# muldiv_unit

muldiv_unit, metal layers overlaid:
Bar = 50 µm. Two of the layers only.
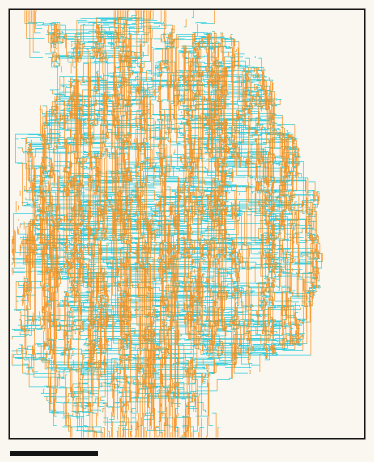
muldiv_unit, metal 3:
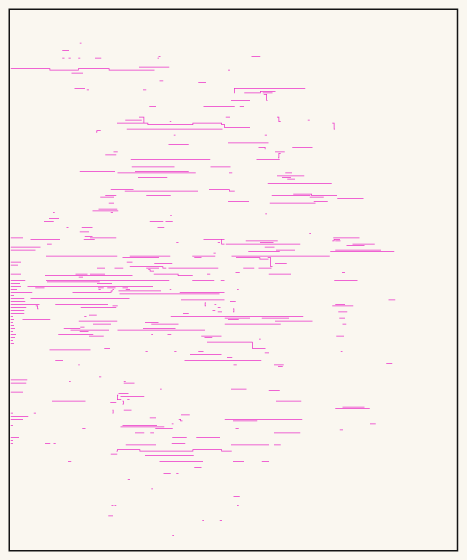
muldiv_unit, the clock network:
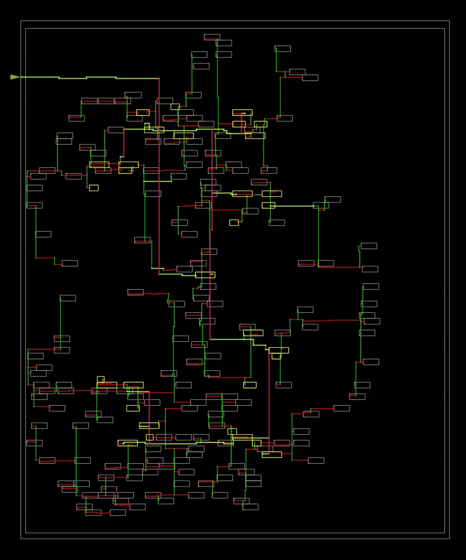
`src/rtl/muldiv_unit.sv`:
```
// Iterative multiply/divide unit with HI/LO result registers.
// Signed operations run on magnitudes; the sign is fixed up in a single
// FIX cycle after WIDTH shift-add or restoring-division steps in CALC.
module muldiv_unit #(
   parameter int WIDTH = 32
) (
   input  logic             clk,
   input  logic             reset,
   input  logic             start,
   input  logic [2:0]       op,
   input  logic [WIDTH-1:0] a,
   input  logic [WIDTH-1:0] b,
   input  logic             cancel,
   output logic             busy,
   output logic             done,
   output logic [WIDTH-1:0] hi,
   output logic [WIDTH-1:0] lo
);

   localparam int CW = $clog2(WIDTH + 1);

   localparam logic [1:0] S_IDLE = 2'd0;
   localparam logic [1:0] S_CALC = 2'd1;
   localparam logic [1:0] S_FIX  = 2'd2;

   localparam logic [2:0] OP_MULT  = 3'b000;
   localparam logic [2:0] OP_MULTU = 3'b001;
   localparam logic [2:0] OP_DIV   = 3'b010;
   localparam logic [2:0] OP_DIVU  = 3'b011;
   localparam logic [2:0] OP_MTHI  = 3'b100;
   localparam logic [2:0] OP_MTLO  = 3'b101;

   localparam logic [WIDTH-1:0]   ZERO_W = {WIDTH{1'b0}};
   localparam logic [WIDTH-1:0]   ONES_W = {WIDTH{1'b1}};
   localparam logic [WIDTH-1:0]   ONE_W  = {{(WIDTH-1){1'b0}}, 1'b1};
   localparam logic [2*WIDTH-1:0] ONE_2W = {{(2*WIDTH-1){1'b0}}, 1'b1};
   localparam logic [CW-1:0]      ZERO_C = {CW{1'b0}};
   localparam logic [CW-1:0]      ONE_C  = {{(CW-1){1'b0}}, 1'b1};
   localparam logic [CW-1:0]      LOAD_C = CW'(WIDTH);

   // Conditional two's-complement negation, operand width.
   function automatic logic [WIDTH-1:0] cneg_w(input logic [WIDTH-1:0] v, input logic en);
      if (en) return ~v + ONE_W;
      else    return v;
   endfunction

   // Conditional two's-complement negation, double width.
   function automatic logic [2*WIDTH-1:0] cneg_2w(input logic [2*WIDTH-1:0] v, input logic en);
      if (en) return ~v + ONE_2W;
      else    return v;
   endfunction

   logic [1:0]         state_q, state_d;
   logic [CW-1:0]      cnt_q, cnt_d;
   logic               is_div_q, is_div_d;
   logic               neg_res_q, neg_res_d;
   logic               neg_rem_q, neg_rem_d;
   logic               dbz_q, dbz_d;
   logic [WIDTH-1:0]   opnd_q, opnd_d;    // multiplicand or divisor magnitude
   logic [2*WIDTH-1:0] acc_q, acc_d;      // {partial, multiplier} or {remainder, quotient}
   logic [WIDTH-1:0]   hi_q, hi_d;
   logic [WIDTH-1:0]   lo_q, lo_d;
   logic               done_q, done_d;
   logic               busy_q, busy_d;

   logic               signed_op_s, sign_a_s, sign_b_s;
   logic [WIDTH-1:0]   abs_a_s, abs_b_s;
   logic [WIDTH:0]     sum_s, trial_s;
   logic [2*WIDTH-1:0] mul_step_s, div_step_s, product_s;

   assign signed_op_s = ~op[0];
   assign sign_a_s    = signed_op_s & a[WIDTH-1];
   assign sign_b_s    = signed_op_s & b[WIDTH-1];
   assign abs_a_s     = cneg_w(a, sign_a_s);
   assign abs_b_s     = cneg_w(b, sign_b_s);

   // One shift-add step: add multiplicand when the current multiplier bit is set, then shift right.
   assign sum_s      = {1'b0, acc_q[2*WIDTH-1:WIDTH]} + {1'b0, (acc_q[0] ? opnd_q : ZERO_W)};
   assign mul_step_s = {sum_s, acc_q[WIDTH-1:1]};

   // One restoring step: shift the next dividend bit into the remainder and try to subtract.
   // A divisor of zero always "fits", which leaves quotient all ones and remainder = dividend.
   assign trial_s    = acc_q[2*WIDTH-1:WIDTH-1] - {1'b0, opnd_q};
   assign div_step_s = trial_s[WIDTH] ? {acc_q[2*WIDTH-2:0], 1'b0}
                                      : {trial_s[WIDTH-1:0], acc_q[WIDTH-2:0], 1'b1};

   assign product_s  = cneg_2w(acc_q, neg_res_q);

   // Next-state and datapath control for the IDLE/CALC/FIX sequence.
   always_comb begin
      state_d   = state_q;
      cnt_d     = cnt_q;
      is_div_d  = is_div_q;
      neg_res_d = neg_res_q;
      neg_rem_d = neg_rem_q;
      dbz_d     = dbz_q;
      opnd_d    = opnd_q;
      acc_d     = acc_q;
      hi_d      = hi_q;
      lo_d      = lo_q;
      done_d    = 1'b0;
      case (state_q)
         S_IDLE: begin
            if (cancel) begin
               state_d = S_IDLE;     // a flush drops any coincident start
            end else if (start) begin
               case (op)
                  OP_MULT, OP_MULTU, OP_DIV, OP_DIVU: begin
                     state_d   = S_CALC;
                     cnt_d     = LOAD_C;
                     is_div_d  = op[1];
                     neg_res_d = sign_a_s ^ sign_b_s;
                     neg_rem_d = sign_a_s;
                     dbz_d     = op[1] & (b == ZERO_W);
                     if (op[1]) begin
                        opnd_d = abs_b_s;
                        acc_d  = {ZERO_W, abs_a_s};
                     end else begin
                        opnd_d = abs_a_s;
                        acc_d  = {ZERO_W, abs_b_s};
                     end
                  end
                  OP_MTHI: hi_d = a;
                  OP_MTLO: lo_d = a;
                  default: state_d = S_IDLE;
               endcase
            end else begin
               state_d = S_IDLE;
            end
         end
         S_CALC: begin
            if (cancel) begin
               state_d = S_IDLE;
            end else begin
               cnt_d = cnt_q - ONE_C;
               if (is_div_q) acc_d = div_step_s;
               else          acc_d = mul_step_s;
               if (cnt_q == ONE_C) state_d = S_FIX;
               else                state_d = S_CALC;
            end
         end
         S_FIX: begin
            state_d = S_IDLE;
            if (cancel) begin
               done_d = 1'b0;
            end else begin
               done_d = 1'b1;
               if (is_div_q) begin
                  hi_d = cneg_w(acc_q[2*WIDTH-1:WIDTH], neg_rem_q);
                  lo_d = dbz_q ? ONES_W : cneg_w(acc_q[WIDTH-1:0], neg_res_q);
               end else begin
                  hi_d = product_s[2*WIDTH-1:WIDTH];
                  lo_d = product_s[WIDTH-1:0];
               end
            end
         end
         default: state_d = S_IDLE;
      endcase
      busy_d = (state_d != S_IDLE);
   end

   // State and result registers with synchronous active-low reset.
   always_ff @(posedge clk) begin
      if (!reset) begin
         state_q   <= S_IDLE;
         cnt_q     <= ZERO_C;
         is_div_q  <= 1'b0;
         neg_res_q <= 1'b0;
         neg_rem_q <= 1'b0;
         dbz_q     <= 1'b0;
         opnd_q    <= ZERO_W;
         acc_q     <= {2*WIDTH{1'b0}};
         hi_q      <= ZERO_W;
         lo_q      <= ZERO_W;
         done_q    <= 1'b0;
         busy_q    <= 1'b0;
      end else begin
         state_q   <= state_d;
         cnt_q     <= cnt_d;
         is_div_q  <= is_div_d;
         neg_res_q <= neg_res_d;
         neg_rem_q <= neg_rem_d;
         dbz_q     <= dbz_d;
         opnd_q    <= opnd_d;
         acc_q     <= acc_d;
         hi_q      <= hi_d;
         lo_q      <= lo_d;
         done_q    <= done_d;
         busy_q    <= busy_d;
      end
   end

   assign busy = busy_q;
   assign done = done_q;
   assign hi   = hi_q;
   assign lo   = lo_q;

endmodule

```
`config.mk`:
```
export PLATFORM = sky130hd
export DESIGN_NAME = muldiv_unit
export DESIGN_NICKNAME = d
export VERILOG_FILES = /design/src/rtl/muldiv_unit.sv
export SDC_FILE = /design/constraint.sdc
export NUM_CORES = 1
export LEC_CHECK = 0
export CAP_MARGIN = 10
export CORE_AREA = 2 2 199 241
export DETAILED_ROUTE_END_ITERATION = 12
export DIE_AREA = 0 0 201 243
export PLACE_DENSITY = 0.53
export SETUP_SLACK_MARGIN = 0.4
export SYNTH_ARGS = -nofsm -noshare
export SYNTH_HDL_FRONTEND = slang
export SYNTH_SLANG_ARGS = --single-unit
```
`constraint.sdc`:
```
create_clock -name clk -period 6.7 [get_ports clk]
set_clock_uncertainty 0.05 [all_clocks]
set_input_delay 0.67 -clock clk [delete_from_list [all_inputs] [get_ports clk]]
set_output_delay 0.67 -clock clk [all_outputs]
set_load 0.05 [all_outputs]
```
==> flow_metrics.py <==
# Auto-generated metrics
metrics = {
    "status": {
        "status": "completed",
    },
    "clocking": {
        "cts_buffer_depth": 2,
        "cts-buffers-inserted": 17,
        "cts_root_buf": "clkbuf_16",
        "post-cts-setup-buffer-count": 0,
    },
    "yosys": {
        "ys_area_um2": 14700,
        "netlist_top_cells_count": "nand2_1, nor2_1, a21oi_1, dfxtp_1, o21ai_0",
        "synthTopCellsByArea": "dfxtp_1, a21oi_1, nand2_1",
        "edf_count": 0,
        "yosysWarningCount": 0,
        "synthTopLogicFamily": "AND-OR/OR-AND gates",
        "syn_area_um2": 14700,
        "xor_share_pct": 10.0,
        "ys.flop_type": "dfxtp_1",
    },
    "timing": {
        "max_freq_mhz": 225,
        "setup_ws_ns": 2.25,
        "fin_crit_ns": 4.45,
    },
    "detailed_routing": {
        "drtAntennaViolNets": 0,
        "routed-wl-met3_um": 2720,
        "drt-initial-drc-count": 1204,
    },
    "critical_path": {
        "cp_num_buf_inv": 2,
        "cp-start-kind": "flip-flop",
        "arrival_ns": 4.73,
        "critPathKind": "flip-flop to flip-flop",
    },
    "die": {
        "die_x_um": 201,
        "io_pins": 137,
        "rows": 87,
        "nWellTaps": 623,
        "fp-utilization_pct": 31.7,
    },
    "grt": {
        "grt_use_met1_pct": 29.3,
        "overflow": 0,
        "first_global_vias": 14800,
        "grt_pass1_wl_um": 93100,
    },
    "worst_hold_path": {
        "hold_path.class": "flip-flop to flip-flop",
    },
    "layout": {
        "logic_area_um2": 10400,
        "layout.non_clock_inverters": 68,
        "seq_share_pct": 20.3,
        "signal_buffers": 164,
    },
}
Notes on 'metal layers overlaid' of muldiv_unit above:
- M2: orange (wire length 30.3 mm)
- M1: cyan (wire length 25.4 mm)
gr usage total: 24.9%
final WL: 62,800 µm
Via Count: 15,500
WL per Instance: 23.1 µm

Notes on 'metal 3' of muldiv_unit above:
- main direction: horizontal
- longest straight run: 59.3 µm
- wire length on this layer: 2,720 µm
- share of all routed wire: 4.3%
- nets with wire on the layer: 222
GR Util met3: 2.78%

Notes on 'the clock network' of muldiv_unit above:
Clock Sinks: 174
number of clock buffers in the layout: 17
P_clk: 1080 µW
final sequential cell count: 174
Late-Pin Clk Latency: 0.47 ns

==> report_power, final <==
| part | total, µW | switching, µW | internal [µW] |
|---|---|---|---|
| logic | 732 | 464 | 269 |
| registers | 1100 | 40.2 | 1060 |
| clock network | 1080 | 559 | 517 |
==> stage by stage <==
step	util [%]	cells	power, µW	instance area (µm²)	hold slack (ns)
2_1_floorplan	-	2040	1600	14700	0.382
3_3_place_gp	35.6	2682	1850	16500	0.391
3_5_place_dp	35.6	2682	1850	16500	0.398
4_1_cts	36.9	2714	2920	17200	0.406
5_1_grt	36.9	2714	3020	17200	0.418
6_report	36.9	2714	2910	17200	0.405
==> worst paths after layout <==
| path | from | end | cells past startpoint |
|---|---|---|---|
| worst max-delay path | acc_q[31]$_SDFFE_PN0P_ | acc_q[48]$_SDFFE_PN0P_ | 13 |
| worst min register to register | opnd_q[11]$_SDFFE_PN0P_ | opnd_q[11]$_SDFFE_PN0P_ | 2 |
| worst max register to register | acc_q[31]$_SDFFE_PN0P_ | acc_q[48]$_SDFFE_PN0P_ | 13 |
| worst min-delay path | opnd_q[11]$_SDFFE_PN0P_ | opnd_q[11]$_SDFFE_PN0P_ | 2 |

# clk_ratio_meter

==> config.mk <==
export PLATFORM = sky130hd
export DESIGN_NAME = clk_ratio_meter
export DESIGN_NICKNAME = d
export VERILOG_FILES = /design/src/rtl/clk_meter_pkg.sv /design/src/rtl/sig_sync.sv /design/src/rtl/clk_ratio_meter.sv
export SDC_FILE = /design/constraint.sdc
export NUM_CORES = 1
export LEC_CHECK = 0
export ABC_AREA = 1
export CORE_MARGIN = 3
export CORE_UTILIZATION = 56
export CTS_CLUSTER_DIAMETER = 150
export CTS_CLUSTER_SIZE = 24
export DETAILED_ROUTE_END_ITERATION = 10
export GPL_TIMING_DRIVEN = 0
export HOLD_SLACK_MARGIN = 0.15
export PLACE_DENSITY = 0.85
export SLEW_MARGIN = 20
export SYNTH_ARGS = -nofsm -noshare
export SYNTH_HDL_FRONTEND = slang
export SYNTH_SLANG_ARGS = --single-unit
==> constraint.sdc <==
create_clock -name clkin -period 2.4 [get_ports clkin]
set_input_delay 0.36 -clock clkin [delete_from_list [all_inputs] [get_ports clkin]]
set_output_delay 0.36 -clock clkin [all_outputs]
set_load 0.02 [all_outputs]
==> src/rtl/clk_meter_pkg.sv <==
// rtl/clk_meter_pkg.sv - shared defaults and state encoding for the clock ratio meter
package clk_meter_pkg;

  localparam int CNT_W_DEF  = 8;
  localparam int LOCK_N_DEF = 4;

  typedef enum logic {
    IDLE    = 1'b0,
    MEASURE = 1'b1
  } meter_state_t;

endpackage

==> src/rtl/sig_sync.sv <==
// rtl/sig_sync.sv - two-flop synchronizer plus edge register producing a rising-edge strobe
module sig_sync (
  input  logic clkin,
  input  logic rst_n,
  input  logic sig_in,
  output logic level,
  output logic rise
);

  logic r_s1;
  logic r_s2;
  logic r_s3;

  // shift the asynchronous input through two metastability flops and one history flop
  always_ff @(posedge clkin or negedge rst_n) begin
    if (!rst_n) begin
      r_s1 <= 1'b0;
      r_s2 <= 1'b0;
      r_s3 <= 1'b0;
    end else begin
      r_s1 <= sig_in;
      r_s2 <= r_s1;
      r_s3 <= r_s2;
    end
  end

  assign level = r_s2;
  assign rise  = r_s2 & ~r_s3;

endmodule

==> src/rtl/clk_ratio_meter.sv <==
// rtl/clk_ratio_meter.sv - measures sig_in period and duty in clkin cycles with lock and timeout flags
module clk_ratio_meter
  import clk_meter_pkg::*;
#(
  parameter int CNT_W  = CNT_W_DEF,
  parameter int LOCK_N = LOCK_N_DEF
) (
  input  logic             clkin,
  input  logic             rst_n,
  input  logic             sig_in,
  output logic [CNT_W-1:0] ratio,
  output logic [CNT_W-1:0] high_cnt,
  output logic [CNT_W-1:0] low_cnt,
  output logic             valid,
  output logic             locked,
  output logic             timeout
);

  localparam int                LW       = $clog2(LOCK_N + 1);
  localparam logic [CNT_W-1:0]  CNT_MAX  = '1;
  localparam logic [CNT_W-1:0]  CNT_ONE  = CNT_W'(1);
  localparam logic [LW-1:0]     LOCK_SAT = LW'(LOCK_N);
  localparam logic [LW-1:0]     LOCK_HIT = LW'(LOCK_N - 1);

  logic             w_level;
  logic             w_rise;
  logic             w_match;
  logic [LW-1:0]    w_lock_next;

  meter_state_t     r_state;
  logic [CNT_W-1:0] r_period;
  logic [CNT_W-1:0] r_hi;
  logic [LW-1:0]    r_lock_cnt;
  logic             r_have_ref;
  logic [CNT_W-1:0] r_ratio;
  logic [CNT_W-1:0] r_high;
  logic [CNT_W-1:0] r_low;
  logic             r_valid;
  logic             r_locked;
  logic             r_timeout;

  sig_sync u_sync (
    .clkin  (clkin),
    .rst_n  (rst_n),
    .sig_in (sig_in),
    .level  (w_level),
    .rise   (w_rise)
  );

  // a period only matches when a prior measurement from the same run exists
  assign w_match     = r_have_ref && (r_period == r_ratio);
  assign w_lock_next = (r_lock_cnt == LOCK_SAT) ? LOCK_SAT : r_lock_cnt + LW'(1);

  // measurement state machine: count the period, publish on rise, drop to IDLE on starvation
  always_ff @(posedge clkin or negedge rst_n) begin
    if (!rst_n) begin
      r_state    <= IDLE;
      r_period   <= '0;
      r_hi       <= '0;
      r_lock_cnt <= '0;
      r_have_ref <= 1'b0;
      r_ratio    <= '0;
      r_high     <= '0;
      r_low      <= '0;
      r_valid    <= 1'b0;
      r_locked   <= 1'b0;
      r_timeout  <= 1'b0;
    end else begin
      r_valid <= 1'b0;
      case (r_state)
        IDLE: begin
          if (w_rise) begin
            r_state    <= MEASURE;
            r_period   <= CNT_ONE;
            r_hi       <= CNT_ONE;
            r_timeout  <= 1'b0;
            r_have_ref <= 1'b0;
          end
        end
        MEASURE: begin
          if (w_rise) begin
            // a rise on the saturation cycle still completes the measurement
            r_ratio    <= r_period;
            r_high     <= r_hi;
            r_low      <= r_period - r_hi;
            r_valid    <= 1'b1;
            r_period   <= CNT_ONE;
            r_hi       <= CNT_ONE;
            r_have_ref <= 1'b1;
            if (w_match) begin
              r_lock_cnt <= w_lock_next;
              if (w_lock_next >= LOCK_HIT) begin
                r_locked <= 1'b1;
              end
            end else begin
              r_lock_cnt <= '0;
              r_locked   <= 1'b0;
            end
          end else if (r_period == CNT_MAX) begin
            r_timeout  <= 1'b1;
            r_locked   <= 1'b0;
            r_lock_cnt <= '0;
            r_have_ref <= 1'b0;
            r_state    <= IDLE;
          end else begin
            r_period <= r_period + CNT_ONE;
            r_hi     <= r_hi + CNT_W'(w_level);
          end
        end
        default: r_state <= IDLE;
      endcase
    end
  end

  assign ratio    = r_ratio;
  assign high_cnt = r_high;
  assign low_cnt  = r_low;
  assign valid    = r_valid;
  assign locked   = r_locked;
  assign timeout  = r_timeout;

endmodule

clk_ratio_meter, metal layers overlaid:
Bar = 20 µm. Two of the layers only.
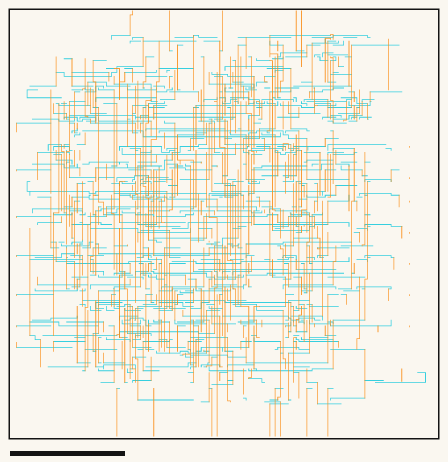
- M2: orange (wire length 2,710 µm)
- M1: cyan (wire length 2,580 µm)

==> flow_metrics.py <==
# Auto-generated metrics
metrics = {
    "yosys": {
        "syn-instance-count": 301,
        "ys.flops": 51,
        "yosys.area_share.simple_pct": 21.5,
        "ys.flop_type": "dfrtp_1",
        "netlist_top_cells_count": "nand2_1, dfrtp_1, inv_1, nand3_1, o21ai_0",
        "synthTopCellsByArea": "dfrtp_1, nand2_1, ha_1",
        "syn_area_um2": 2640,
        "postSynthAreaPerCell_um2": 8.76,
        "synthTopLogicFamily": "simple AND/OR/NAND/NOR gates",
    },
    "layout": {
        "layout.cells.most_common": "nand2_1",
        "fillCellCount": 354,
    },
    "grt": {
        "grtUsageTotal_pct": 21.7,
        "antenna_found_initial": 0,
        "grt-busiest-layer": "met2",
        "met2_usage_pct": 35.5,
        "overflow": 0,
        "grt_pass1_wl_um": 9140,
    },
    "die": {
        "fp-utilization_pct": 59.3,
        "io_pins": 30,
        "die_y_um": 74.6,
        "rows": 24,
        "die_x_um": 74.6,
        "chipArea_um2": 5570,
    },
    "timing": {
        "whs_ns": 0.366,
        "max_freq_mhz": 519,
        "slew_headroom_pct": 56.8,
        "final_hold_viol_count": 0,
    },
    "critical_path": {
        "crit_path_max_fanout": 6,
        "worstRegToRegCells": 9,
        "crit_path_end": "low_cnt[6]$_DFFE_PN0P_",
        "startpoint": "r_period[0]$_DFFE_PN0P_",
        "worstPathRequired_ns": 2.61,
    },
    "placed_design": {
        "dp_hpwl_um": 4060,
    },
    "clocking": {
        "holdBufCountCts": 1,
        "cts_tree": "yes",
        "clkSinkCount": 51,
        "cts-buffers-inserted": 5,
    },
    "detailed_routing": {
        "top_layer": "met4",
        "drt-initial-drc-count": 168,
        "drc": 0,
        "viasPerCell": 5.47,
        "wl_um": 5610,
        "routed-wl-met3_um": 216,
        "dr_wl_met2_um": 2710,
    },
    "status": {
        "status": "completed",
    },
    "pwr": {
        "peakVddDrop_mv": 0.627,
    },
    "worst_hold_path": {
        "hold_start": "u_sync.r_s1$_DFF_PN0_",
    },
    "run": {
        "drv_cap": 0,
    },
}
==> metrics by stage <==
step	power, µW	worst slack, ns	area (µm²)
after global placement	2420	-0.496	2990
final	3020	0.472	3100
after CTS	3020	0.482	3100
after global routing	3210	0.314	3100
after detailed placement	2460	0.506	2990
after floorplan	2020	0.671	2640
==> final cells by class <==
class,count,area share [%]
Buffer,6,1.25
Clock buffer,8,3.23
Tap cell,52,2.10
Multi-Input combinational cell,207,38.2
Inverter,37,4.48
Timing Repair Buffer,30,9.60
Sequential cell,51,41.2
==> where the power goes <==
part	internal (µW)	total [µW]	switching (µW)
Clock	264	558	294
Sequential	1040	1200	160
Combinational	549	1260	710
==> worst max-delay path, stage by stage (launching register included) <==
cell	delay (ns)
dfrtp_1	0.39
inv_1	0.12
ha_1	0.24
fa_1	0.40
o21ai_0	0.29
nand3_1	0.14
nand2_1	0.08
nand2_1	0.05
nand3_1	0.07
nand2_1	0.06
==> flip-flops by register name, summed over array words and instances, names as in the netlist, 3 cells and up <==
register	flops
high_cnt	8
ratio	8
r_lock_cnt	3
low_cnt	8
r_hi	8
r_period	8

# ir_transmitter

ir_transmitter, metal layers overlaid:
Bar = 20 µm. Two of the layers only.
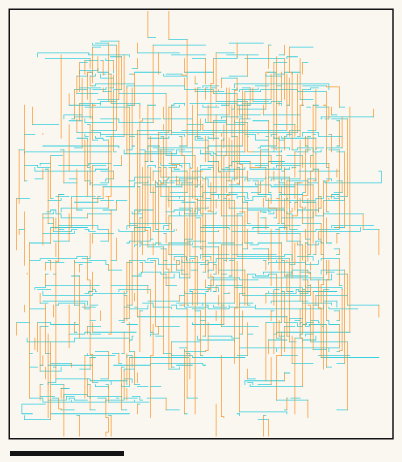
ir_transmitter, the metal 2 layer:
Bar = 20 µm.
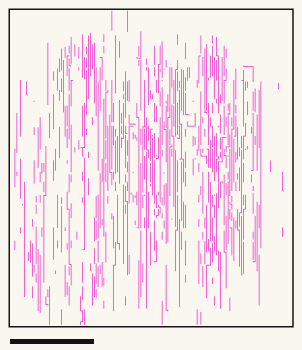
<file path="src/rtl/ir_transmitter.sv">
// Pulse-width-coded IR frame transmitter: start mark, then per bit a space plus a short (0) or long (1) mark, LSB first.
// Optional 38 kHz-style carrier on ir_led is enabled by defining IR_TX_CARRIER_EN.
module ir_transmitter #(
    parameter int BASE_PULSE_WIDTH = 30000,
    parameter int DATA_BITS        = 12,
    parameter int GAP_UNITS        = 4
`ifdef IR_TX_CARRIER_EN
    ,
    parameter int CARRIER_HALF     = 658
`endif
) (
    input  logic                 clk,
    input  logic                 rst,
    input  logic [DATA_BITS-1:0] data,
    input  logic                 send,
    output logic                 busy,
    output logic                 done,
    output logic                 ir_out
`ifdef IR_TX_CARRIER_EN
    ,
    output logic                 ir_led
`endif
);

    localparam int MAX_UNITS = (GAP_UNITS > 4) ? GAP_UNITS : 4;
    localparam int CNT_W     = $clog2(MAX_UNITS * BASE_PULSE_WIDTH + 1);
    localparam int BIT_W     = $clog2(DATA_BITS + 1);

    localparam logic [CNT_W-1:0] START_LEN = CNT_W'(4 * BASE_PULSE_WIDTH);
    localparam logic [CNT_W-1:0] UNIT_LEN  = CNT_W'(BASE_PULSE_WIDTH);
    localparam logic [CNT_W-1:0] LONG_LEN  = CNT_W'(2 * BASE_PULSE_WIDTH);
    localparam logic [CNT_W-1:0] GAP_LEN   = CNT_W'(GAP_UNITS * BASE_PULSE_WIDTH);
    localparam logic [BIT_W-1:0] LAST_BIT  = BIT_W'(DATA_BITS - 1);

    typedef enum logic [2:0] {
        S_IDLE,
        S_START,
        S_SPACE,
        S_MARK,
        S_GAP
    } state_t;

    state_t               r_state;
    logic [CNT_W-1:0]     r_cnt;
    logic [BIT_W-1:0]     r_bit_cnt;
    logic [DATA_BITS-1:0] r_shift;
    logic                 r_busy;
    logic                 r_done;
    logic                 r_ir;
    logic                 w_cnt_last;

    // The counter holds the cycles remaining in the current phase, including this one.
    assign w_cnt_last = (r_cnt <= CNT_W'(1));

    // NOTE: all state lives in one clocked block and uses non-blocking assignments so
    // every register samples pre-edge values; the reset branch is asynchronous.
    always_ff @(posedge clk or posedge rst) begin
        if (rst) begin
            r_state   <= S_IDLE;
            r_cnt     <= '0;
            r_bit_cnt <= '0;
            r_shift   <= '0;
            r_busy    <= 1'b0;
            r_done    <= 1'b0;
            r_ir      <= 1'b1;
        end else begin
            r_done <= 1'b0;
            case (r_state)
                S_IDLE: begin
                    r_ir   <= 1'b1;
                    r_busy <= 1'b0;
                    if (send) begin
                        r_shift   <= data;
                        r_bit_cnt <= '0;
                        r_cnt     <= START_LEN;
                        r_state   <= S_START;
                        r_ir      <= 1'b0;
                        r_busy    <= 1'b1;
                    end
                end
                S_START: begin
                    if (w_cnt_last) begin
                        r_state <= S_SPACE;
                        r_cnt   <= UNIT_LEN;
                        r_ir    <= 1'b1;
                    end else begin
                        r_cnt <= r_cnt - CNT_W'(1);
                    end
                end
                S_SPACE: begin
                    if (w_cnt_last) begin
                        r_state <= S_MARK;
                        r_cnt   <= r_shift[0] ? LONG_LEN : UNIT_LEN;
                        r_ir    <= 1'b0;
                    end else begin
                        r_cnt <= r_cnt - CNT_W'(1);
                    end
                end
                S_MARK: begin
                    if (w_cnt_last) begin
                        r_shift   <= r_shift >> 1;
                        r_bit_cnt <= r_bit_cnt + BIT_W'(1);
                        r_ir      <= 1'b1;
                        if (r_bit_cnt == LAST_BIT) begin
                            r_state <= S_GAP;
                            r_cnt   <= GAP_LEN;
                        end else begin
                            r_state <= S_SPACE;
                            r_cnt   <= UNIT_LEN;
                        end
                    end else begin
                        r_cnt <= r_cnt - CNT_W'(1);
                    end
                end
                S_GAP: begin
                    if (w_cnt_last) begin
                        r_state <= S_IDLE;
                        r_cnt   <= '0;
                        r_busy  <= 1'b0;
                        r_done  <= 1'b1;
                    end else begin
                        r_cnt <= r_cnt - CNT_W'(1);
                    end
                end
                default: begin
                    r_state <= S_IDLE;
                    r_cnt   <= '0;
                    r_busy  <= 1'b0;
                    r_ir    <= 1'b1;
                end
            endcase
        end
    end

    assign busy   = r_busy;
    assign done   = r_done;
    assign ir_out = r_ir;

`ifdef IR_TX_CARRIER_EN
    localparam int CAR_W = $clog2(CARRIER_HALF + 1);
    localparam logic [CAR_W-1:0] CAR_LEN = CAR_W'(CARRIER_HALF);

    logic             w_mark_entry;
    logic             w_in_mark;
    logic             w_mark_exit;
    logic [CAR_W-1:0] r_car_cnt;
    logic             r_led;

    // Entry conditions mirror the FSM transitions so the carrier phase restarts with every mark.
    assign w_mark_entry = ((r_state == S_IDLE) && send) || ((r_state == S_SPACE) && w_cnt_last);
    assign w_in_mark    = (r_state == S_START) || (r_state == S_MARK);
    assign w_mark_exit  = w_in_mark && w_cnt_last;

    always_ff @(posedge clk or posedge rst) begin
        if (rst) begin
            r_car_cnt <= '0;
            r_led     <= 1'b0;
        end else if (w_mark_entry) begin
            r_car_cnt <= CAR_LEN;
            r_led     <= 1'b1;
        end else if (w_mark_exit || !w_in_mark) begin
            r_car_cnt <= '0;
            r_led     <= 1'b0;
        end else if (r_car_cnt <= CAR_W'(1)) begin
            r_car_cnt <= CAR_LEN;
            r_led     <= ~r_led;
        end else begin
            r_car_cnt <= r_car_cnt - CAR_W'(1);
        end
    end

    assign ir_led = r_led;
`endif

endmodule

</file>
<file path="config.mk">
export PLATFORM = sky130hd
export DESIGN_NAME = ir_transmitter
export DESIGN_NICKNAME = d
export VERILOG_FILES = /design/src/rtl/ir_transmitter.sv
export SDC_FILE = /design/constraint.sdc
export NUM_CORES = 1
export LEC_CHECK = 0
export ABC_AREA = 1
export CAP_MARGIN = 20
export CORE_AREA = 2 2 65 73
export CTS_BUF_LIST = sky130_fd_sc_hd__clkbuf_8
export DETAILED_ROUTE_END_ITERATION = 10
export DIE_AREA = 0 0 67 75
export PLACE_DENSITY = 0.78
export SLEW_MARGIN = 25
export SYNTH_ARGS = -nofsm -noshare
export SYNTH_HDL_FRONTEND = slang
export SYNTH_SLANG_ARGS = --single-unit
</file>
<file path="constraint.sdc">
create_clock -name clk -period 2.14 [get_ports clk]
set_input_delay 0.214 -clock clk [delete_from_list [all_inputs] [get_ports clk]]
set_output_delay 0.214 -clock clk [all_outputs]
set_load 0.02 [all_outputs]
</file>
==> flow_metrics.py <==
# Auto-generated metrics
metrics = {
    "yosys": {
        "synth_seq_share_pct": 38.9,
        "ys.flops": 39,
        "aoi_share_pct": 13.6,
        "largest_area_cell": "dfrtp_1",
        "yosys.area_share.simple_pct": 32.5,
        "syn-instance-count": 335,
    },
    "grt": {
        "grt_max_degree": 40,
        "overflow": 0,
        "antenna_found_initial": 0,
    },
    "clocking": {
        "clk_pin_slew_ns": 0.08,
        "cts_root_buf": "clkbuf_8",
        "cts_buffer_depth": 2,
    },
    "timing": {
        "slew_viol_final": 0,
        "setup_ws_ns": 0.242,
        "whs_ns": 0.333,
        "fin_setup_tns_ns": 0,
        "slew_headroom_pct": 58.1,
    },
    "layout": {
        "clk_share_pct": 3.26,
        "logic_area_um2": 1320,
        "layout-drive-gt1-share_pct": 12.9,
        "lay_top_cells": "nand2_1, dfrtp_1, inv_1, nor2_1, o21ai_0",
    },
    "pwr": {
        "power.density_nw_per_um2": 1240,
        "p_total_uw": 3470,
        "pwr-share-seq_pct": 37.4,
    },
    "status": {
        "status": "completed",
    },
    "detailed_routing": {
        "wl_met1_um": 2400,
        "wl_um": 5570,
    },
    "placed_design": {
        "gp_congestion": 0.946,
    },
    "die": {
        "die_x_um": 67,
    },
}
About 'metal layers overlaid' of ir_transmitter:
- M1: cyan (wire length 2,400 µm)
- M2: orange (wire length 2,760 µm)
WL per Instance: 13.6 µm
gr usage total: 25.9%
Via Count: 2,186

About 'the metal 2 layer' of ir_transmitter:
- longest straight run: 39.4 µm
- main direction: vertical
- nets with wire on the layer: 295
- share of all routed wire: 50%
- wire length on this layer: 2,760 µm

[sequential cells by signal (all words and copies together) (netlist names)]
register,cells
r_cnt,17
done,1
ir_out,1
r_shift,12
busy,1
r_bit_cnt,4
r_state,3
[critical path: stages, from the launching register on]
cell,delay (ns)
dfrtp_1,0.43
inv_1,0.14
ha_1,0.22
nand2_1,0.17
nor3b_1,0.35
nand2_1,0.12
xor2_1,0.19
nand2_1,0.07
nand2_1,0.07
nand2_1,0.04
[synthesized netlist by cell type]
cell type  instances
nand2_2            5
dfrtp_1           38
nand3_2            1
o211ai_2           4
inv_2              5
buf_4              2
nand3b_1           1
nand4_1            3
nor2_2             7
buf_8              1
a21o_1             1
nor2_1            36
o21a_1             1
nor2_4             3
xnor2_1            5
xor2_1             9
nand2_4            2
o211ai_1           7
nor3b_1            1
inv_1             35
o21ai_2            4
nand3_1           18
o21bai_2           1
ha_1               3
buf_6              3
a21oi_1            2
nand2_8            1
nand2_1          100
dfstp_2            1
buf_2              1
o21ai_4            1
o21ai_0           26
o22ai_1            1
nor3_1             4
o31ai_1            2

# pc_sequencer

pc_sequencer, metal layers overlaid:
Bar = 20 µm. Two of the layers only.
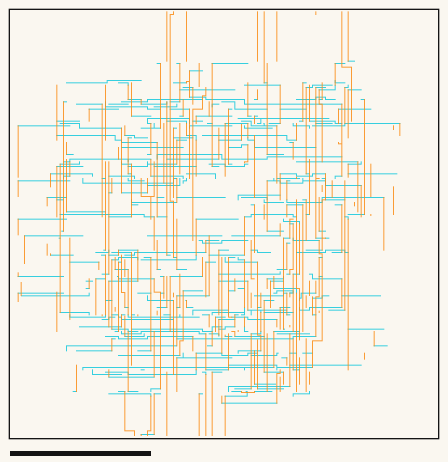
pc_sequencer, metal 3:
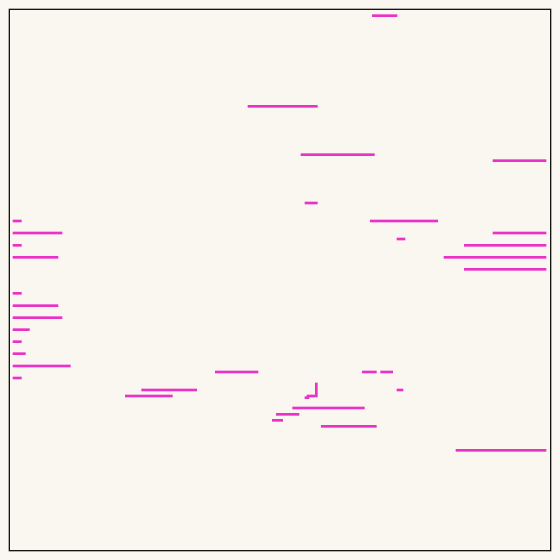
File: src/rtl/pc_sequencer.sv
// Fetch/execute controller driving the PC select (PS) and the instruction-memory handshake.
// One instruction is FETCH, WAIT (until mem_ready), DECODE, then EXEC (held while stalled).
module pc_sequencer #(
  parameter int unsigned TIMEOUT  = 15,
  parameter int unsigned RETIRE_W = 16
) (
  input  logic                clock,
  input  logic                reset,
  input  logic                start,
  input  logic                mem_ready,
  input  logic                stall,
  input  logic                br_reg,
  input  logic                br_uncond,
  input  logic                br_cond,
  input  logic                cond_met,
  input  logic                halt_instr,
  output logic [1:0]          PS,
  output logic                mem_req,
  output logic                ir_load,
  output logic                exec_en,
  output logic [2:0]          state,
  output logic                fault,
  output logic [RETIRE_W-1:0] retired
);

  localparam int unsigned CntW = $clog2(TIMEOUT + 1);

  typedef enum logic [2:0] {
    StIdle   = 3'd0,
    StFetch  = 3'd1,
    StWait   = 3'd2,
    StDecode = 3'd3,
    StExec   = 3'd4,
    StHalt   = 3'd5,
    StFault  = 3'd6
  } state_e;

  state_e              state_q;
  logic [CntW-1:0]     wait_cnt_q;
  logic [RETIRE_W-1:0] retired_q;
  logic                retire;

  // An instruction completes on the edge that ends a non-stalled EXEC.
  assign retire = (state_q == StExec) && !stall;

  always_ff @(posedge clock or negedge reset) begin
    if (!reset) begin
      state_q    <= StIdle;
      wait_cnt_q <= '0;
      retired_q  <= '0;
    end else begin
      case (state_q)
        StIdle: begin
          if (start) state_q <= StFetch;
        end
        StFetch: begin
          state_q    <= StWait;
          wait_cnt_q <= '0;
        end
        StWait: begin
          if (mem_ready) begin
            state_q <= StDecode;
          end else if (wait_cnt_q == CntW'(TIMEOUT)) begin
            state_q <= StFault;
          end else begin
            wait_cnt_q <= wait_cnt_q + 1'b1;
          end
        end
        StDecode: begin
          state_q <= StExec;
        end
        StExec: begin
          if (!stall) state_q <= halt_instr ? StHalt : StFetch;
        end
        StHalt: begin
          if (start) state_q <= StFetch;
        end
        StFault: begin
          state_q <= StFault;
        end
        default: begin
          // Encoding 7 is unreachable in normal operation; treat it as a fault.
          state_q <= StFault;
        end
      endcase
      if (retire) retired_q <= retired_q + 1'b1;
    end
  end

  always_comb begin
    PS = 2'b00;
    if (retire) begin
      if (halt_instr) begin
        PS = 2'b01;
      end else if (br_reg) begin
        PS = 2'b10;
      end else if (br_uncond || (br_cond && cond_met)) begin
        PS = 2'b11;
      end else begin
        PS = 2'b01;
      end
    end
  end

  assign mem_req = (state_q == StFetch) || (state_q == StWait);
  assign ir_load = (state_q == StWait) && mem_ready;
  assign exec_en = retire;
  assign fault   = (state_q == StFault);
  assign state   = state_q;
  assign retired = retired_q;

endmodule

File: config.mk
export PLATFORM = sky130hd
export DESIGN_NAME = pc_sequencer
export DESIGN_NICKNAME = d
export VERILOG_FILES = /design/src/rtl/pc_sequencer.sv
export SDC_FILE = /design/constraint.sdc
export NUM_CORES = 1
export LEC_CHECK = 0
export CAP_MARGIN = 30
export CORE_MARGIN = 5
export CORE_UTILIZATION = 46
export DETAILED_ROUTE_END_ITERATION = 12
export MAX_ROUTING_LAYER = met4
export PLACE_DENSITY = 0.78
export SLEW_MARGIN = 15
export SYNTH_ARGS = -nofsm -noshare
export SYNTH_HDL_FRONTEND = slang
export SYNTH_SLANG_ARGS = --single-unit
File: constraint.sdc
create_clock -name clock -period 2.3 [get_ports clock]
set_input_delay 0.575 -clock clock [delete_from_list [all_inputs] [get_ports clock]]
set_output_delay 0.575 -clock clock [all_outputs]
set_load 0.1 [all_outputs]
==> flow_metrics.py <==
# Auto-generated metrics
metrics = {
    "layout": {
        "logic_area_um2": 622,
        "layout-drive-gt1-share_pct": 32.0,
    },
    "timing": {
        "grt_setup_unrepaired": "yes",
        "finClkSkew_ns": 0.00351,
        "setup_ws_ns": -0.0788,
        "final_hold_viol_count": 0,
        "setup_viol": 3,
    },
    "run": {
        "warnings": 29,
    },
    "status": {
        "status": "finished with violations",
        "violations": "setup timing",
    },
    "critical_path": {
        "reg2reg_to": "retired[9]$_DFFE_PN0P_",
    },
    "clocking": {
        "clk_latency_ns": 0.33,
        "cts-buffers-inserted": 3,
    },
    "yosys": {
        "largest_area_cell": "dfrtp_1",
        "top_cell_area_share_pct": 48.4,
    },
    "placed_design": {
        "post_dp_cell_area_um2": 1680,
    },
    "detailed_routing": {
        "viasPerCell": 5.44,
    },
    "pwr": {
        "comb_power_share_pct": 65.3,
        "internal-power_uw": 1040,
    },
}
Notes on 'metal layers overlaid' of pc_sequencer above:
- M2: orange (wire length 1,410 µm)
- M1: cyan (wire length 1,230 µm)
Via Count: 1,082
final WL: 2870 µm
gr usage total: 17.1%

Notes on 'metal 3' of pc_sequencer above:
- longest straight run: 11.3 µm
- share of all routed wire: 5.2%
- wire length on this layer: 149 µm

[worst min path at each step]
stage / endpoint / cells past startpoint / from / slack (ns)
after floorplan: retired[0]$_DFFE_PN0P_ / 0 / reset / 0.28
after global placement: retired[15]$_DFFE_PN0P_ / 1 / retired[15]$_DFFE_PN0P_ / 0.46
after detailed placement: retired[5]$_DFFE_PN0P_ / 1 / retired[5]$_DFFE_PN0P_ / 0.48
after CTS: retired[12]$_DFFE_PN0P_ / 1 / retired[12]$_DFFE_PN0P_ / 0.51
after global routing: retired[15]$_DFFE_PN0P_ / 1 / retired[15]$_DFFE_PN0P_ / 0.52
final: retired[13]$_DFFE_PN0P_ / 1 / retired[13]$_DFFE_PN0P_ / 0.50
[cell type report]
cell class	instances	area share (%)
well taps	30	2.17
flip-flops and latches	23	34.0
clock buffers	3	1.30
repair buffers	44	24.7
multi-input cells	91	36.0
inverters	7	1.52
clock inverters	1	0.290
[kinds of logic (layout without fill, tap and decap cells)]
logic type                 after synthesis  in the layout  share of synthesized area [%]
xor gates and xnor gates                17             17                           12.5
DFF                                     23             23                           48.4
buffers and inverters                   10             55                           3.79
AOI/OAI and AO/OA                       18             18                           9.16
adders and majority gates                2              2                           2.10
and+or+nand+nor                         54             54                           24.0

# event_encoder

event_encoder, the clock network:
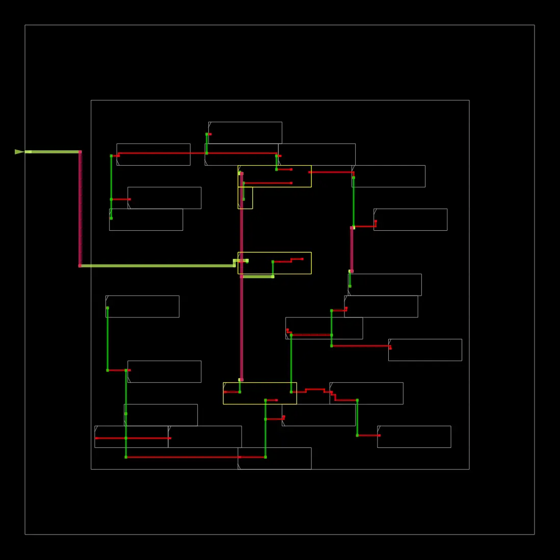
event_encoder, metal 3:
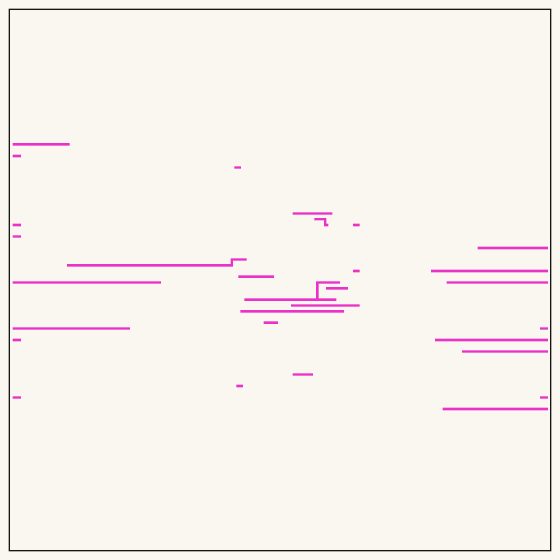
## config.mk

```make
export PLATFORM = sky130hd
export DESIGN_NAME = event_encoder
export DESIGN_NICKNAME = d
export VERILOG_FILES = /design/src/rtl/event_encoder.sv
export SDC_FILE = /design/constraint.sdc
export NUM_CORES = 1
export LEC_CHECK = 0
export CORE_MARGIN = 8
export CORE_UTILIZATION = 42
export CTS_BUF_LIST = sky130_fd_sc_hd__clkbuf_16
export CTS_CLUSTER_SIZE = 8
export DETAILED_ROUTE_END_ITERATION = 10
export GPL_TIMING_DRIVEN = 0
export HOLD_SLACK_MARGIN = 0.05
export PLACE_DENSITY = 0.73
export SETUP_SLACK_MARGIN = 0.2
export SLEW_MARGIN = 20
export SYNTH_ARGS = -nofsm -noshare
export SYNTH_HDL_FRONTEND = slang
export SYNTH_SLANG_ARGS = --single-unit
```

## constraint.sdc

```tcl
create_clock -name clk -period 2.2 [get_ports clk]
set_clock_uncertainty 0.15 [all_clocks]
set_input_delay 0.44 -clock clk [delete_from_list [all_inputs] [get_ports clk]]
set_output_delay 0.44 -clock clk [all_outputs]
set_load 0.02 [all_outputs]
```

## src/rtl/event_encoder.sv

```systemverilog
// Sequential N-to-log2(N) event encoder: captures request rising edges and offers
// one pending index per valid/ready handshake. Optional macro: ROUND_ROBIN_EN.
module event_encoder #(
   parameter int N = 8,
   parameter int W = 3
) (
   input  logic         clk,
   input  logic         rst_n,
   input  logic [N-1:0] in,
   input  logic         clr,
   output logic [W-1:0] out,
   output logic         valid,
   input  logic         ready,
   output logic [N-1:0] pending,
   output logic         overflow
);

   typedef enum logic {S_IDLE, S_OFFER} state_t;

   state_t       r_state;
   logic [N-1:0] r_in_q;
   logic [N-1:0] r_pending;
   logic [W-1:0] r_out;
   logic         r_overflow;

   logic [N-1:0] w_rise;
   logic         w_accept;
   logic [N-1:0] w_grant;
   logic [N-1:0] w_pend_nxt;
   logic [W-1:0] w_base;
   logic [W-1:0] w_idx;
   logic [W-1:0] w_sel;
   logic         w_found;

   assign w_rise     = in & ~r_in_q;
   assign w_accept   = (r_state == S_OFFER) & ready;
   assign w_grant    = w_accept ? (N'(1) << r_out) : '0;
   assign w_pend_nxt = clr ? '0 : ((r_pending & ~w_grant) | w_rise);

`ifdef ROUND_ROBIN_EN
   logic [W-1:0] r_rr_ptr;

   // Search starts just past the index being accepted, so it wraps fairly.
   assign w_base = w_accept ? (r_out + W'(1)) : r_rr_ptr;

   always_ff @(posedge clk or negedge rst_n) begin
      if (!rst_n) begin
         r_rr_ptr <= '0;
      end else if (clr) begin
         r_rr_ptr <= '0;
      end else if (w_accept) begin
         r_rr_ptr <= r_out + W'(1);
      end
   end
`else
   assign w_base = '0;
`endif

   always_comb begin
      w_sel   = '0;
      w_idx   = '0;
      w_found = 1'b0;
      for (int i = 0; i < N; i++) begin
         w_idx = w_base + W'(i);
         if (!w_found && w_pend_nxt[w_idx]) begin
            w_sel   = w_idx;
            w_found = 1'b1;
         end
      end
   end

   always_ff @(posedge clk or negedge rst_n) begin
      if (!rst_n) begin
         r_state    <= S_IDLE;
         r_in_q     <= '0;
         r_pending  <= '0;
         r_out      <= '0;
         r_overflow <= 1'b0;
      end else begin
         r_in_q     <= in;
         r_pending  <= w_pend_nxt;
         r_overflow <= !clr & |(w_rise & r_pending & ~w_grant);
         if (clr) begin
            r_state <= S_IDLE;
            r_out   <= '0;
         end else begin
            unique case (r_state)
               S_IDLE: begin
                  r_state <= w_found ? S_OFFER : S_IDLE;
                  r_out   <= w_sel;
               end
               S_OFFER: begin
                  if (w_accept) begin
                     r_state <= w_found ? S_OFFER : S_IDLE;
                     r_out   <= w_sel;
                  end
               end
               default: begin
                  r_state <= S_IDLE;
                  r_out   <= '0;
               end
            endcase
         end
      end
   end

   assign out      = r_out;
   assign valid    = (r_state == S_OFFER);
   assign pending  = r_pending;
   assign overflow = r_overflow;

endmodule

```

==> flow_metrics.py <==
# Auto-generated metrics
metrics = {
    "clocking": {
        "post-cts-setup-buffer-count": 5,
        "htree_levels": 1,
        "cts_resized": 5,
        "clk_pin_slew_ns": 0.06,
    },
    "yosys": {
        "synthTopLogicFamily": "AND-OR/OR-AND gates",
        "top_cell": "dfrtp_1",
        "synthArstFlopShare_pct": 100,
        "ys_sh_adder_pct": 0,
        "ys.flops": 21,
        "netlist_top_cells_count": "dfrtp_1, a21oi_1, nand2b_1, nor2_1, o21ai_1",
        "postSynthAreaPerCell_um2": 10.4,
        "top_cell_area_share_pct": 54.7,
        "synthTopCellsByArea": "dfrtp_1, a21oi_1, nand2b_1",
    },
    "layout": {
        "layout-drive-gt1-share_pct": 22.5,
        "final_nets": 142,
        "design_area_um2": 1440,
        "area_growth_pct": 50.1,
    },
    "die": {
        "fp-utilization_pct": 43.9,
    },
    "detailed_routing": {
        "routed-wl-met3_um": 183,
        "top_layer": "met4",
        "viasPerCell": 5.83,
    },
    "pwr": {
        "power.density_nw_per_um2": 718,
        "comb_power_share_pct": 21.8,
        "internal-power_uw": 766,
        "clock_power_share_pct": 36.8,
        "pwr-share-seq_pct": 41.5,
        "peakVddDrop_mv": 0.509,
    },
    "placed_design": {
        "port_buffers": 23,
        "dp_hpwl_um": 1700,
    },
    "timing": {
        "max_freq_mhz": 471,
        "whs_ns": 0.420,
        "min_period_over_period_pct": 96.5,
    },
    "critical_path": {
        "cp-end-kind": "flip-flop",
        "worstRegToRegCells": 5,
        "cp_slowest_stage_delay_ns": 0.56,
        "critPathKind": "input pin to flip-flop",
        "reg2reg_to": "out[0]$_DFFE_PN0P_",
    },
    "grt": {
        "globalRouteMet3Util_pct": 3.83,
        "grt_max_degree": 22,
    },
    "status": {
        "status": "completed",
    },
}
Notes on 'the clock network' of event_encoder above:
final sequential cell count: 21
Clock Sinks: 21
Late-Pin Clk Latency: 0.25 ns
P_clk: 381 µW

Notes on 'metal 3' of event_encoder above:
- longest straight run: 19.3 µm
- main direction: horizontal
Via Count: 916
final WL: 2620 µm

-- cells in the final DEF (no fill, tap or decap), types with 4 or more instances in the layout --
cell             Yosys  final
dfrtp_1             21     19
nand2b_1             8      8
clkdlybuf4s50_1      0     21
buf_4                0     10
a21oi_1             10     10
nand2_1              4      4
o21ai_2              1      4
nor2_1               7      7
-- worst min-delay path, stage by stage (launching register included) --
cell	delay, ns
dfrtp_1	0.39
nand2_1	0.06
o21ai_1	0.08
-- cell type report --
class	instances	area [µm²]	share of cell area [%]
Clock buffer	3	75.1	5.20
Multi-Input combinational cell	68	479	33.2
Inverter	1	3.75	0.260
Clock inverter	1	5.00	0.347
Sequential cell	21	528	36.6
Tap cell	28	35.0	2.43
Buffer	2	7.51	0.520
Timing Repair Buffer	33	309	21.4
-- flip-flops by register name (all words and copies together) (netlist names) --
signal	cells
overflow	1
valid	1
r_in_q	8
out	3
pending	8
-- metrics by stage --
stage	TNS, ns	setup slack, ns	utilization (%)
after global routing	0	0.0473	65.8
after detailed placement	-1.96	-0.625	56.1
final	0	0.0763	65.8
after CTS	0	0.0451	62.6
after global placement	-1.86	-0.610	56.1
after floorplan	0	0.0430	-

# ips2l_pcie_seio_arb

[src/rtl/ips2l_pcie_seio_pkg.sv]
// Shared state encoding, default parameters and helpers for the SEIO arbiter.
package ips2l_pcie_seio_pkg;

    localparam int unsigned DefNReq   = 2;
    localparam int unsigned DefAddrW  = 12;
    localparam int unsigned DefDataW  = 8;
    localparam int unsigned DefAckTmo = 255;

    // Width of the frame/read-data bit counter.
    localparam int unsigned CntW = 5;

    typedef enum logic [2:0] {
        StIdle,
        StPre0,
        StPre1,
        StShift,
        StStop,
        StWaitAck,
        StRdata,
        StDone
    } seio_state_e;

    // Index following idx in a ring of n requesters; becomes the new top priority.
    function automatic logic [1:0] rr_next(input logic [1:0] idx, input int unsigned n);
        return (32'(idx) + 32'd1 >= n) ? 2'd0 : idx + 2'd1;
    endfunction

endpackage

[src/rtl/ips2l_pcie_seio_rr_arb.sv]
// Round-robin grant: the first active request at or after ptr_i wins.
module ips2l_pcie_seio_rr_arb
    import ips2l_pcie_seio_pkg::*;
#(
    parameter int unsigned N_REQ = DefNReq
) (
    input  logic [N_REQ-1:0] req_i,
    input  logic [1:0]       ptr_i,
    output logic [N_REQ-1:0] gnt_o,
    output logic [1:0]       idx_o,
    output logic             vld_o
);

    // Walk the ring starting at the pointer and stop at the first requester.
    always_comb begin
        gnt_o = '0;
        idx_o = '0;
        vld_o = 1'b0;
        for (int unsigned k = 0; k < N_REQ; k++) begin
            for (int unsigned i = 0; i < N_REQ; i++) begin
                if (!vld_o && req_i[i] && ((32'(ptr_i) + k) % N_REQ == i)) begin
                    vld_o    = 1'b1;
                    gnt_o[i] = 1'b1;
                    idx_o    = 2'(i);
                end
            end
        end
    end

endmodule

[src/rtl/ips2l_pcie_seio_arb.sv]
// SEIO command arbiter: grants one requester at a time and runs a serial
// frame (preamble, address, optional write data) followed by ack/read-back.
module ips2l_pcie_seio_arb
    import ips2l_pcie_seio_pkg::*;
#(
    parameter int unsigned N_REQ   = DefNReq,
    parameter int unsigned ADDR_W  = DefAddrW,
    parameter int unsigned DATA_W  = DefDataW,
    parameter int unsigned ACK_TMO = DefAckTmo
) (
    input  logic                      pclk_div2,
    input  logic                      user_rst,
    input  logic [N_REQ-1:0]          req_vld,
    input  logic [N_REQ-1:0]          req_wr,
    input  logic [N_REQ*ADDR_W-1:0]   req_addr,
    input  logic [N_REQ*DATA_W-1:0]   req_wdata,
    output logic [N_REQ-1:0]          req_rdy,
    output logic                      rsp_vld,
    output logic [1:0]                rsp_id,
    output logic [DATA_W-1:0]         rsp_rdata,
    output logic                      rsp_err,
    output logic                      sedo,
    output logic                      sedo_en,
    input  logic                      sedi,
    input  logic                      sedi_ack,
    output logic                      busy
);

    localparam int unsigned FrameW = ADDR_W + DATA_W;
    localparam int unsigned TmoW   = $clog2(ACK_TMO + 2);

    seio_state_e         state_q;
    logic [1:0]          ptr_q;
    logic [1:0]          id_q;
    logic                wr_q;
    logic [FrameW-1:0]   sh_q;
    logic [CntW-1:0]     cnt_q;
    logic [TmoW-1:0]     tmo_q;

    logic [N_REQ-1:0]    gnt;
    logic [1:0]          gnt_idx;
    logic                gnt_vld;
    logic                sel_wr;
    logic [ADDR_W-1:0]   sel_addr;
    logic [DATA_W-1:0]   sel_wdata;
    logic [CntW-1:0]     last_bit;

    ips2l_pcie_seio_rr_arb #(
        .N_REQ (N_REQ)
    ) u_rr_arb (
        .req_i (req_vld),
        .ptr_i (ptr_q),
        .gnt_o (gnt),
        .idx_o (gnt_idx),
        .vld_o (gnt_vld)
    );

    // Pick the granted requester's command fields.
    always_comb begin
        sel_wr    = 1'b0;
        sel_addr  = '0;
        sel_wdata = '0;
        for (int unsigned i = 0; i < N_REQ; i++) begin
            if (gnt[i]) begin
                sel_wr    = req_wr[i];
                sel_addr  = req_addr[i*ADDR_W +: ADDR_W];
                sel_wdata = req_wdata[i*DATA_W +: DATA_W];
            end
        end
    end

    // Reads stop after the address; writes carry the data bits too.
    always_comb begin
        last_bit = wr_q ? CntW'(FrameW - 1) : CntW'(ADDR_W - 1);
    end

    // Frame sequencer with registered outputs aligned to the current state.
    always_ff @(posedge pclk_div2 or posedge user_rst) begin
        if (user_rst) begin
            state_q   <= StIdle;
            ptr_q     <= '0;
            id_q      <= '0;
            wr_q      <= 1'b0;
            sh_q      <= '0;
            cnt_q     <= '0;
            tmo_q     <= '0;
            req_rdy   <= '0;
            rsp_vld   <= 1'b0;
            rsp_id    <= '0;
            rsp_rdata <= '0;
            rsp_err   <= 1'b0;
            sedo      <= 1'b0;
            sedo_en   <= 1'b0;
            busy      <= 1'b0;
        end else begin
            req_rdy <= '0;
            rsp_vld <= 1'b0;
            rsp_err <= 1'b0;
            unique case (state_q)
                StIdle: begin
                    if (gnt_vld) begin
                        req_rdy   <= gnt;
                        id_q      <= gnt_idx;
                        ptr_q     <= rr_next(gnt_idx, N_REQ);
                        wr_q      <= sel_wr;
                        sh_q      <= {sel_addr, sel_wdata};
                        rsp_rdata <= '0;
                        sedo_en   <= 1'b1;
                        sedo      <= ~sel_wr;
                        busy      <= 1'b1;
                        state_q   <= StPre0;
                    end
                end
                StPre0: begin
                    sedo    <= wr_q;
                    state_q <= StPre1;
                end
                StPre1: begin
                    sedo    <= sh_q[FrameW-1];
                    sh_q    <= sh_q << 1;
                    cnt_q   <= '0;
                    state_q <= StShift;
                end
                StShift: begin
                    if (cnt_q == last_bit) begin
                        sedo    <= 1'b0;
                        sedo_en <= 1'b0;
                        state_q <= StStop;
                    end else begin
                        sedo  <= sh_q[FrameW-1];
                        sh_q  <= sh_q << 1;
                        cnt_q <= cnt_q + CntW'(1);
                    end
                end
                StStop: begin
                    tmo_q   <= '0;
                    state_q <= StWaitAck;
                end
                StWaitAck: begin
                    if (sedi_ack) begin
                        cnt_q <= '0;
                        if (wr_q) begin
                            rsp_vld <= 1'b1;
                            rsp_id  <= id_q;
                            state_q <= StDone;
                        end else begin
                            state_q <= StRdata;
                        end
                    end else if (tmo_q == TmoW'(ACK_TMO)) begin
                        rsp_vld <= 1'b1;
                        rsp_id  <= id_q;
                        rsp_err <= 1'b1;
                        state_q <= StDone;
                    end else begin
                        tmo_q <= tmo_q + TmoW'(1);
                    end
                end
                StRdata: begin
                    rsp_rdata <= {rsp_rdata[DATA_W-2:0], sedi};
                    if (cnt_q == CntW'(DATA_W - 1)) begin
                        rsp_vld <= 1'b1;
                        rsp_id  <= id_q;
                        state_q <= StDone;
                    end else begin
                        cnt_q <= cnt_q + CntW'(1);
                    end
                end
                StDone: begin
                    busy    <= 1'b0;
                    state_q <= StIdle;
                end
                default: begin
                    sedo    <= 1'b0;
                    sedo_en <= 1'b0;
                    busy    <= 1'b0;
                    state_q <= StIdle;
                end
            endcase
        end
    end

endmodule

[config.mk]
export PLATFORM = sky130hd
export DESIGN_NAME = ips2l_pcie_seio_arb
export DESIGN_NICKNAME = d
export VERILOG_FILES = /design/src/rtl/ips2l_pcie_seio_pkg.sv /design/src/rtl/ips2l_pcie_seio_rr_arb.sv /design/src/rtl/ips2l_pcie_seio_arb.sv
export SDC_FILE = /design/constraint.sdc
export NUM_CORES = 1
export LEC_CHECK = 0
export CORE_MARGIN = 2
export CORE_UTILIZATION = 35
export DETAILED_ROUTE_END_ITERATION = 16
export GPL_TIMING_DRIVEN = 0
export PLACE_DENSITY_LB_ADDON = 0.08
export SYNTH_ARGS = -nofsm -noshare
export SYNTH_HDL_FRONTEND = slang
export SYNTH_SLANG_ARGS = --single-unit
export TNS_END_PERCENT = 30
[constraint.sdc]
create_clock -name pclk_div2 -period 3.2 [get_ports pclk_div2]
set_input_delay 0.32 -clock pclk_div2 [delete_from_list [all_inputs] [get_ports pclk_div2]]
set_output_delay 0.32 -clock pclk_div2 [all_outputs]
set_load 0.1 [all_outputs]
ips2l_pcie_seio_arb, metal 3:
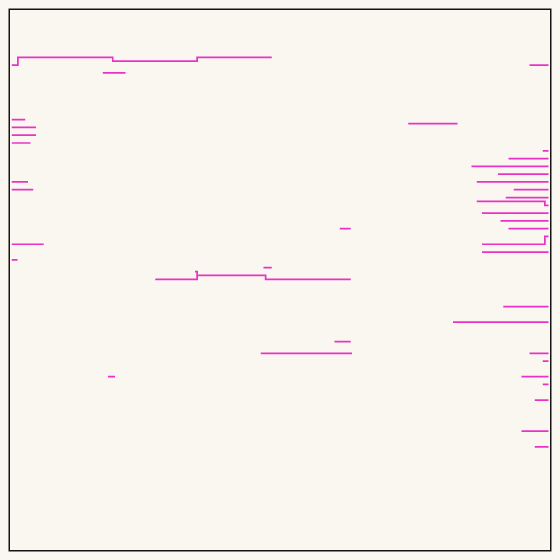
- longest straight run: 16.6 µm
- nets with wire on the layer: 37
- main direction: horizontal
- wire length on this layer: 304 µm

ips2l_pcie_seio_arb, floorplan with the power grid:
Bar = 20 µm. Pins as bars on the die edge.
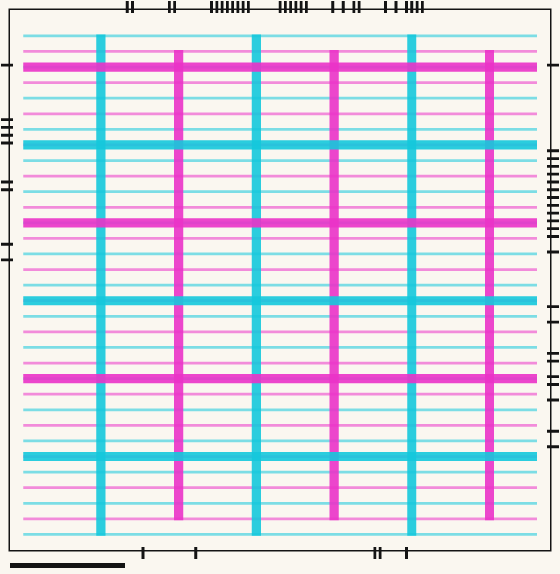
- VSS: cyan
- VDD: magenta
- rows: 32
- met4 straps: 6

==> flow_metrics.py <==
# Auto-generated metrics
metrics = {
    "status": {
        "status": "completed",
    },
    "yosys": {
        "ys_sh_adder_pct": 1.32,
        "xor_share_pct": 1.84,
        "netlist_top_cells_count": "dfrtp_1, a221o_1, o221a_2, nor2_1, o21ai_0",
        "syn_area_um2": 2850,
        "syn-num-nets": 309,
        "top_cell": "dfrtp_1",
        "synth_seq_share_pct": 49.1,
        "ys_types": 59,
        "ys.flops": 56,
        "mux_area_share_pct": 2.24,
        "top_cell_area_share_pct": 49.1,
    },
    "critical_path": {
        "reg2reg_to": "tmo_q[7]$_DFFE_PP0P_",
        "crit_path_end": "tmo_q[7]$_DFFE_PP0P_",
        "startpoint": "tmo_q[0]$_DFFE_PP0P_",
        "arrival_ns": 2.71,
        "r2r_setup_slack_ns": 0.73,
        "worstPathRequired_ns": 3.43,
    },
    "pwr": {
        "pwr-share-seq_pct": 42.9,
        "seq_power_uw": 1060,
        "pg_comb_uw": 998,
        "swShare_pct": 36.2,
        "leakagePower_uw": 0.00154,
    },
    "die": {
        "chipArea_um2": 8890,
        "coreArea_um2": 7810,
        "fp-utilization_pct": 36.5,
        "rows": 32,
        "die_y_um": 94.3,
    },
    "placed_design": {
        "post_dp_cell_area_um2": 3630,
        "port_buffers": 63,
        "place_ws_ns": 0.733,
        "dp_hpwl_um": 4950,
        "dp.cells": 424,
    },
    "layout": {
        "area_growth_pct": 30.7,
        "sh_comb_area_pct": 34.7,
        "regArea_um2": 1400,
        "layout-drive-gt1-share_pct": 14.6,
        "clk_share_pct": 2.58,
        "final.clkbuf_count": 7,
        "nonClkBufAreaFrac_pct": 20.5,
        "antenna_cells": 0,
        "largest_class": "flip-flops and latches",
        "final_cells": 431,
        "lay_top_cells": "clkdlybuf4s50_1, dfrtp_1, a221o_1, o221a_2",
        "seq_share_pct": 37.6,
    },
    "timing": {
        "slew_headroom_pct": 33.6,
        "setup_ws_ns": 0.729,
        "max_freq_mhz": 405,
        "fin_crit_ns": 2.47,
        "whs_ns": 0.411,
        "final_hold_viol_count": 0,
        "setup_viol": 0,
    },
    "grt": {
        "grt_max_degree": 31,
        "overflow": 0,
        "first_global_vias": 2225,
    },
    "detailed_routing": {
        "first_pass_iters": 4,
        "drc": 0,
        "viasPerCell": 5.29,
        "wl_um": 6700,
    },
    "clocking": {
        "post-cts-setup-buffer-count": 0,
        "holdBufCountCts": 0,
        "clk_pin_slew_ns": 0.10,
        "clkSinkCount": 56,
        "clk_latency_ns": 0.31,
    },
    "worst_hold_path": {
        "hold_path.class": "input pin to asynchronous set/reset pin",
    },
}
[worst max-delay path: stages, from the launching register on]
cell     delay [ns]
dfrtp_1        0.42
ha_1           0.21
and2_1         0.17
and4_1         0.20
ha_1           0.23
o21ai_2        0.25
or3b_4         0.43
or3_1          0.35
a21oi_1        0.14
[state kept, by name, indices dropped and copies added (netlist names), 2 cells and up]
signal / flops
sh_q: 20
tmo_q: 9
rsp_rdata: 8
cnt_q: 5
state_q: 3
req_rdy: 2
[worst min path at each step]
stage                                           to  slack, ns           startpoint  cells after the start
after CTS                     sh_q[18]$_DFFE_PP0P_       0.45             user_rst                      2
final                         sh_q[18]$_DFFE_PP0P_       0.41             user_rst                      2
after global placement         id_q[0]$_DFFE_PP0P_       0.46  id_q[0]$_DFFE_PP0P_                      1
after global routing      rsp_rdata[7]$_DFFE_PP0P_       0.49             user_rst                      2
after floorplan                  rsp_err$_DFF_PP0_       0.39             sedi_ack                      1
after detailed placement       id_q[0]$_DFFE_PP0P_       0.46  id_q[0]$_DFFE_PP0P_                      1
[layer usage]
layer	up-vias	routed length, µm	track usage, %
li1	1128	-	-
met1	1101	3340	23.2
met2	46	2990	23.6
met3	5	304	3.21
met4	0	56	3.62
met5	-	0	0

# des_sbox_seq

des_sbox_seq, floorplan with the power grid:
Bar = 50 µm. Pins as bars on the die edge.
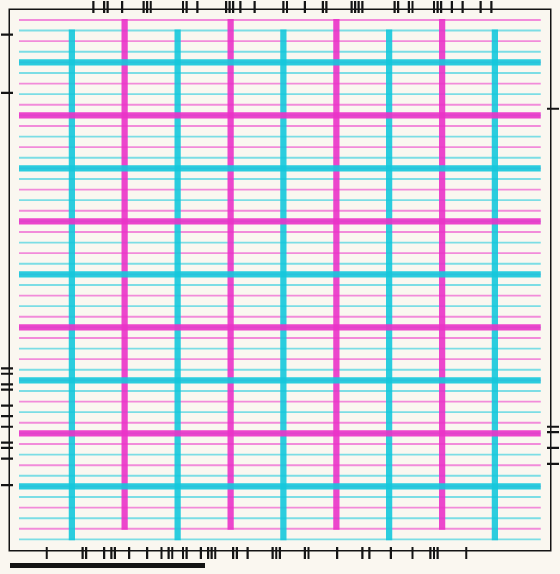
des_sbox_seq, the metal 2 layer:
Bar = 50 µm.
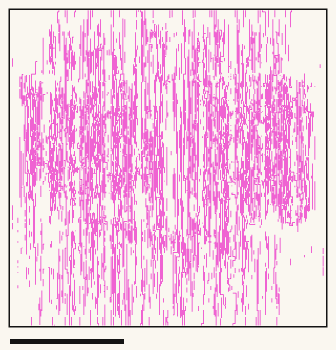
===== config.mk =====
export PLATFORM = sky130hd
export DESIGN_NAME = des_sbox_seq
export DESIGN_NICKNAME = d
export VERILOG_FILES = /design/src/rtl/des_sbox_seq.sv
export SDC_FILE = /design/constraint.sdc
export NUM_CORES = 1
export LEC_CHECK = 0
export ABC_CLOCK_PERIOD_IN_PS = 18100
export CORE_MARGIN = 2
export CORE_UTILIZATION = 50
export CTS_BUF_LIST = sky130_fd_sc_hd__clkbuf_8 sky130_fd_sc_hd__clkbuf_16
export DETAILED_ROUTE_END_ITERATION = 10
export GPL_ROUTABILITY_DRIVEN = 1
export MAX_ROUTING_LAYER = met4
export PLACE_DENSITY_LB_ADDON = 0.12
export SKIP_CTS_REPAIR_TIMING = 1
export SYNTH_ARGS = -nofsm -noshare
export SYNTH_HDL_FRONTEND = slang
export SYNTH_SLANG_ARGS = --single-unit

===== constraint.sdc =====
create_clock -name clk -period 18.1 [get_ports clk]
set_clock_uncertainty 0.15 [all_clocks]
set_input_delay 4.525 -clock clk [delete_from_list [all_inputs] [get_ports clk]]
set_output_delay 4.525 -clock clk [all_outputs]
set_load 0.05 [all_outputs]

===== src/rtl/des_sbox_seq.sv =====
// Sequential DES S-box stage: captures one 48-bit word and evaluates LANES S-boxes per clock.
// Optional feature: define DES_SBOX_PARITY_EN to add the registered out_par parity output.
module des_sbox_seq #(
  parameter int LANES = 2
) (
  input  logic        clk,
  input  logic        rst_n,
  input  logic        in_valid,
  output logic        in_ready,
  input  logic [47:0] in_data,
  output logic        out_valid,
  input  logic        out_ready,
  output logic [31:0] out_data,
  input  logic        flush
`ifdef DES_SBOX_PARITY_EN
  ,
  output logic        out_par
`endif
);

  if (LANES != 1 && LANES != 2 && LANES != 4 && LANES != 8) begin : g_lanes_check
    $error("des_sbox_seq: LANES must be 1, 2, 4 or 8");
  end

  localparam logic [2:0] STEP     = 3'(LANES);
  localparam logic [2:0] LAST_CNT = 3'(8 - LANES);

  // NOTE: the S-box tables are constants, so they become logic with no storage to reset.
  localparam logic [3:0] SBOX [8][64] = '{
    '{14, 4,13, 1, 2,15,11, 8, 3,10, 6,12, 5, 9, 0, 7,
       0,15, 7, 4,14, 2,13, 1,10, 6,12,11, 9, 5, 3, 8,
       4, 1,14, 8,13, 6, 2,11,15,12, 9, 7, 3,10, 5, 0,
      15,12, 8, 2, 4, 9, 1, 7, 5,11, 3,14,10, 0, 6,13},
    '{15, 1, 8,14, 6,11, 3, 4, 9, 7, 2,13,12, 0, 5,10,
       3,13, 4, 7,15, 2, 8,14,12, 0, 1,10, 6, 9,11, 5,
       0,14, 7,11,10, 4,13, 1, 5, 8,12, 6, 9, 3, 2,15,
      13, 8,10, 1, 3,15, 4, 2,11, 6, 7,12, 0, 5,14, 9},
    '{10, 0, 9,14, 6, 3,15, 5, 1,13,12, 7,11, 4, 2, 8,
      13, 7, 0, 9, 3, 4, 6,10, 2, 8, 5,14,12,11,15, 1,
      13, 6, 4, 9, 8,15, 3, 0,11, 1, 2,12, 5,10,14, 7,
       1,10,13, 0, 6, 9, 8, 7, 4,15,14, 3,11, 5, 2,12},
    '{ 7,13,14, 3, 0, 6, 9,10, 1, 2, 8, 5,11,12, 4,15,
      13, 8,11, 5, 6,15, 0, 3, 4, 7, 2,12, 1,10,14, 9,
      10, 6, 9, 0,12,11, 7,13,15, 1, 3,14, 5, 2, 8, 4,
       3,15, 0, 6,10, 1,13, 8, 9, 4, 5,11,12, 7, 2,14},
    '{ 2,12, 4, 1, 7,10,11, 6, 8, 5, 3,15,13, 0,14, 9,
      14,11, 2,12, 4, 7,13, 1, 5, 0,15,10, 3, 9, 8, 6,
       4, 2, 1,11,10,13, 7, 8,15, 9,12, 5, 6, 3, 0,14,
      11, 8,12, 7, 1,14, 2,13, 6,15, 0, 9,10, 4, 5, 3},
    '{12, 1,10,15, 9, 2, 6, 8, 0,13, 3, 4,14, 7, 5,11,
      10,15, 4, 2, 7,12, 9, 5, 6, 1,13,14, 0,11, 3, 8,
       9,14,15, 5, 2, 8,12, 3, 7, 0, 4,10, 1,13,11, 6,
       4, 3, 2,12, 9, 5,15,10,11,14, 1, 7, 6, 0, 8,13},
    '{ 4,11, 2,14,15, 0, 8,13, 3,12, 9, 7, 5,10, 6, 1,
      13, 0,11, 7, 4, 9, 1,10,14, 3, 5,12, 2,15, 8, 6,
       1, 4,11,13,12, 3, 7,14,10,15, 6, 8, 0, 5, 9, 2,
       6,11,13, 8, 1, 4,10, 7, 9, 5, 0,15,14, 2, 3,12},
    '{13, 2, 8, 4, 6,15,11, 1,10, 9, 3,14, 5, 0,12, 7,
       1,15,13, 8,10, 3, 7, 4,12, 5, 6,11, 0,14, 9, 2,
       7,11, 4, 1, 9,12,14, 2, 0, 6,10,13,15, 3, 5, 8,
       2, 1,14, 7, 4,10, 8,13,15,12, 9, 0, 3, 5, 6,11}
  };

  typedef enum logic [1:0] {IDLE, RUN, DONE} state_t;

  state_t      r_state;
  logic [2:0]  r_cnt;
  logic [47:0] r_data;
  logic [31:0] r_result;
  logic        r_in_ready;
  logic        r_out_valid;
  logic [31:0] w_next;
  logic        w_last;

  // Replace nibble idx of res with S(idx+1) applied to chunk idx of din (idx 0 is S1, the MSBs).
  function automatic logic [31:0] apply_lane(input logic [31:0] res, input logic [47:0] din,
                                             input logic [2:0] idx);
    logic [5:0]  c;
    logic [31:0] r;
    c = 6'(din >> (6'd42 - 6'(idx) * 6'd6));
    r = res;
    r[5'd31 - {idx, 2'b00} -: 4] = SBOX[idx][{c[5], c[0], c[4:1]}];
    return r;
  endfunction

  // NOTE: every always_comb output gets a default first so no path leaves it unassigned (no latch).
  always_comb begin
    w_next = r_result;
    for (int l = 0; l < LANES; l++) begin
      w_next = apply_lane(w_next, r_data, r_cnt + 3'(l));
    end
  end

  assign w_last = (r_cnt == LAST_CNT);

  // NOTE: sequential state uses non-blocking assignments so all registers update together.
  always_ff @(posedge clk or negedge rst_n) begin
    if (!rst_n) begin
      r_state     <= IDLE;
      r_cnt       <= '0;
      r_data      <= '0;
      r_result    <= '0;
      r_in_ready  <= 1'b1;
      r_out_valid <= 1'b0;
    end else if (flush) begin
      // out_data is deliberately kept; only the handshake state is abandoned.
      r_state     <= IDLE;
      r_cnt       <= '0;
      r_in_ready  <= 1'b1;
      r_out_valid <= 1'b0;
    end else begin
      case (r_state)
        IDLE: if (in_valid) begin
          r_data     <= in_data;
          r_cnt      <= '0;
          r_result   <= '0;
          r_in_ready <= 1'b0;
          r_state    <= RUN;
        end
        RUN: begin
          r_result <= w_next;
          r_cnt    <= r_cnt + STEP;
          if (w_last) begin
            r_out_valid <= 1'b1;
            r_state     <= DONE;
          end
        end
        DONE: if (out_ready) begin
          r_out_valid <= 1'b0;
          r_in_ready  <= 1'b1;
          r_state     <= IDLE;
        end
        default: begin
          r_state     <= IDLE;
          r_in_ready  <= 1'b1;
          r_out_valid <= 1'b0;
        end
      endcase
    end
  end

  assign in_ready  = r_in_ready;
  assign out_valid = r_out_valid;
  assign out_data  = r_result;

`ifdef DES_SBOX_PARITY_EN
  logic r_par;

  always_ff @(posedge clk or negedge rst_n) begin
    if (!rst_n) begin
      r_par <= 1'b0;
    end else if (!flush && r_state == RUN && w_last) begin
      r_par <= ^w_next;
    end
  end

  assign out_par = r_par;
`endif

endmodule


==> flow_metrics.py <==
# Auto-generated metrics
metrics = {
    "die": {
        "chipArea_um2": 19200,
        "fp-utilization_pct": 50.7,
        "die_x_um": 139,
        "io_pins": 87,
    },
    "layout": {
        "signal_buffers": 110,
        "layout.cells.most_common": "nand2_1",
        "antenna_cells": 0,
        "clk_share_pct": 3.01,
        "seq_cells": 86,
        "seq_share_pct": 21.1,
        "final_cells": 1348,
        "final.clkbuf_count": 10,
        "largest_class": "logic gates",
        "logic_gate_count": 896,
        "layout.non_clock_inverters": 11,
    },
    "critical_path": {
        "cp-start-kind": "input pin",
        "crit_path_end": "out_data[14]$_DFFE_PN0P_",
        "worstReg2RegStart": "r_cnt[1]$_DFFE_PN0P_",
        "worstRegToRegCells": 11,
        "arrival_ns": 6.92,
        "path_depth": 4,
        "crit_path_max_fanout": 13,
        "cp_num_buf_inv": 1,
        "worstPathRequired_ns": 18.21,
        "reg2reg_to": "out_data[11]$_DFFE_PN0P_",
        "startpoint": "flush",
    },
    "timing": {
        "whs_ns": 0.333,
        "min_period_over_period_pct": 37.6,
        "setup_ws_ns": 11.30,
        "setup_viol": 0,
        "slew_headroom_pct": 12.7,
        "final_hold_viol_count": 0,
    },
    "pwr": {
        "peakVddDrop_mv": 0.0690,
        "swShare_pct": 49.5,
        "seq_power_uw": 252,
        "pg_comb_uw": 722,
        "pwr-share-seq_pct": 21.4,
        "maxPowerGroup": "combinational cells",
    },
    "yosys": {
        "syn-instance-count": 1104,
        "ys_area_um2": 9050,
        "synthTopCellsByArea": "dfrtp_1, mux2_2, o21ai_0",
        "largest_area_cell": "dfrtp_1",
    },
    "status": {
        "status": "completed",
    },
    "detailed_routing": {
        "wl_um": 31600,
        "drc": 0,
        "drtAntennaViolNets": 0,
        "viasPerCell": 7.24,
    },
    "grt": {
        "first_global_vias": 9033,
        "grt-busiest-layer": "met2",
        "grt_max_degree": 67,
        "overflow": 0,
        "grt_use_met1_pct": 47.0,
    },
    "clocking": {
        "clkSinkCount": 86,
        "cts_buffer_depth": 2,
        "htree_levels": 3,
        "cts_root_buf": "clkbuf_16",
    },
    "placed_design": {
        "post_dp_cell_area_um2": 9930,
        "gp_congestion": 1.03,
        "dp.cells": 1332,
        "port_buffers": 86,
    },
    "worst_hold_path": {
        "holdPathEnd": "out_data[10]$_DFFE_PN0P_",
        "hold_path.class": "flip-flop to flip-flop",
    },
}
## Picture notes: 'floorplan with the power grid' of des_sbox_seq
- VSS: cyan
- VDD: magenta
- met4 straps: 9
- rows: 49
- met5 straps: 9
- met1 rails: 50
- signal pins: 87

## Picture notes: 'the metal 2 layer' of des_sbox_seq
- share of all routed wire: 45%
- wire length on this layer: 14,100 µm
- longest straight run: 73.4 µm
- nets with wire on the layer: 944

==> flip-flops by register name (all words and copies together), names as in the netlist <==
name       flops
r_data        48
r_state        2
r_cnt          2
in_ready       1
out_data      32
out_valid      1
==> kinds of logic (layout without fill, tap and decap cells) <==
kind of cell	after synthesis	after routing	synth area share, %
AOI/OAI and AO/OA	427	427	33.0
xor gates and xnor gates	8	8	0.857
adders and majority gates	34	34	4.77
buffers and inverters	125	137	5.83
DFF	86	86	23.8
muxes	103	103	15.0
other	2	5	0.0830
and+or+nand+nor	319	319	16.7
==> synth_stat cells, types with 11 or more instances <==
cell / n
a22oi_1: 15
a311oi_1: 11
nor2_1: 72
mux2i_1: 30
o221ai_1: 11
o22ai_1: 18
ha_1: 28
nand2_1: 107
dfrtp_1: 85
nor3_1: 29
buf_2: 38
a211oi_1: 24
mux4_2: 18
a221oi_1: 11
o211ai_1: 36
a31oi_1: 20
o21ai_0: 90
a21oi_1: 67
o21a_1: 11
buf_1: 18
clkbuf_1: 56
nand3_1: 40
mux2_2: 53

# mem_arbiter

[src/rtl/mem_arbiter.sv]
// Two-client (icache/dcache) memory arbiter with round-robin tie-break, burst-holding grants,
// and an outstanding-read counter that steers returning data to the issuing owner.
module mem_arbiter #(
    parameter int unsigned CNT_W = 3
) (
    input  logic        clk,
    input  logic        rst_n,
    // icache
    input  logic        i_ren,
    input  logic        i_wen,
    input  logic [15:0] i_addr,
    input  logic [15:0] i_wdata,
    output logic        i_gnt,
    output logic        i_valid,
    output logic [15:0] i_rdata,
    // dcache
    input  logic        d_ren,
    input  logic        d_wen,
    input  logic [15:0] d_addr,
    input  logic [15:0] d_wdata,
    output logic        d_gnt,
    output logic        d_valid,
    output logic [15:0] d_rdata,
    // memory
    output logic        mem_ren,
    output logic        mem_wen,
    output logic [15:0] mem_addr,
    output logic [15:0] mem_wdata,
    input  logic [15:0] mem_rdata,
    input  logic        mem_data_valid,
    // status
    output logic        busy,
    output logic        err
);

    typedef enum logic [1:0] {StIdle, StGntI, StGntD, StDrain} state_t;

    localparam logic [CNT_W-1:0] CntMax = '1;
    localparam logic [CNT_W-1:0] CntOne = {{(CNT_W-1){1'b0}}, 1'b1};

    // Owner / last-served encoding: 0 = icache, 1 = dcache.
    state_t           r_state, w_state_d;
    logic             r_owner, w_owner_d;
    logic             r_last, w_last_d;
    logic [CNT_W-1:0] r_cnt, w_cnt_d;
    logic             r_err, w_err_d;

    logic w_i_req, w_d_req, w_cnt_nz, w_dv_ok, w_rd_issue;

    assign w_i_req    = i_ren | i_wen;
    assign w_d_req    = d_ren | d_wen;
    assign w_cnt_nz   = |r_cnt;
    assign w_dv_ok    = mem_data_valid & w_cnt_nz;
    assign w_rd_issue = mem_ren & ~mem_wen;

    always_ff @(posedge clk or negedge rst_n) begin
        if (!rst_n) begin
            r_state <= StIdle;
            r_owner <= 1'b0;
            r_last  <= 1'b1;
            r_cnt   <= '0;
            r_err   <= 1'b0;
        end else begin
            r_state <= w_state_d;
            r_owner <= w_owner_d;
            r_last  <= w_last_d;
            r_cnt   <= w_cnt_d;
            r_err   <= w_err_d;
        end
    end

    // Memory command path: only the granted client reaches memory.
    always_comb begin
        i_gnt     = 1'b0;
        d_gnt     = 1'b0;
        mem_ren   = 1'b0;
        mem_wen   = 1'b0;
        mem_addr  = '0;
        mem_wdata = '0;
        unique case (r_state)
            StGntI: begin
                i_gnt     = 1'b1;
                mem_ren   = w_i_req;
                mem_wen   = i_wen;
                mem_addr  = i_addr;
                mem_wdata = i_wdata;
            end
            StGntD: begin
                d_gnt     = 1'b1;
                mem_ren   = w_d_req;
                mem_wen   = d_wen;
                mem_addr  = d_addr;
                mem_wdata = d_wdata;
            end
            default: ;
        endcase
    end

    // Read data goes to the owner only while its transaction is live.
    assign i_valid = w_dv_ok & ~r_owner & ((r_state == StGntI) | (r_state == StDrain));
    assign d_valid = w_dv_ok &  r_owner & ((r_state == StGntD) | (r_state == StDrain));
    assign i_rdata = i_valid ? mem_rdata : 16'h0000;
    assign d_rdata = d_valid ? mem_rdata : 16'h0000;

    assign busy = (r_state != StIdle);
    assign err  = r_err;

    // Outstanding-read counter; saturates at all-ones and ignores stray valids, both flagged in err.
    always_comb begin
        w_cnt_d = r_cnt;
        w_err_d = r_err;
        if (mem_data_valid && !w_cnt_nz) begin
            w_err_d = 1'b1;
        end
        if (w_rd_issue && !w_dv_ok) begin
            if (r_cnt == CntMax) begin
                w_err_d = 1'b1;
            end else begin
                w_cnt_d = r_cnt + CntOne;
            end
        end else if (!w_rd_issue && w_dv_ok) begin
            w_cnt_d = r_cnt - CntOne;
        end
    end

    // Exit decisions use the post-edge count so the last return retires the transaction at once.
    always_comb begin
        w_state_d = r_state;
        w_owner_d = r_owner;
        w_last_d  = r_last;
        unique case (r_state)
            StIdle: begin
                if (w_i_req && w_d_req) begin
                    w_state_d = r_last ? StGntI : StGntD;
                    w_owner_d = ~r_last;
                end else if (w_i_req) begin
                    w_state_d = StGntI;
                    w_owner_d = 1'b0;
                end else if (w_d_req) begin
                    w_state_d = StGntD;
                    w_owner_d = 1'b1;
                end
            end
            StGntI: begin
                if (!w_i_req) begin
                    w_last_d  = 1'b0;
                    w_state_d = (w_cnt_d != '0) ? StDrain : StIdle;
                end
            end
            StGntD: begin
                if (!w_d_req) begin
                    w_last_d  = 1'b1;
                    w_state_d = (w_cnt_d != '0) ? StDrain : StIdle;
                end
            end
            StDrain: begin
                if (w_cnt_d == '0) begin
                    w_state_d = StIdle;
                end
            end
            default: w_state_d = StIdle;
        endcase
    end

endmodule

[config.mk]
export PLATFORM = sky130hd
export DESIGN_NAME = mem_arbiter
export DESIGN_NICKNAME = d
export VERILOG_FILES = /design/src/rtl/mem_arbiter.sv
export SDC_FILE = /design/constraint.sdc
export NUM_CORES = 1
export LEC_CHECK = 0
export ABC_AREA = 0
export CAP_MARGIN = 40
export CORE_ASPECT_RATIO = 1.4
export CORE_MARGIN = 4
export CORE_UTILIZATION = 40
export DETAILED_ROUTE_END_ITERATION = 16
export DONT_BUFFER_PORTS = 1
export SETUP_SLACK_MARGIN = 0.15
export SYNTH_ARGS = -nofsm -noshare
export SYNTH_HDL_FRONTEND = slang
export SYNTH_SLANG_ARGS = --single-unit
[constraint.sdc]
create_clock -name clk -period 3.1 [get_ports clk]
set_input_delay 0.62 -clock clk [delete_from_list [all_inputs] [get_ports clk]]
set_output_delay 0.62 -clock clk [all_outputs]
set_load 0.005 [all_outputs]
mem_arbiter, floorplan with the power grid:
Bar = 20 µm. Pins as bars on the die edge.
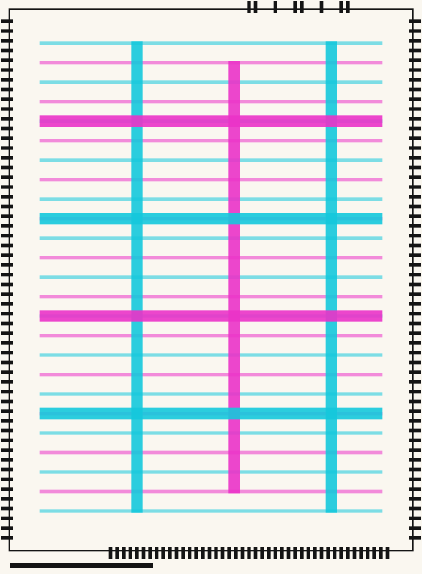
- VDD: magenta
- VSS: cyan
- met1 rails: 25
- rows: 24
- signal pins: 159
- met5 straps: 4
- met4 straps: 3
DIE HEIGHT: 75.4 µm
VDD IR-drop max: 0.674 mV

==> flow_metrics.py <==
# Auto-generated metrics
metrics = {
    "status": {
        "status": "completed",
    },
    "critical_path": {
        "cp_num_buf_inv": 3,
        "path_depth": 7,
        "worstReg2RegStart": "r_state[0]$_DFFE_PN0P_",
        "critPathKind": "flip-flop to output pin",
        "worstRegToRegCells": 8,
        "arrival_ns": 2.13,
        "reg2reg_to": "r_state[1]$_DFFE_PN0P_",
        "cp-end-kind": "output pin",
        "crit_family": "buffers and inverters",
        "critPathMostFrequentCell": "buf_4",
        "cp-start-kind": "flip-flop",
    },
    "clocking": {
        "cts_root_buf": "clkbuf_8",
        "cts_resized": 0,
        "clk_pin_slew_ns": 0.05,
        "post-cts-setup-buffer-count": 0,
        "cts_buffer_depth": 2,
        "holdBufCountCts": 0,
    },
    "layout": {
        "final_util_pct": 43.6,
        "design_area_um2": 1360,
        "top_regs": "r_cnt (3), r_state (2)",
        "fillCellCount": 342,
        "final_cells": 220,
        "layout.cells.most_common": "nor2_1",
        "lay_top_cells": "nor2_1, a22oi_1, and2_1",
        "final_nets": 277,
    },
    "timing": {
        "whs_ns": 0.0770,
        "setup_viol": 0,
        "max_freq_mhz": 363,
        "setup_ws_ns": 0.348,
        "final_hold_viol_count": 0,
        "slew_headroom_pct": 62.8,
        "tightest_slew_ns": 0.557,
    },
    "yosys": {
        "syn-instance-count": 186,
        "ys_types": 38,
        "syn_area_um2": 1300,
        "ys_cells": 186,
        "synthTopCellsByArea": "a22oi_1, and2_1, dfrtp_1",
        "ys.flop_type": "dfrtp_1",
        "syn-num-nets": 281,
        "largest_area_cell": "a22oi_1",
        "netlist_top_cells_count": "nor2_1, a22oi_1, and2_1",
        "edf_count": 0,
        "synthArstFlopShare_pct": 100,
    },
    "placed_design": {
        "post_dp_cell_area_um2": 1320,
        "dp.cells": 216,
        "place_ws_ns": 0.516,
        "dp_hpwl_um": 3970,
        "port_buffers": 0,
    },
    "pwr": {
        "p_total_uw": 1560,
        "leakagePower_uw": 0.000565,
    },
    "detailed_routing": {
        "drt-initial-drc-count": 142,
        "viasPerCell": 6.63,
        "wl_um": 4660,
    },
    "grt": {
        "antenna_found_initial": 0,
        "first_global_vias": 1371,
        "grtUsageTotal_pct": 20.4,
        "overflow": 0,
    },
    "die": {
        "coreArea_um2": 3120,
        "chipArea_um2": 4230,
        "fp-utilization_pct": 41.5,
        "rows": 24,
    },
    "worst_hold_path": {
        "hold_path.class": "input pin to asynchronous set/reset pin",
    },
}
mem_arbiter, the clock network:
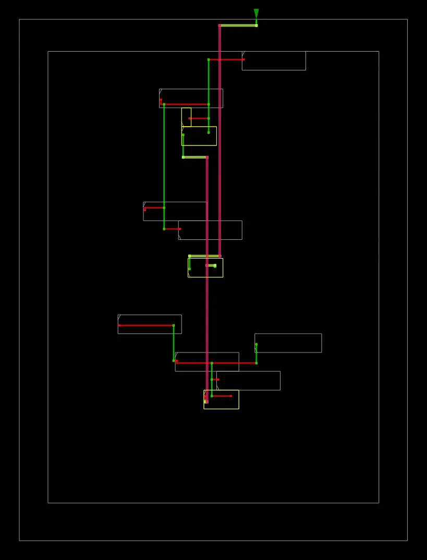
number of clock buffers in the layout: 4
Late-Pin Clk Latency: 0.24 ns
Inserted Clock Buffers: 3

-- logic make-up (layout without fill, tap and decap cells) --
family / after synthesis / count (layout) / share of synthesized area, %
AND/OR/NAND/NOR: 87 / 87 / 33.6
AND-OR/OR-AND: 59 / 59 / 34.1
buffers and inverters: 22 / 17 / 7.05
adder cells (fa/ha/maj): 8 / 8 / 7.72
flip-flops: 8 / 8 / 15.5
XOR/XNOR: 1 / 1 / 1.26
multiplexers: 1 / 1 / 0.772
-- layer usage --
metal / global-route usage [%] / up-vias / part of all wire [%]
met2: 39.9 / 123 / 53
met4: 8.44 / 0 / 1.8
li1: - / 647 / -
met3: 5.59 / 7 / 12
met5: 0 / - / 0
met1: 20.2 / 681 / 34
-- power breakdown --
part	internal, µW	switching, µW
clock network	89.4	44.9
registers	156	44.8
logic	432	796
total	678	886
-- cell type report --
| class | count | area [µm²] | area share [%] |
|---|---|---|---|
| multi-input cells | 156 | 1000 | 73.6 |
| inverters | 9 | 33.8 | 2.48 |
| repair buffers | 4 | 30.0 | 2.20 |
| well taps | 39 | 48.8 | 3.58 |
| flip-flops and latches | 8 | 201 | 14.8 |
| clock buffers | 4 | 45.0 | 3.31 |

# ext_bus_responder_flat

ext_bus_responder_flat, metal 3:
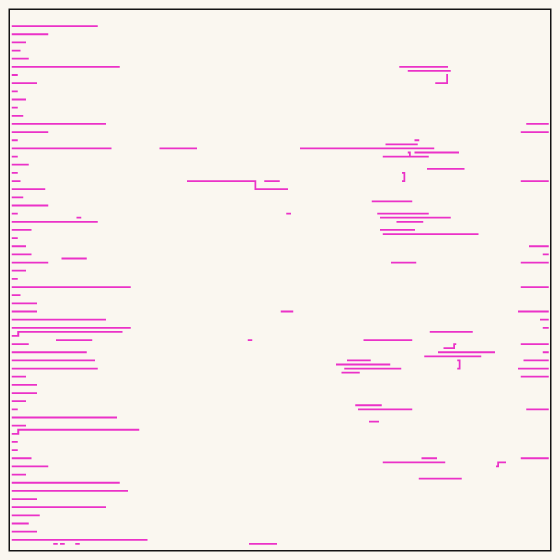
ext_bus_responder_flat, metal layers overlaid:
Bar = 20 µm. Two of the layers only.
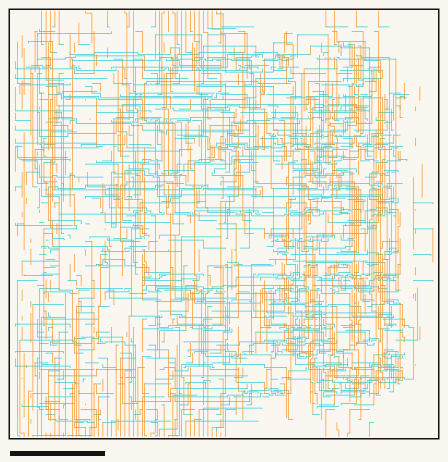
===== src/rtl/ext_bus_pkg.sv =====
// Shared decode constants and FSM state type for the external bus.
// The SoC-side initiator imports this too, so both ends decode command words identically.
package ext_bus_pkg;

  localparam int DATA_W       = 32;
  localparam int WR_BIT       = 31;
  localparam int LEN_LSB      = 24;
  localparam int CMD_LEN_W    = 4;
  localparam int BUS_TURN_CYC = 1;

  typedef enum logic [2:0] {
    ST_IDLE    = 3'd0,
    ST_WRITE   = 3'd1,
    ST_RD_TURN = 3'd2,
    ST_RD_DATA = 3'd3,
    ST_RD_END  = 3'd4
  } ext_bus_state_t;

endpackage


===== src/rtl/ext_bus_responder_if.sv =====
// Shared external bus signals as seen between the SoC (master) and the responder (slave).
// Handshake: the SoC strobes IN_busValid for each command or write beat and it is always taken;
// OUT_busReady marks an accepted write beat, or a valid read word while OUT_busOE drives the bus.
interface ext_bus_responder_if;
  logic [31:0] IN_bus;
  logic        IN_busValid;
  logic [31:0] OUT_bus;
  logic        OUT_busOE;
  logic        OUT_busReady;

  modport slave (
    input  IN_bus, IN_busValid,
    output OUT_bus, OUT_busOE, OUT_busReady
  );

  modport master (
    output IN_bus, IN_busValid,
    input  OUT_bus, OUT_busOE, OUT_busReady
  );
endinterface


===== src/rtl/ext_bus_responder.sv =====
// Target endpoint of the external bus: decodes commands, bursts writes into a word SRAM,
// and returns pipelined burst reads framed by one-cycle bus turnarounds.
module ext_bus_responder
  import ext_bus_pkg::*;
#(
  parameter int ADDR_W = 24,
  parameter int LEN_W  = CMD_LEN_W
) (
  input  logic                clk,
  input  logic                rst,
  ext_bus_responder_if.slave  bus,
  output logic                OUT_mem_ce,
  output logic                OUT_mem_we,
  output logic [ADDR_W-1:0]   OUT_mem_addr,
  output logic [DATA_W-1:0]   OUT_mem_data,
  input  logic [DATA_W-1:0]   IN_mem_data,
  output logic                OUT_err,
  output ext_bus_state_t      dbg_state_o
);

  ext_bus_state_t    state_q, state_d;
  logic [ADDR_W-1:0] start_q, start_d;
  logic [LEN_W-1:0]  len_q, len_d;
  logic [LEN_W-1:0]  cnt_q, cnt_d;
  logic              err_q, err_d;

  logic [ADDR_W-1:0] beat_addr;
  logic [ADDR_W-1:0] next_addr;
  logic              last_beat;

  // Address arithmetic deliberately wraps modulo 2^ADDR_W.
  assign beat_addr = start_q + ADDR_W'(cnt_q);
  assign next_addr = beat_addr + ADDR_W'(1);
  assign last_beat = (cnt_q == len_q);

  always_comb begin
    state_d          = state_q;
    start_d          = start_q;
    len_d            = len_q;
    cnt_d            = cnt_q;
    err_d            = err_q;
    bus.OUT_bus      = '0;
    bus.OUT_busOE    = 1'b0;
    bus.OUT_busReady = 1'b0;
    OUT_mem_ce       = 1'b0;
    OUT_mem_we       = 1'b0;
    OUT_mem_addr     = '0;
    OUT_mem_data     = '0;

    case (state_q)
      ST_IDLE: begin
        if (bus.IN_busValid) begin
          start_d = bus.IN_bus[ADDR_W-1:0];
          len_d   = bus.IN_bus[LEN_LSB +: LEN_W];
          cnt_d   = '0;
          state_d = bus.IN_bus[WR_BIT] ? ST_WRITE : ST_RD_TURN;
        end
      end
      ST_WRITE: begin
        bus.OUT_busReady = 1'b1;
        if (bus.IN_busValid) begin
          OUT_mem_ce   = 1'b1;
          OUT_mem_we   = 1'b1;
          OUT_mem_addr = beat_addr;
          OUT_mem_data = bus.IN_bus;
          if (last_beat) state_d = ST_IDLE;
          else           cnt_d   = cnt_q + LEN_W'(1);
        end
      end
      ST_RD_TURN: begin
        // Bus is released this cycle while the first word is fetched.
        OUT_mem_ce   = 1'b1;
        OUT_mem_addr = beat_addr;
        state_d      = ST_RD_DATA;
        if (bus.IN_busValid) err_d = 1'b1;
      end
      ST_RD_DATA: begin
        bus.OUT_busOE    = 1'b1;
        bus.OUT_busReady = 1'b1;
        bus.OUT_bus      = IN_mem_data;
        if (last_beat) begin
          state_d = ST_RD_END;
        end else begin
          OUT_mem_ce   = 1'b1;
          OUT_mem_addr = next_addr;
          cnt_d        = cnt_q + LEN_W'(1);
        end
        if (bus.IN_busValid) err_d = 1'b1;
      end
      ST_RD_END: begin
        state_d = ST_IDLE;
        if (bus.IN_busValid) err_d = 1'b1;
      end
      default: state_d = ST_IDLE;
    endcase
  end

  always_ff @(posedge clk) begin
    if (rst) begin
      state_q <= ST_IDLE;
      start_q <= '0;
      len_q   <= '0;
      cnt_q   <= '0;
      err_q   <= 1'b0;
    end else begin
      state_q <= state_d;
      start_q <= start_d;
      len_q   <= len_d;
      cnt_q   <= cnt_d;
      err_q   <= err_d;
    end
  end

  assign OUT_err     = err_q;
  assign dbg_state_o = state_q;

endmodule


===== src/flat_wrapper.sv =====
// flat-port wrapper written by rule: the top's interface ports become plain ports
module ext_bus_responder_flat import ext_bus_pkg::*;
#(
  parameter int ADDR_W = 24,
  parameter int LEN_W  = CMD_LEN_W
)
  (clk, rst, OUT_mem_ce, OUT_mem_we, OUT_mem_addr, OUT_mem_data, IN_mem_data, OUT_err, dbg_state_o, bus_IN_bus, bus_IN_busValid, bus_OUT_bus, bus_OUT_busOE, bus_OUT_busReady);
  ext_bus_responder_if bus_i ();
  input  logic clk;
  input  logic rst;
  output logic OUT_mem_ce;
  output logic OUT_mem_we;
  output logic [ADDR_W-1:0] OUT_mem_addr;
  output logic [DATA_W-1:0] OUT_mem_data;
  input  logic [DATA_W-1:0] IN_mem_data;
  output logic OUT_err;
  output ext_bus_state_t dbg_state_o;
  input wire logic [$bits(bus_i.IN_bus)-1:0] bus_IN_bus;
  input wire logic [$bits(bus_i.IN_busValid)-1:0] bus_IN_busValid;
  output wire logic [$bits(bus_i.OUT_bus)-1:0] bus_OUT_bus;
  output wire logic [$bits(bus_i.OUT_busOE)-1:0] bus_OUT_busOE;
  output wire logic [$bits(bus_i.OUT_busReady)-1:0] bus_OUT_busReady;
  assign bus_i.IN_bus = bus_IN_bus;
  assign bus_i.IN_busValid = bus_IN_busValid;
  assign bus_OUT_bus = bus_i.OUT_bus;
  assign bus_OUT_busOE = bus_i.OUT_busOE;
  assign bus_OUT_busReady = bus_i.OUT_busReady;
  ext_bus_responder #(.ADDR_W(ADDR_W), .LEN_W(LEN_W)) u_core (.clk(clk), .rst(rst), .bus(bus_i), .OUT_mem_ce(OUT_mem_ce), .OUT_mem_we(OUT_mem_we), .OUT_mem_addr(OUT_mem_addr), .OUT_mem_data(OUT_mem_data), .IN_mem_data(IN_mem_data), .OUT_err(OUT_err), .dbg_state_o(dbg_state_o));
endmodule

===== config.mk =====
export PLATFORM = sky130hd
export DESIGN_NAME = ext_bus_responder_flat
export DESIGN_NICKNAME = d
export VERILOG_FILES = /design/src/rtl/ext_bus_pkg.sv /design/src/rtl/ext_bus_responder_if.sv /design/src/rtl/ext_bus_responder.sv /design/src/flat_wrapper.sv
export SDC_FILE = /design/constraint.sdc
export NUM_CORES = 1
export LEC_CHECK = 0
export CAP_MARGIN = 20
export CORE_MARGIN = 2
export CORE_UTILIZATION = 45
export DETAILED_ROUTE_END_ITERATION = 8
export PLACE_DENSITY_LB_ADDON = 0.12
export SLEW_MARGIN = 5
export SYNTH_ARGS = -nofsm -noshare
export SYNTH_HDL_FRONTEND = slang
export SYNTH_SLANG_ARGS = --single-unit

===== constraint.sdc =====
create_clock -name clk -period 9.3 [get_ports clk]
set_clock_uncertainty 0.1 [all_clocks]
set_input_delay 0.93 -clock clk [delete_from_list [all_inputs] [get_ports clk]]
set_output_delay 0.93 -clock clk [all_outputs]
set_load 0.01 [all_outputs]

==> flow_metrics.py <==
# Auto-generated metrics
metrics = {
    "status": {
        "status": "completed",
    },
    "yosys": {
        "postSynthAreaPerCell_um2": 6.87,
        "ys.flops": 36,
        "yosys.area_share.simple_pct": 38.4,
        "synthTopLogicFamily": "simple AND/OR/NAND/NOR gates",
        "ys_types": 56,
        "syn-instance-count": 485,
        "syn-num-nets": 559,
        "synth_seq_share_pct": 21.6,
        "ys_area_um2": 3330,
        "syn_area_um2": 3330,
        "ys_cells": 485,
    },
    "grt": {
        "grt_max_degree": 69,
        "first_global_vias": 3773,
    },
    "pwr": {
        "peakVddDrop_mv": 0.0603,
        "leakagePower_uw": 0.00189,
        "comb_power_share_pct": 37.8,
        "swShare_pct": 34.0,
        "clock_power_share_pct": 22.2,
    },
    "placed_design": {
        "gp_congestion": 0.910,
        "post_dp_cell_area_um2": 4930,
        "dp.cells": 705,
    },
    "die": {
        "rows": 31,
        "chipArea_um2": 8110,
        "die_x_um": 90.1,
        "die_y_um": 90.1,
    },
    "layout": {
        "antenna_cells": 0,
        "layout.cells.most_common": "clkdlybuf4s50_1",
        "lay_top_cells": "clkdlybuf4s50_1, nand2_1, and3_1",
        "layout-drive-gt1-share_pct": 3.58,
        "final_nets": 688,
        "final_cells": 713,
    },
    "timing": {
        "max_freq_mhz": 176,
        "slew_headroom_pct": 26.1,
        "grt_setup_unrepaired": "no",
        "min_period_over_period_pct": 61.0,
        "slew_viol_final": 0,
        "setup_viol": 0,
        "fin_setup_tns_ns": 0,
        "tightest_slew_ns": 1.10,
        "fin_crit_ns": 5.67,
    },
    "critical_path": {
        "worstReg2RegStart": "u_core.dbg_state_o[1]$_SDFFE_PP0P_",
        "reg2reg_to": "u_core.start_q[7]$_SDFFE_PP0P_",
        "critPathMostFrequentCell": "a21oi_1",
        "r2r_setup_slack_ns": 6.54,
        "critPathKind": "flip-flop to output pin",
        "worstPathRequired_ns": 8.27,
        "crit_path_end": "OUT_mem_addr[22]",
        "startpoint": "u_core.cnt_q[0]$_SDFFE_PP0P_",
        "crit_path_max_fanout": 12,
        "cp-start-kind": "flip-flop",
        "cp_slowest_stage_delay_ns": 0.78,
        "cp_num_buf_inv": 2,
    },
    "worst_hold_path": {
        "holdPathEnd": "u_core.start_q[3]$_SDFFE_PP0P_",
        "hold_start": "u_core.start_q[3]$_SDFFE_PP0P_",
        "whs_path_depth": 2,
    },
    "detailed_routing": {
        "drt-initial-drc-count": 165,
        "viasPerCell": 5.66,
        "drc": 0,
    },
    "clocking": {
        "cts_resized": 0,
        "cts_root_buf": "clkbuf_8",
        "cts_tree": "yes",
        "htree_levels": 2,
        "post-cts-setup-buffer-count": 0,
        "cts-buffers-inserted": 5,
    },
    "run": {
        "warnings": 26,
    },
}
Notes on 'metal 3' of ext_bus_responder_flat above:
- nets with wire on the layer: 117
- main direction: horizontal
- wire length on this layer: 742 µm
- longest straight run: 22.3 µm
- share of all routed wire: 6.7%
GR Util met3: 4.78%
Via Count: 4,033
final WL: 11,100 µm

Notes on 'metal layers overlaid' of ext_bus_responder_flat above:
- M1: cyan (wire length 4,720 µm)
- M2: orange (wire length 5,410 µm)
gr usage total: 25.9%
WL per Instance: 15.5 µm

[per-layer routing]
layer  GRT usage [%]  vias up
li1                -     1999
met4            7.31        0
met1            31.4     1852
met3            4.78       13
met5               0        -
met2            46.6      169
[per-stage QoR]
stage               util, %  power (µW)  worst slack (ns)  hold WS (ns)
floorplan                 -         277              5.14         0.340
global placement       68.3         354              4.18         0.352
detailed placement     68.3         358              4.05         0.360
CTS                    69.4         460              3.71         0.369
global route           69.6         487              3.25         0.383
finish                 69.6         460              3.63         0.365
[state kept, by name, indices dropped and copies added, names as in the netlist]
name and flops:
u_core.cnt_q 4, u_core.dbg_state_o 3, u_core.len_q 4, u_core.start_q 24, u_core.OUT_err 1
[power groups by stage]
stage / Combinational [µW] / Clock (µW) / Sequential [µW]
final: 174 / 102 / 184
after detailed placement: 169 / 0 / 189
after floorplan: 97.0 / 0 / 180
after global placement: 166 / 0 / 188
after CTS: 170 / 105 / 186
after global routing: 189 / 112 / 186
[area by class of cell]
cell class / instances / area share, %
clock inverter: 1 / 0.0997
sequential: 36 / 14.3
multi-input combinational: 398 / 48.2
clock buffer: 6 / 1.44
timing repair buffer: 164 / 32.7
tap: 99 / 2.47
inverter: 9 / 0.673

# chacha20_mem_xor_dma_flat

chacha20_mem_xor_dma_flat, metal layers overlaid:
Bar = 20 µm. Two of the layers only.
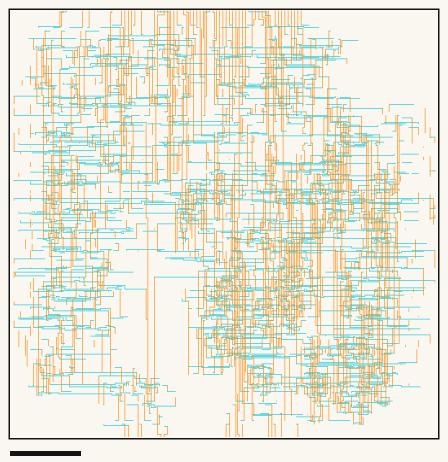
===== config.mk =====
export PLATFORM = sky130hd
export DESIGN_NAME = chacha20_mem_xor_dma_flat
export DESIGN_NICKNAME = d
export VERILOG_FILES = /design/src/rtl/chacha20_mem_xor_dma_pkg.sv /design/src/rtl/chacha20_mem_xor_dma_if.sv /design/src/rtl/chacha20_mem_xor_dma_be_gen.sv /design/src/rtl/chacha20_mem_xor_dma.sv /design/src/flat_wrapper.sv
export SDC_FILE = /design/constraint.sdc
export NUM_CORES = 1
export LEC_CHECK = 0
export CAP_MARGIN = 10
export CORE_MARGIN = 2
export CORE_UTILIZATION = 40
export DETAILED_ROUTE_END_ITERATION = 8
export PLACE_DENSITY_LB_ADDON = 0.2
export SLEW_MARGIN = 15
export SYNTH_ARGS = -nofsm -noshare
export SYNTH_HDL_FRONTEND = slang
export SYNTH_SLANG_ARGS = --single-unit

===== constraint.sdc =====
create_clock -name clk_i -period 6.85 [get_ports clk_i]
set_clock_uncertainty 0.15 [all_clocks]
set_input_delay 1.7125 -clock clk_i [delete_from_list [all_inputs] [get_ports clk_i]]
set_output_delay 1.7125 -clock clk_i [all_outputs]
set_load 0.03 [all_outputs]

===== src/rtl/chacha20_mem_xor_dma_pkg.sv =====
// Shared types and constants for the ChaCha20 in-place XOR DMA engine.
package chacha20_dma_pkg;

  localparam int DMA_ADDR_W = 15;
  localparam int DMA_DATA_W = 32;
  localparam int MEM_DEPTH  = 2 ** DMA_ADDR_W;
  localparam int BYTE_LANES = DMA_DATA_W / 8;

  typedef enum logic [2:0] {
    S_IDLE,
    S_RD,
    S_CAP,
    S_KS,
    S_WR,
    S_DONE
  } state_e;

endpackage


===== src/rtl/chacha20_mem_xor_dma_if.sv =====
// Engine-side bus bundle: Avalon data-memory port plus the keystream stream.
interface chacha20_mem_xor_dma_if
  import chacha20_dma_pkg::*;
#(
  parameter int ADDR_W = DMA_ADDR_W,
  parameter int DATA_W = DMA_DATA_W
) ();

  logic [ADDR_W-1:0]   mem_address;
  logic                mem_chipselect;
  logic                mem_write;
  logic                mem_debugaccess;
  logic [DATA_W/8-1:0] mem_byteenable;
  logic [DATA_W-1:0]   mem_writedata;
  logic [DATA_W-1:0]   mem_readdata;
  logic                mem_clken;
  logic [DATA_W-1:0]   ks_data;
  logic                ks_valid;
  logic                ks_ready;

  modport master (
    output mem_address, mem_chipselect, mem_write, mem_debugaccess,
           mem_byteenable, mem_writedata, mem_clken, ks_ready,
    input  mem_readdata, ks_data, ks_valid
  );

  modport slave (
    input  mem_address, mem_chipselect, mem_write, mem_debugaccess,
           mem_byteenable, mem_writedata, mem_clken, ks_ready,
    output mem_readdata, ks_data, ks_valid
  );

endinterface


===== src/rtl/chacha20_mem_xor_dma_be_gen.sv =====
// Byteenable generator for partial final words; only used with CHACHA_XOR_DMA_TAIL_EN.
module chacha20_dma_be_gen #(
  parameter int LANES = 4
) (
  input  logic             last_word_i,
  input  logic [1:0]       tail_bytes_i,
  output logic [LANES-1:0] be_o
);

  always_comb begin
    be_o = '1;
    if (last_word_i && (tail_bytes_i != 2'd0)) begin
      for (int i = 0; i < LANES; i++) begin
        if (i >= int'(tail_bytes_i)) be_o[i] = 1'b0;
      end
    end
  end

endmodule


===== src/rtl/chacha20_mem_xor_dma.sv =====
// In-place keystream XOR over the data memory: RD -> CAP -> KS -> WR per word.
// Optional tail byte masking on the last word: define CHACHA_XOR_DMA_TAIL_EN.
module chacha20_mem_xor_dma
  import chacha20_dma_pkg::*;
#(
  parameter int ADDR_W = DMA_ADDR_W,
  parameter int DATA_W = DMA_DATA_W
) (
  input  logic              clk_i,
  input  logic              reset_i,
  input  logic              start_i,
  input  logic [ADDR_W-1:0] base_addr_i,
  input  logic [15:0]       num_words_i,
`ifdef CHACHA_XOR_DMA_TAIL_EN
  input  logic [1:0]        tail_bytes_i,
`endif
  output logic              busy_o,
  output logic              done_o,
  output logic              err_o,
  chacha20_mem_xor_dma_if.master bus
);

  localparam int LANES = DATA_W / 8;
  localparam int SUM_W = ADDR_W + 2;

  state_e            state_q, state_d;
  logic [ADDR_W-1:0] addr_q, addr_d;
  logic [15:0]       cnt_q, cnt_d;
  logic [DATA_W-1:0] pt_q, pt_d;
  logic [DATA_W-1:0] wd_q, wd_d;
  logic              err_q, err_d;
  logic [LANES-1:0]  be_w;
  logic [SUM_W-1:0]  end_sum;
  logic              ovf;

  // One bit wider than the count so base+count never wraps before the compare.
  assign end_sum = {2'b00, base_addr_i} + {{(SUM_W-16){1'b0}}, num_words_i};
  assign ovf     = end_sum > SUM_W'(MEM_DEPTH);

`ifdef CHACHA_XOR_DMA_TAIL_EN
  logic [1:0] tail_q, tail_d;

  chacha20_dma_be_gen #(.LANES(LANES)) u_be_gen (
    .last_word_i  (cnt_q == 16'd1),
    .tail_bytes_i (tail_q),
    .be_o         (be_w)
  );
`else
  assign be_w = '1;
`endif

  always_ff @(posedge clk_i) begin
    if (reset_i) begin
      state_q <= S_IDLE;
      addr_q  <= '0;
      cnt_q   <= '0;
      pt_q    <= '0;
      wd_q    <= '0;
      err_q   <= 1'b0;
`ifdef CHACHA_XOR_DMA_TAIL_EN
      tail_q  <= '0;
`endif
    end else begin
      state_q <= state_d;
      addr_q  <= addr_d;
      cnt_q   <= cnt_d;
      pt_q    <= pt_d;
      wd_q    <= wd_d;
      err_q   <= err_d;
`ifdef CHACHA_XOR_DMA_TAIL_EN
      tail_q  <= tail_d;
`endif
    end
  end

  always_comb begin
    state_d             = state_q;
    addr_d              = addr_q;
    cnt_d               = cnt_q;
    pt_d                = pt_q;
    wd_d                = wd_q;
    err_d               = err_q;
`ifdef CHACHA_XOR_DMA_TAIL_EN
    tail_d              = tail_q;
`endif
    busy_o              = (state_q != S_IDLE);
    done_o              = 1'b0;
    err_o               = 1'b0;
    bus.mem_address     = '0;
    bus.mem_chipselect  = 1'b0;
    bus.mem_write       = 1'b0;
    bus.mem_debugaccess = 1'b0;
    bus.mem_byteenable  = '0;
    bus.mem_writedata   = '0;
    bus.mem_clken       = ~reset_i;
    bus.ks_ready        = 1'b0;

    case (state_q)
      S_IDLE: begin
        if (start_i) begin
          addr_d = base_addr_i;
          cnt_d  = num_words_i;
          err_d  = (num_words_i != 16'd0) && ovf;
`ifdef CHACHA_XOR_DMA_TAIL_EN
          tail_d = tail_bytes_i;
`endif
          state_d = ((num_words_i == 16'd0) || ovf) ? S_DONE : S_RD;
        end
      end
      S_RD: begin
        bus.mem_address    = addr_q;
        bus.mem_chipselect = 1'b1;
        state_d            = S_CAP;
      end
      S_CAP: begin
        pt_d    = bus.mem_readdata;
        state_d = S_KS;
      end
      S_KS: begin
        bus.ks_ready = 1'b1;
        if (bus.ks_valid) begin
          wd_d    = pt_q ^ bus.ks_data;
          state_d = S_WR;
        end
      end
      S_WR: begin
        bus.mem_address     = addr_q;
        bus.mem_chipselect  = 1'b1;
        bus.mem_write       = 1'b1;
        bus.mem_debugaccess = 1'b1;
        bus.mem_byteenable  = be_w;
        bus.mem_writedata   = wd_q;
        addr_d              = addr_q + 1'b1;
        cnt_d               = cnt_q - 1'b1;
        state_d             = (cnt_q == 16'd1) ? S_DONE : S_RD;
      end
      S_DONE: begin
        done_o  = 1'b1;
        err_o   = err_q;
        state_d = S_IDLE;
      end
      default: state_d = S_IDLE;
    endcase

    // Reset must kill a write or keystream handshake already decoded this cycle.
    if (reset_i) begin
      busy_o              = 1'b0;
      done_o              = 1'b0;
      err_o               = 1'b0;
      bus.mem_address     = '0;
      bus.mem_chipselect  = 1'b0;
      bus.mem_write       = 1'b0;
      bus.mem_debugaccess = 1'b0;
      bus.mem_byteenable  = '0;
      bus.mem_writedata   = '0;
      bus.ks_ready        = 1'b0;
    end
  end

endmodule


===== src/flat_wrapper.sv =====
// flat-port wrapper written by rule: the top's interface ports become plain ports
module chacha20_mem_xor_dma_flat import chacha20_dma_pkg::*;
#(
  parameter int ADDR_W = DMA_ADDR_W,
  parameter int DATA_W = DMA_DATA_W
)
  (clk_i, reset_i, start_i, base_addr_i, num_words_i, busy_o, done_o, err_o, bus_mem_address, bus_mem_chipselect, bus_mem_write, bus_mem_debugaccess, bus_mem_byteenable, bus_mem_writedata, bus_mem_clken, bus_ks_ready, bus_mem_readdata, bus_ks_data, bus_ks_valid);
  chacha20_mem_xor_dma_if #(.ADDR_W(ADDR_W), .DATA_W(DATA_W)) bus_i ();
  input  logic clk_i;
  input  logic reset_i;
  input  logic start_i;
  input  logic [ADDR_W-1:0] base_addr_i;
  input  logic [15:0] num_words_i;
  output logic busy_o;
  output logic done_o;
  output logic err_o;
  output wire logic [$bits(bus_i.mem_address)-1:0] bus_mem_address;
  output wire logic [$bits(bus_i.mem_chipselect)-1:0] bus_mem_chipselect;
  output wire logic [$bits(bus_i.mem_write)-1:0] bus_mem_write;
  output wire logic [$bits(bus_i.mem_debugaccess)-1:0] bus_mem_debugaccess;
  output wire logic [$bits(bus_i.mem_byteenable)-1:0] bus_mem_byteenable;
  output wire logic [$bits(bus_i.mem_writedata)-1:0] bus_mem_writedata;
  output wire logic [$bits(bus_i.mem_clken)-1:0] bus_mem_clken;
  output wire logic [$bits(bus_i.ks_ready)-1:0] bus_ks_ready;
  input wire logic [$bits(bus_i.mem_readdata)-1:0] bus_mem_readdata;
  input wire logic [$bits(bus_i.ks_data)-1:0] bus_ks_data;
  input wire logic [$bits(bus_i.ks_valid)-1:0] bus_ks_valid;
  assign bus_mem_address = bus_i.mem_address;
  assign bus_mem_chipselect = bus_i.mem_chipselect;
  assign bus_mem_write = bus_i.mem_write;
  assign bus_mem_debugaccess = bus_i.mem_debugaccess;
  assign bus_mem_byteenable = bus_i.mem_byteenable;
  assign bus_mem_writedata = bus_i.mem_writedata;
  assign bus_mem_clken = bus_i.mem_clken;
  assign bus_ks_ready = bus_i.ks_ready;
  assign bus_i.mem_readdata = bus_mem_readdata;
  assign bus_i.ks_data = bus_ks_data;
  assign bus_i.ks_valid = bus_ks_valid;
  chacha20_mem_xor_dma #(.ADDR_W(ADDR_W), .DATA_W(DATA_W)) u_core (.clk_i(clk_i), .reset_i(reset_i), .start_i(start_i), .base_addr_i(base_addr_i), .num_words_i(num_words_i), .busy_o(busy_o), .done_o(done_o), .err_o(err_o), .bus(bus_i));
endmodule

==> flow_metrics.py <==
# Auto-generated metrics
metrics = {
    "layout": {
        "clk_share_pct": 4.30,
        "nonClkBufAreaFrac_pct": 21.8,
        "logic_gate_count": 546,
        "sh_comb_area_pct": 43.8,
        "design_area_um2": 7380,
        "seq_cells": 99,
        "largest_class": "logic gates",
        "final.clkbuf_count": 11,
        "fillCellCount": 1261,
    },
    "yosys": {
        "ys.flops": 99,
        "syn_area_um2": 5450,
        "syn-instance-count": 703,
        "top_cell_area_share_pct": 36.4,
        "yosysWarningCount": 0,
        "largest_area_cell": "dfxtp_1",
        "syn-num-nets": 821,
        "netlist_top_cells_count": "dfxtp_1, nand2_1, a21oi_1, nor2_1, xnor2_1",
        "edf_count": 0,
    },
    "detailed_routing": {
        "wl_um": 16300,
        "viasPerCell": 5.53,
        "dr_wl_met2_um": 7710,
        "drt-initial-drc-count": 398,
        "routed-wl-met3_um": 1210,
    },
    "worst_hold_path": {
        "hold_path.class": "flip-flop to flip-flop",
        "hold_start": "u_core.err_q$_SDFFE_PP0P_",
        "holdPathEnd": "u_core.err_q$_SDFFE_PP0P_",
    },
    "clocking": {
        "holdBufCountCts": 0,
        "cts_root_buf": "clkbuf_16",
        "htree_levels": 3,
        "cts_resized": 0,
        "clk_latency_ns": 0.35,
        "clk_pin_slew_ns": 0.07,
        "cts_buffer_depth": 2,
    },
    "timing": {
        "setup_viol": 0,
        "final_hold_viol_count": 0,
        "min_period_over_period_pct": 80.4,
        "fin_setup_tns_ns": 0,
    },
    "critical_path": {
        "worstPathRequired_ns": 4.99,
        "crit_path_max_fanout": 34,
        "r2r_setup_slack_ns": 3.63,
        "arrival_ns": 3.64,
        "worstReg2RegStart": "u_core.state_q[2]$_SDFFE_PP0P_",
        "crit_family": "buffers and inverters",
        "cp-end-kind": "output pin",
        "cp_slowest_stage_delay_ns": 0.69,
    },
    "placed_design": {
        "place_ws_ns": 1.38,
        "dp_hpwl_um": 11600,
        "port_buffers": 157,
        "gp_congestion": 0.948,
    },
    "die": {
        "fp-utilization_pct": 41.0,
        "die_y_um": 121,
        "rows": 42,
    },
    "grt": {
        "overflow": 0,
        "met2_usage_pct": 37.4,
        "grt-busiest-layer": "met2",
        "grt_max_degree": 71,
        "grt_pass1_wl_um": 25800,
        "antenna_found_initial": 0,
    },
    "pwr": {
        "peakVddDrop_mv": 0.144,
        "internal-power_uw": 1140,
        "p_total_uw": 1660,
    },
    "status": {
        "status": "completed",
    },
}
## Picture notes: 'metal layers overlaid' of chacha20_mem_xor_dma_flat
- M2: orange (wire length 7,710 µm)
- M1: cyan (wire length 6,870 µm)

==> power groups by stage <==
stage | Combinational [µW] | Clock (µW) | Sequential (µW)
finish | 434 | 550 | 674
global route | 481 | 586 | 681
CTS | 433 | 560 | 673
detailed placement | 430 | 0 | 686
global placement | 420 | 0 | 682
floorplan | 290 | 0 | 669
==> kinds of logic (layout without fill, tap and decap cells) <==
logic type | after synthesis | in the layout | share of synthesized area (%)
compound gates | 187 | 187 | 22.2
xor+xnor | 39 | 39 | 6.27
fa+ha+maj | 19 | 19 | 4.50
buf+inv | 58 | 185 | 4.43
flops | 99 | 99 | 36.4
simple gates | 301 | 301 | 26.2
==> worst max path at each step <==
| stage | start | to | slack (ns) | cells past startpoint |
|---|---|---|---|---|
| finish | reset_i | bus_mem_writedata[19] | 1.35 | 4 |
| global route | reset_i | bus_mem_writedata[19] | 1.22 | 4 |
| CTS | reset_i | bus_mem_writedata[19] | 1.33 | 4 |
| detailed placement | reset_i | bus_mem_writedata[19] | 1.38 | 4 |
| global placement | reset_i | bus_mem_writedata[4] | 1.42 | 4 |
| floorplan | reset_i | err_o | 1.72 | 3 |


==> layout pictures side by side <==
Metal layers overlaid.
shot_01.png
Bar = 20 µm. Two of the layers only.
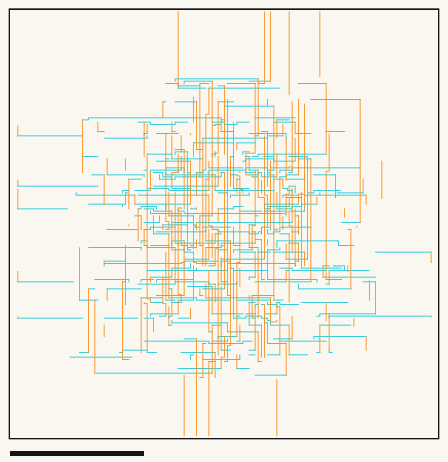
shot_02.png
Bar = 20 µm. Two of the layers only.
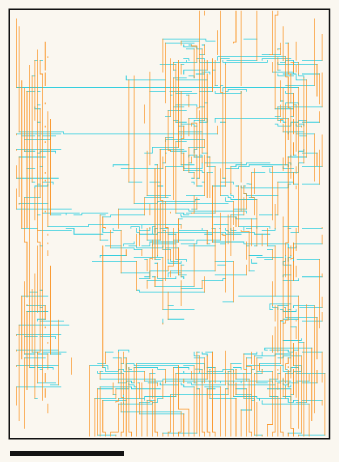
shot_03.png
Bar = 20 µm. Two of the layers only.
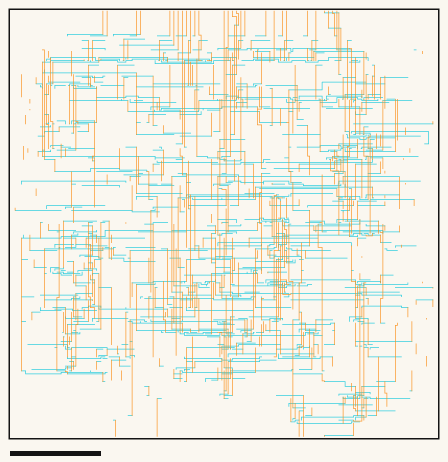
shot_04.png
Bar = 50 µm. Two of the layers only.
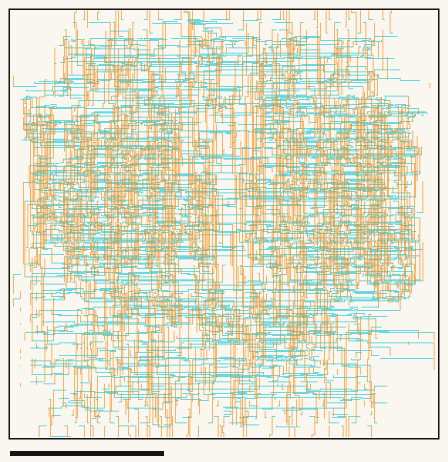
shot_01.png is event_encoder.
shot_03.png is ips2l_pcie_seio_arb.
shot_04.png is des_sbox_seq.
shot_02.png is mem_arbiter.
Of these, largest die: shot_04.png

Key to shot_03.png:
- M1: cyan (wire length 3,340 µm)
- M2: orange (wire length 2,990 µm)


## Gallery

Floorplan with the power grid.
panel A
Bar = 20 µm. Pins as bars on the die edge.
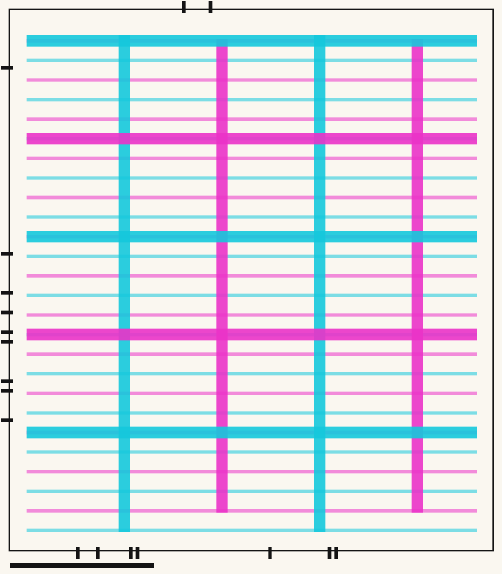
panel B
Bar = 20 µm. Pins as bars on the die edge.
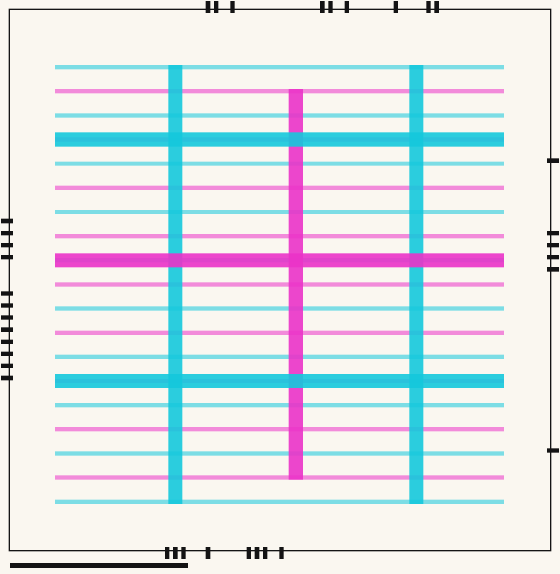
panel C
Bar = 20 µm. Pins as bars on the die edge.
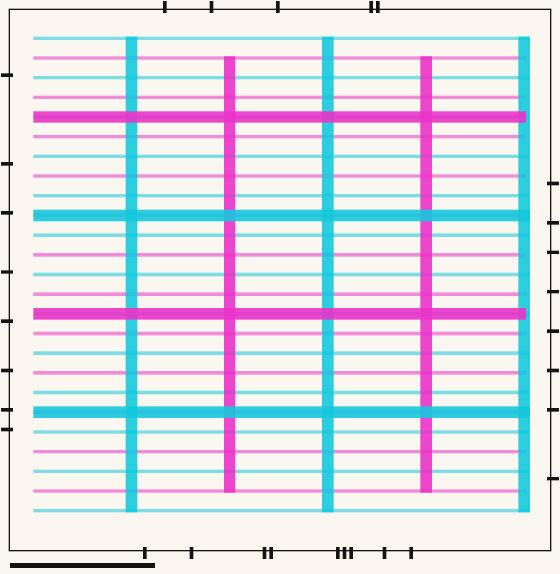
panel D
Bar = 20 µm. Pins as bars on the die edge.
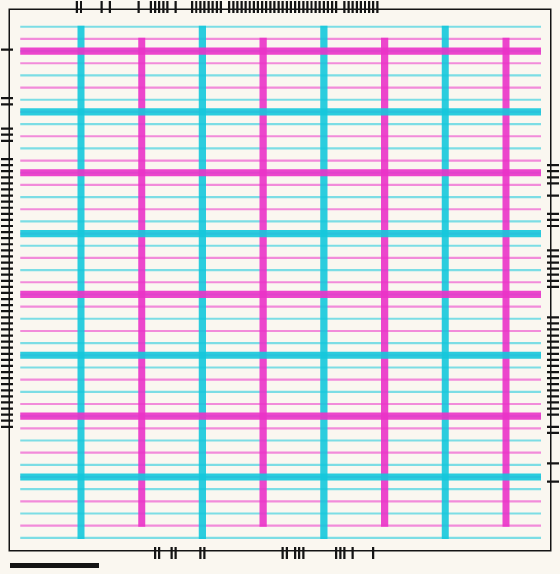
panel E
Bar = 20 µm. Pins as bars on the die edge.
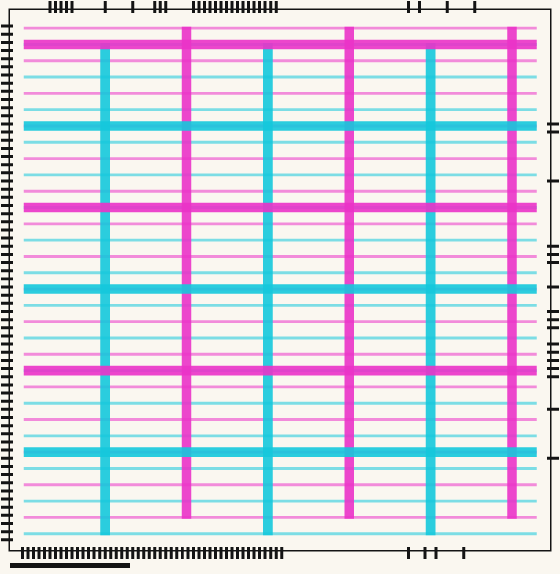
panel F
Bar = 50 µm. Pins as bars on the die edge.
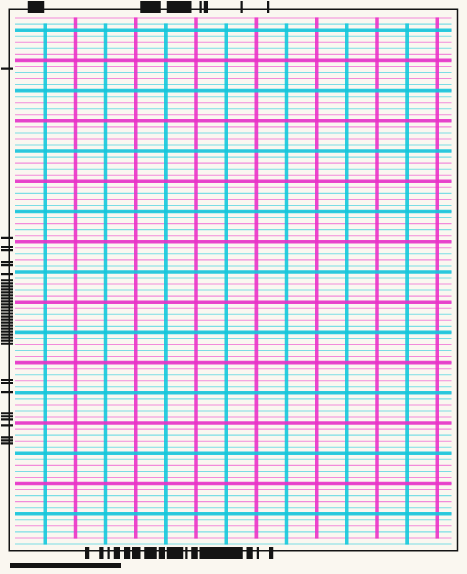
For ir_transmitter, see panel A.
For pc_sequencer, see panel B.
For clk_ratio_meter, see panel C.
For chacha20_mem_xor_dma_flat, see panel D.
For muldiv_unit, see panel F.
For ext_bus_responder_flat, see panel E.
The one with the smallest die is panel B.
The one with the largest die is panel F.

Power and IR drop assume default switching activity.
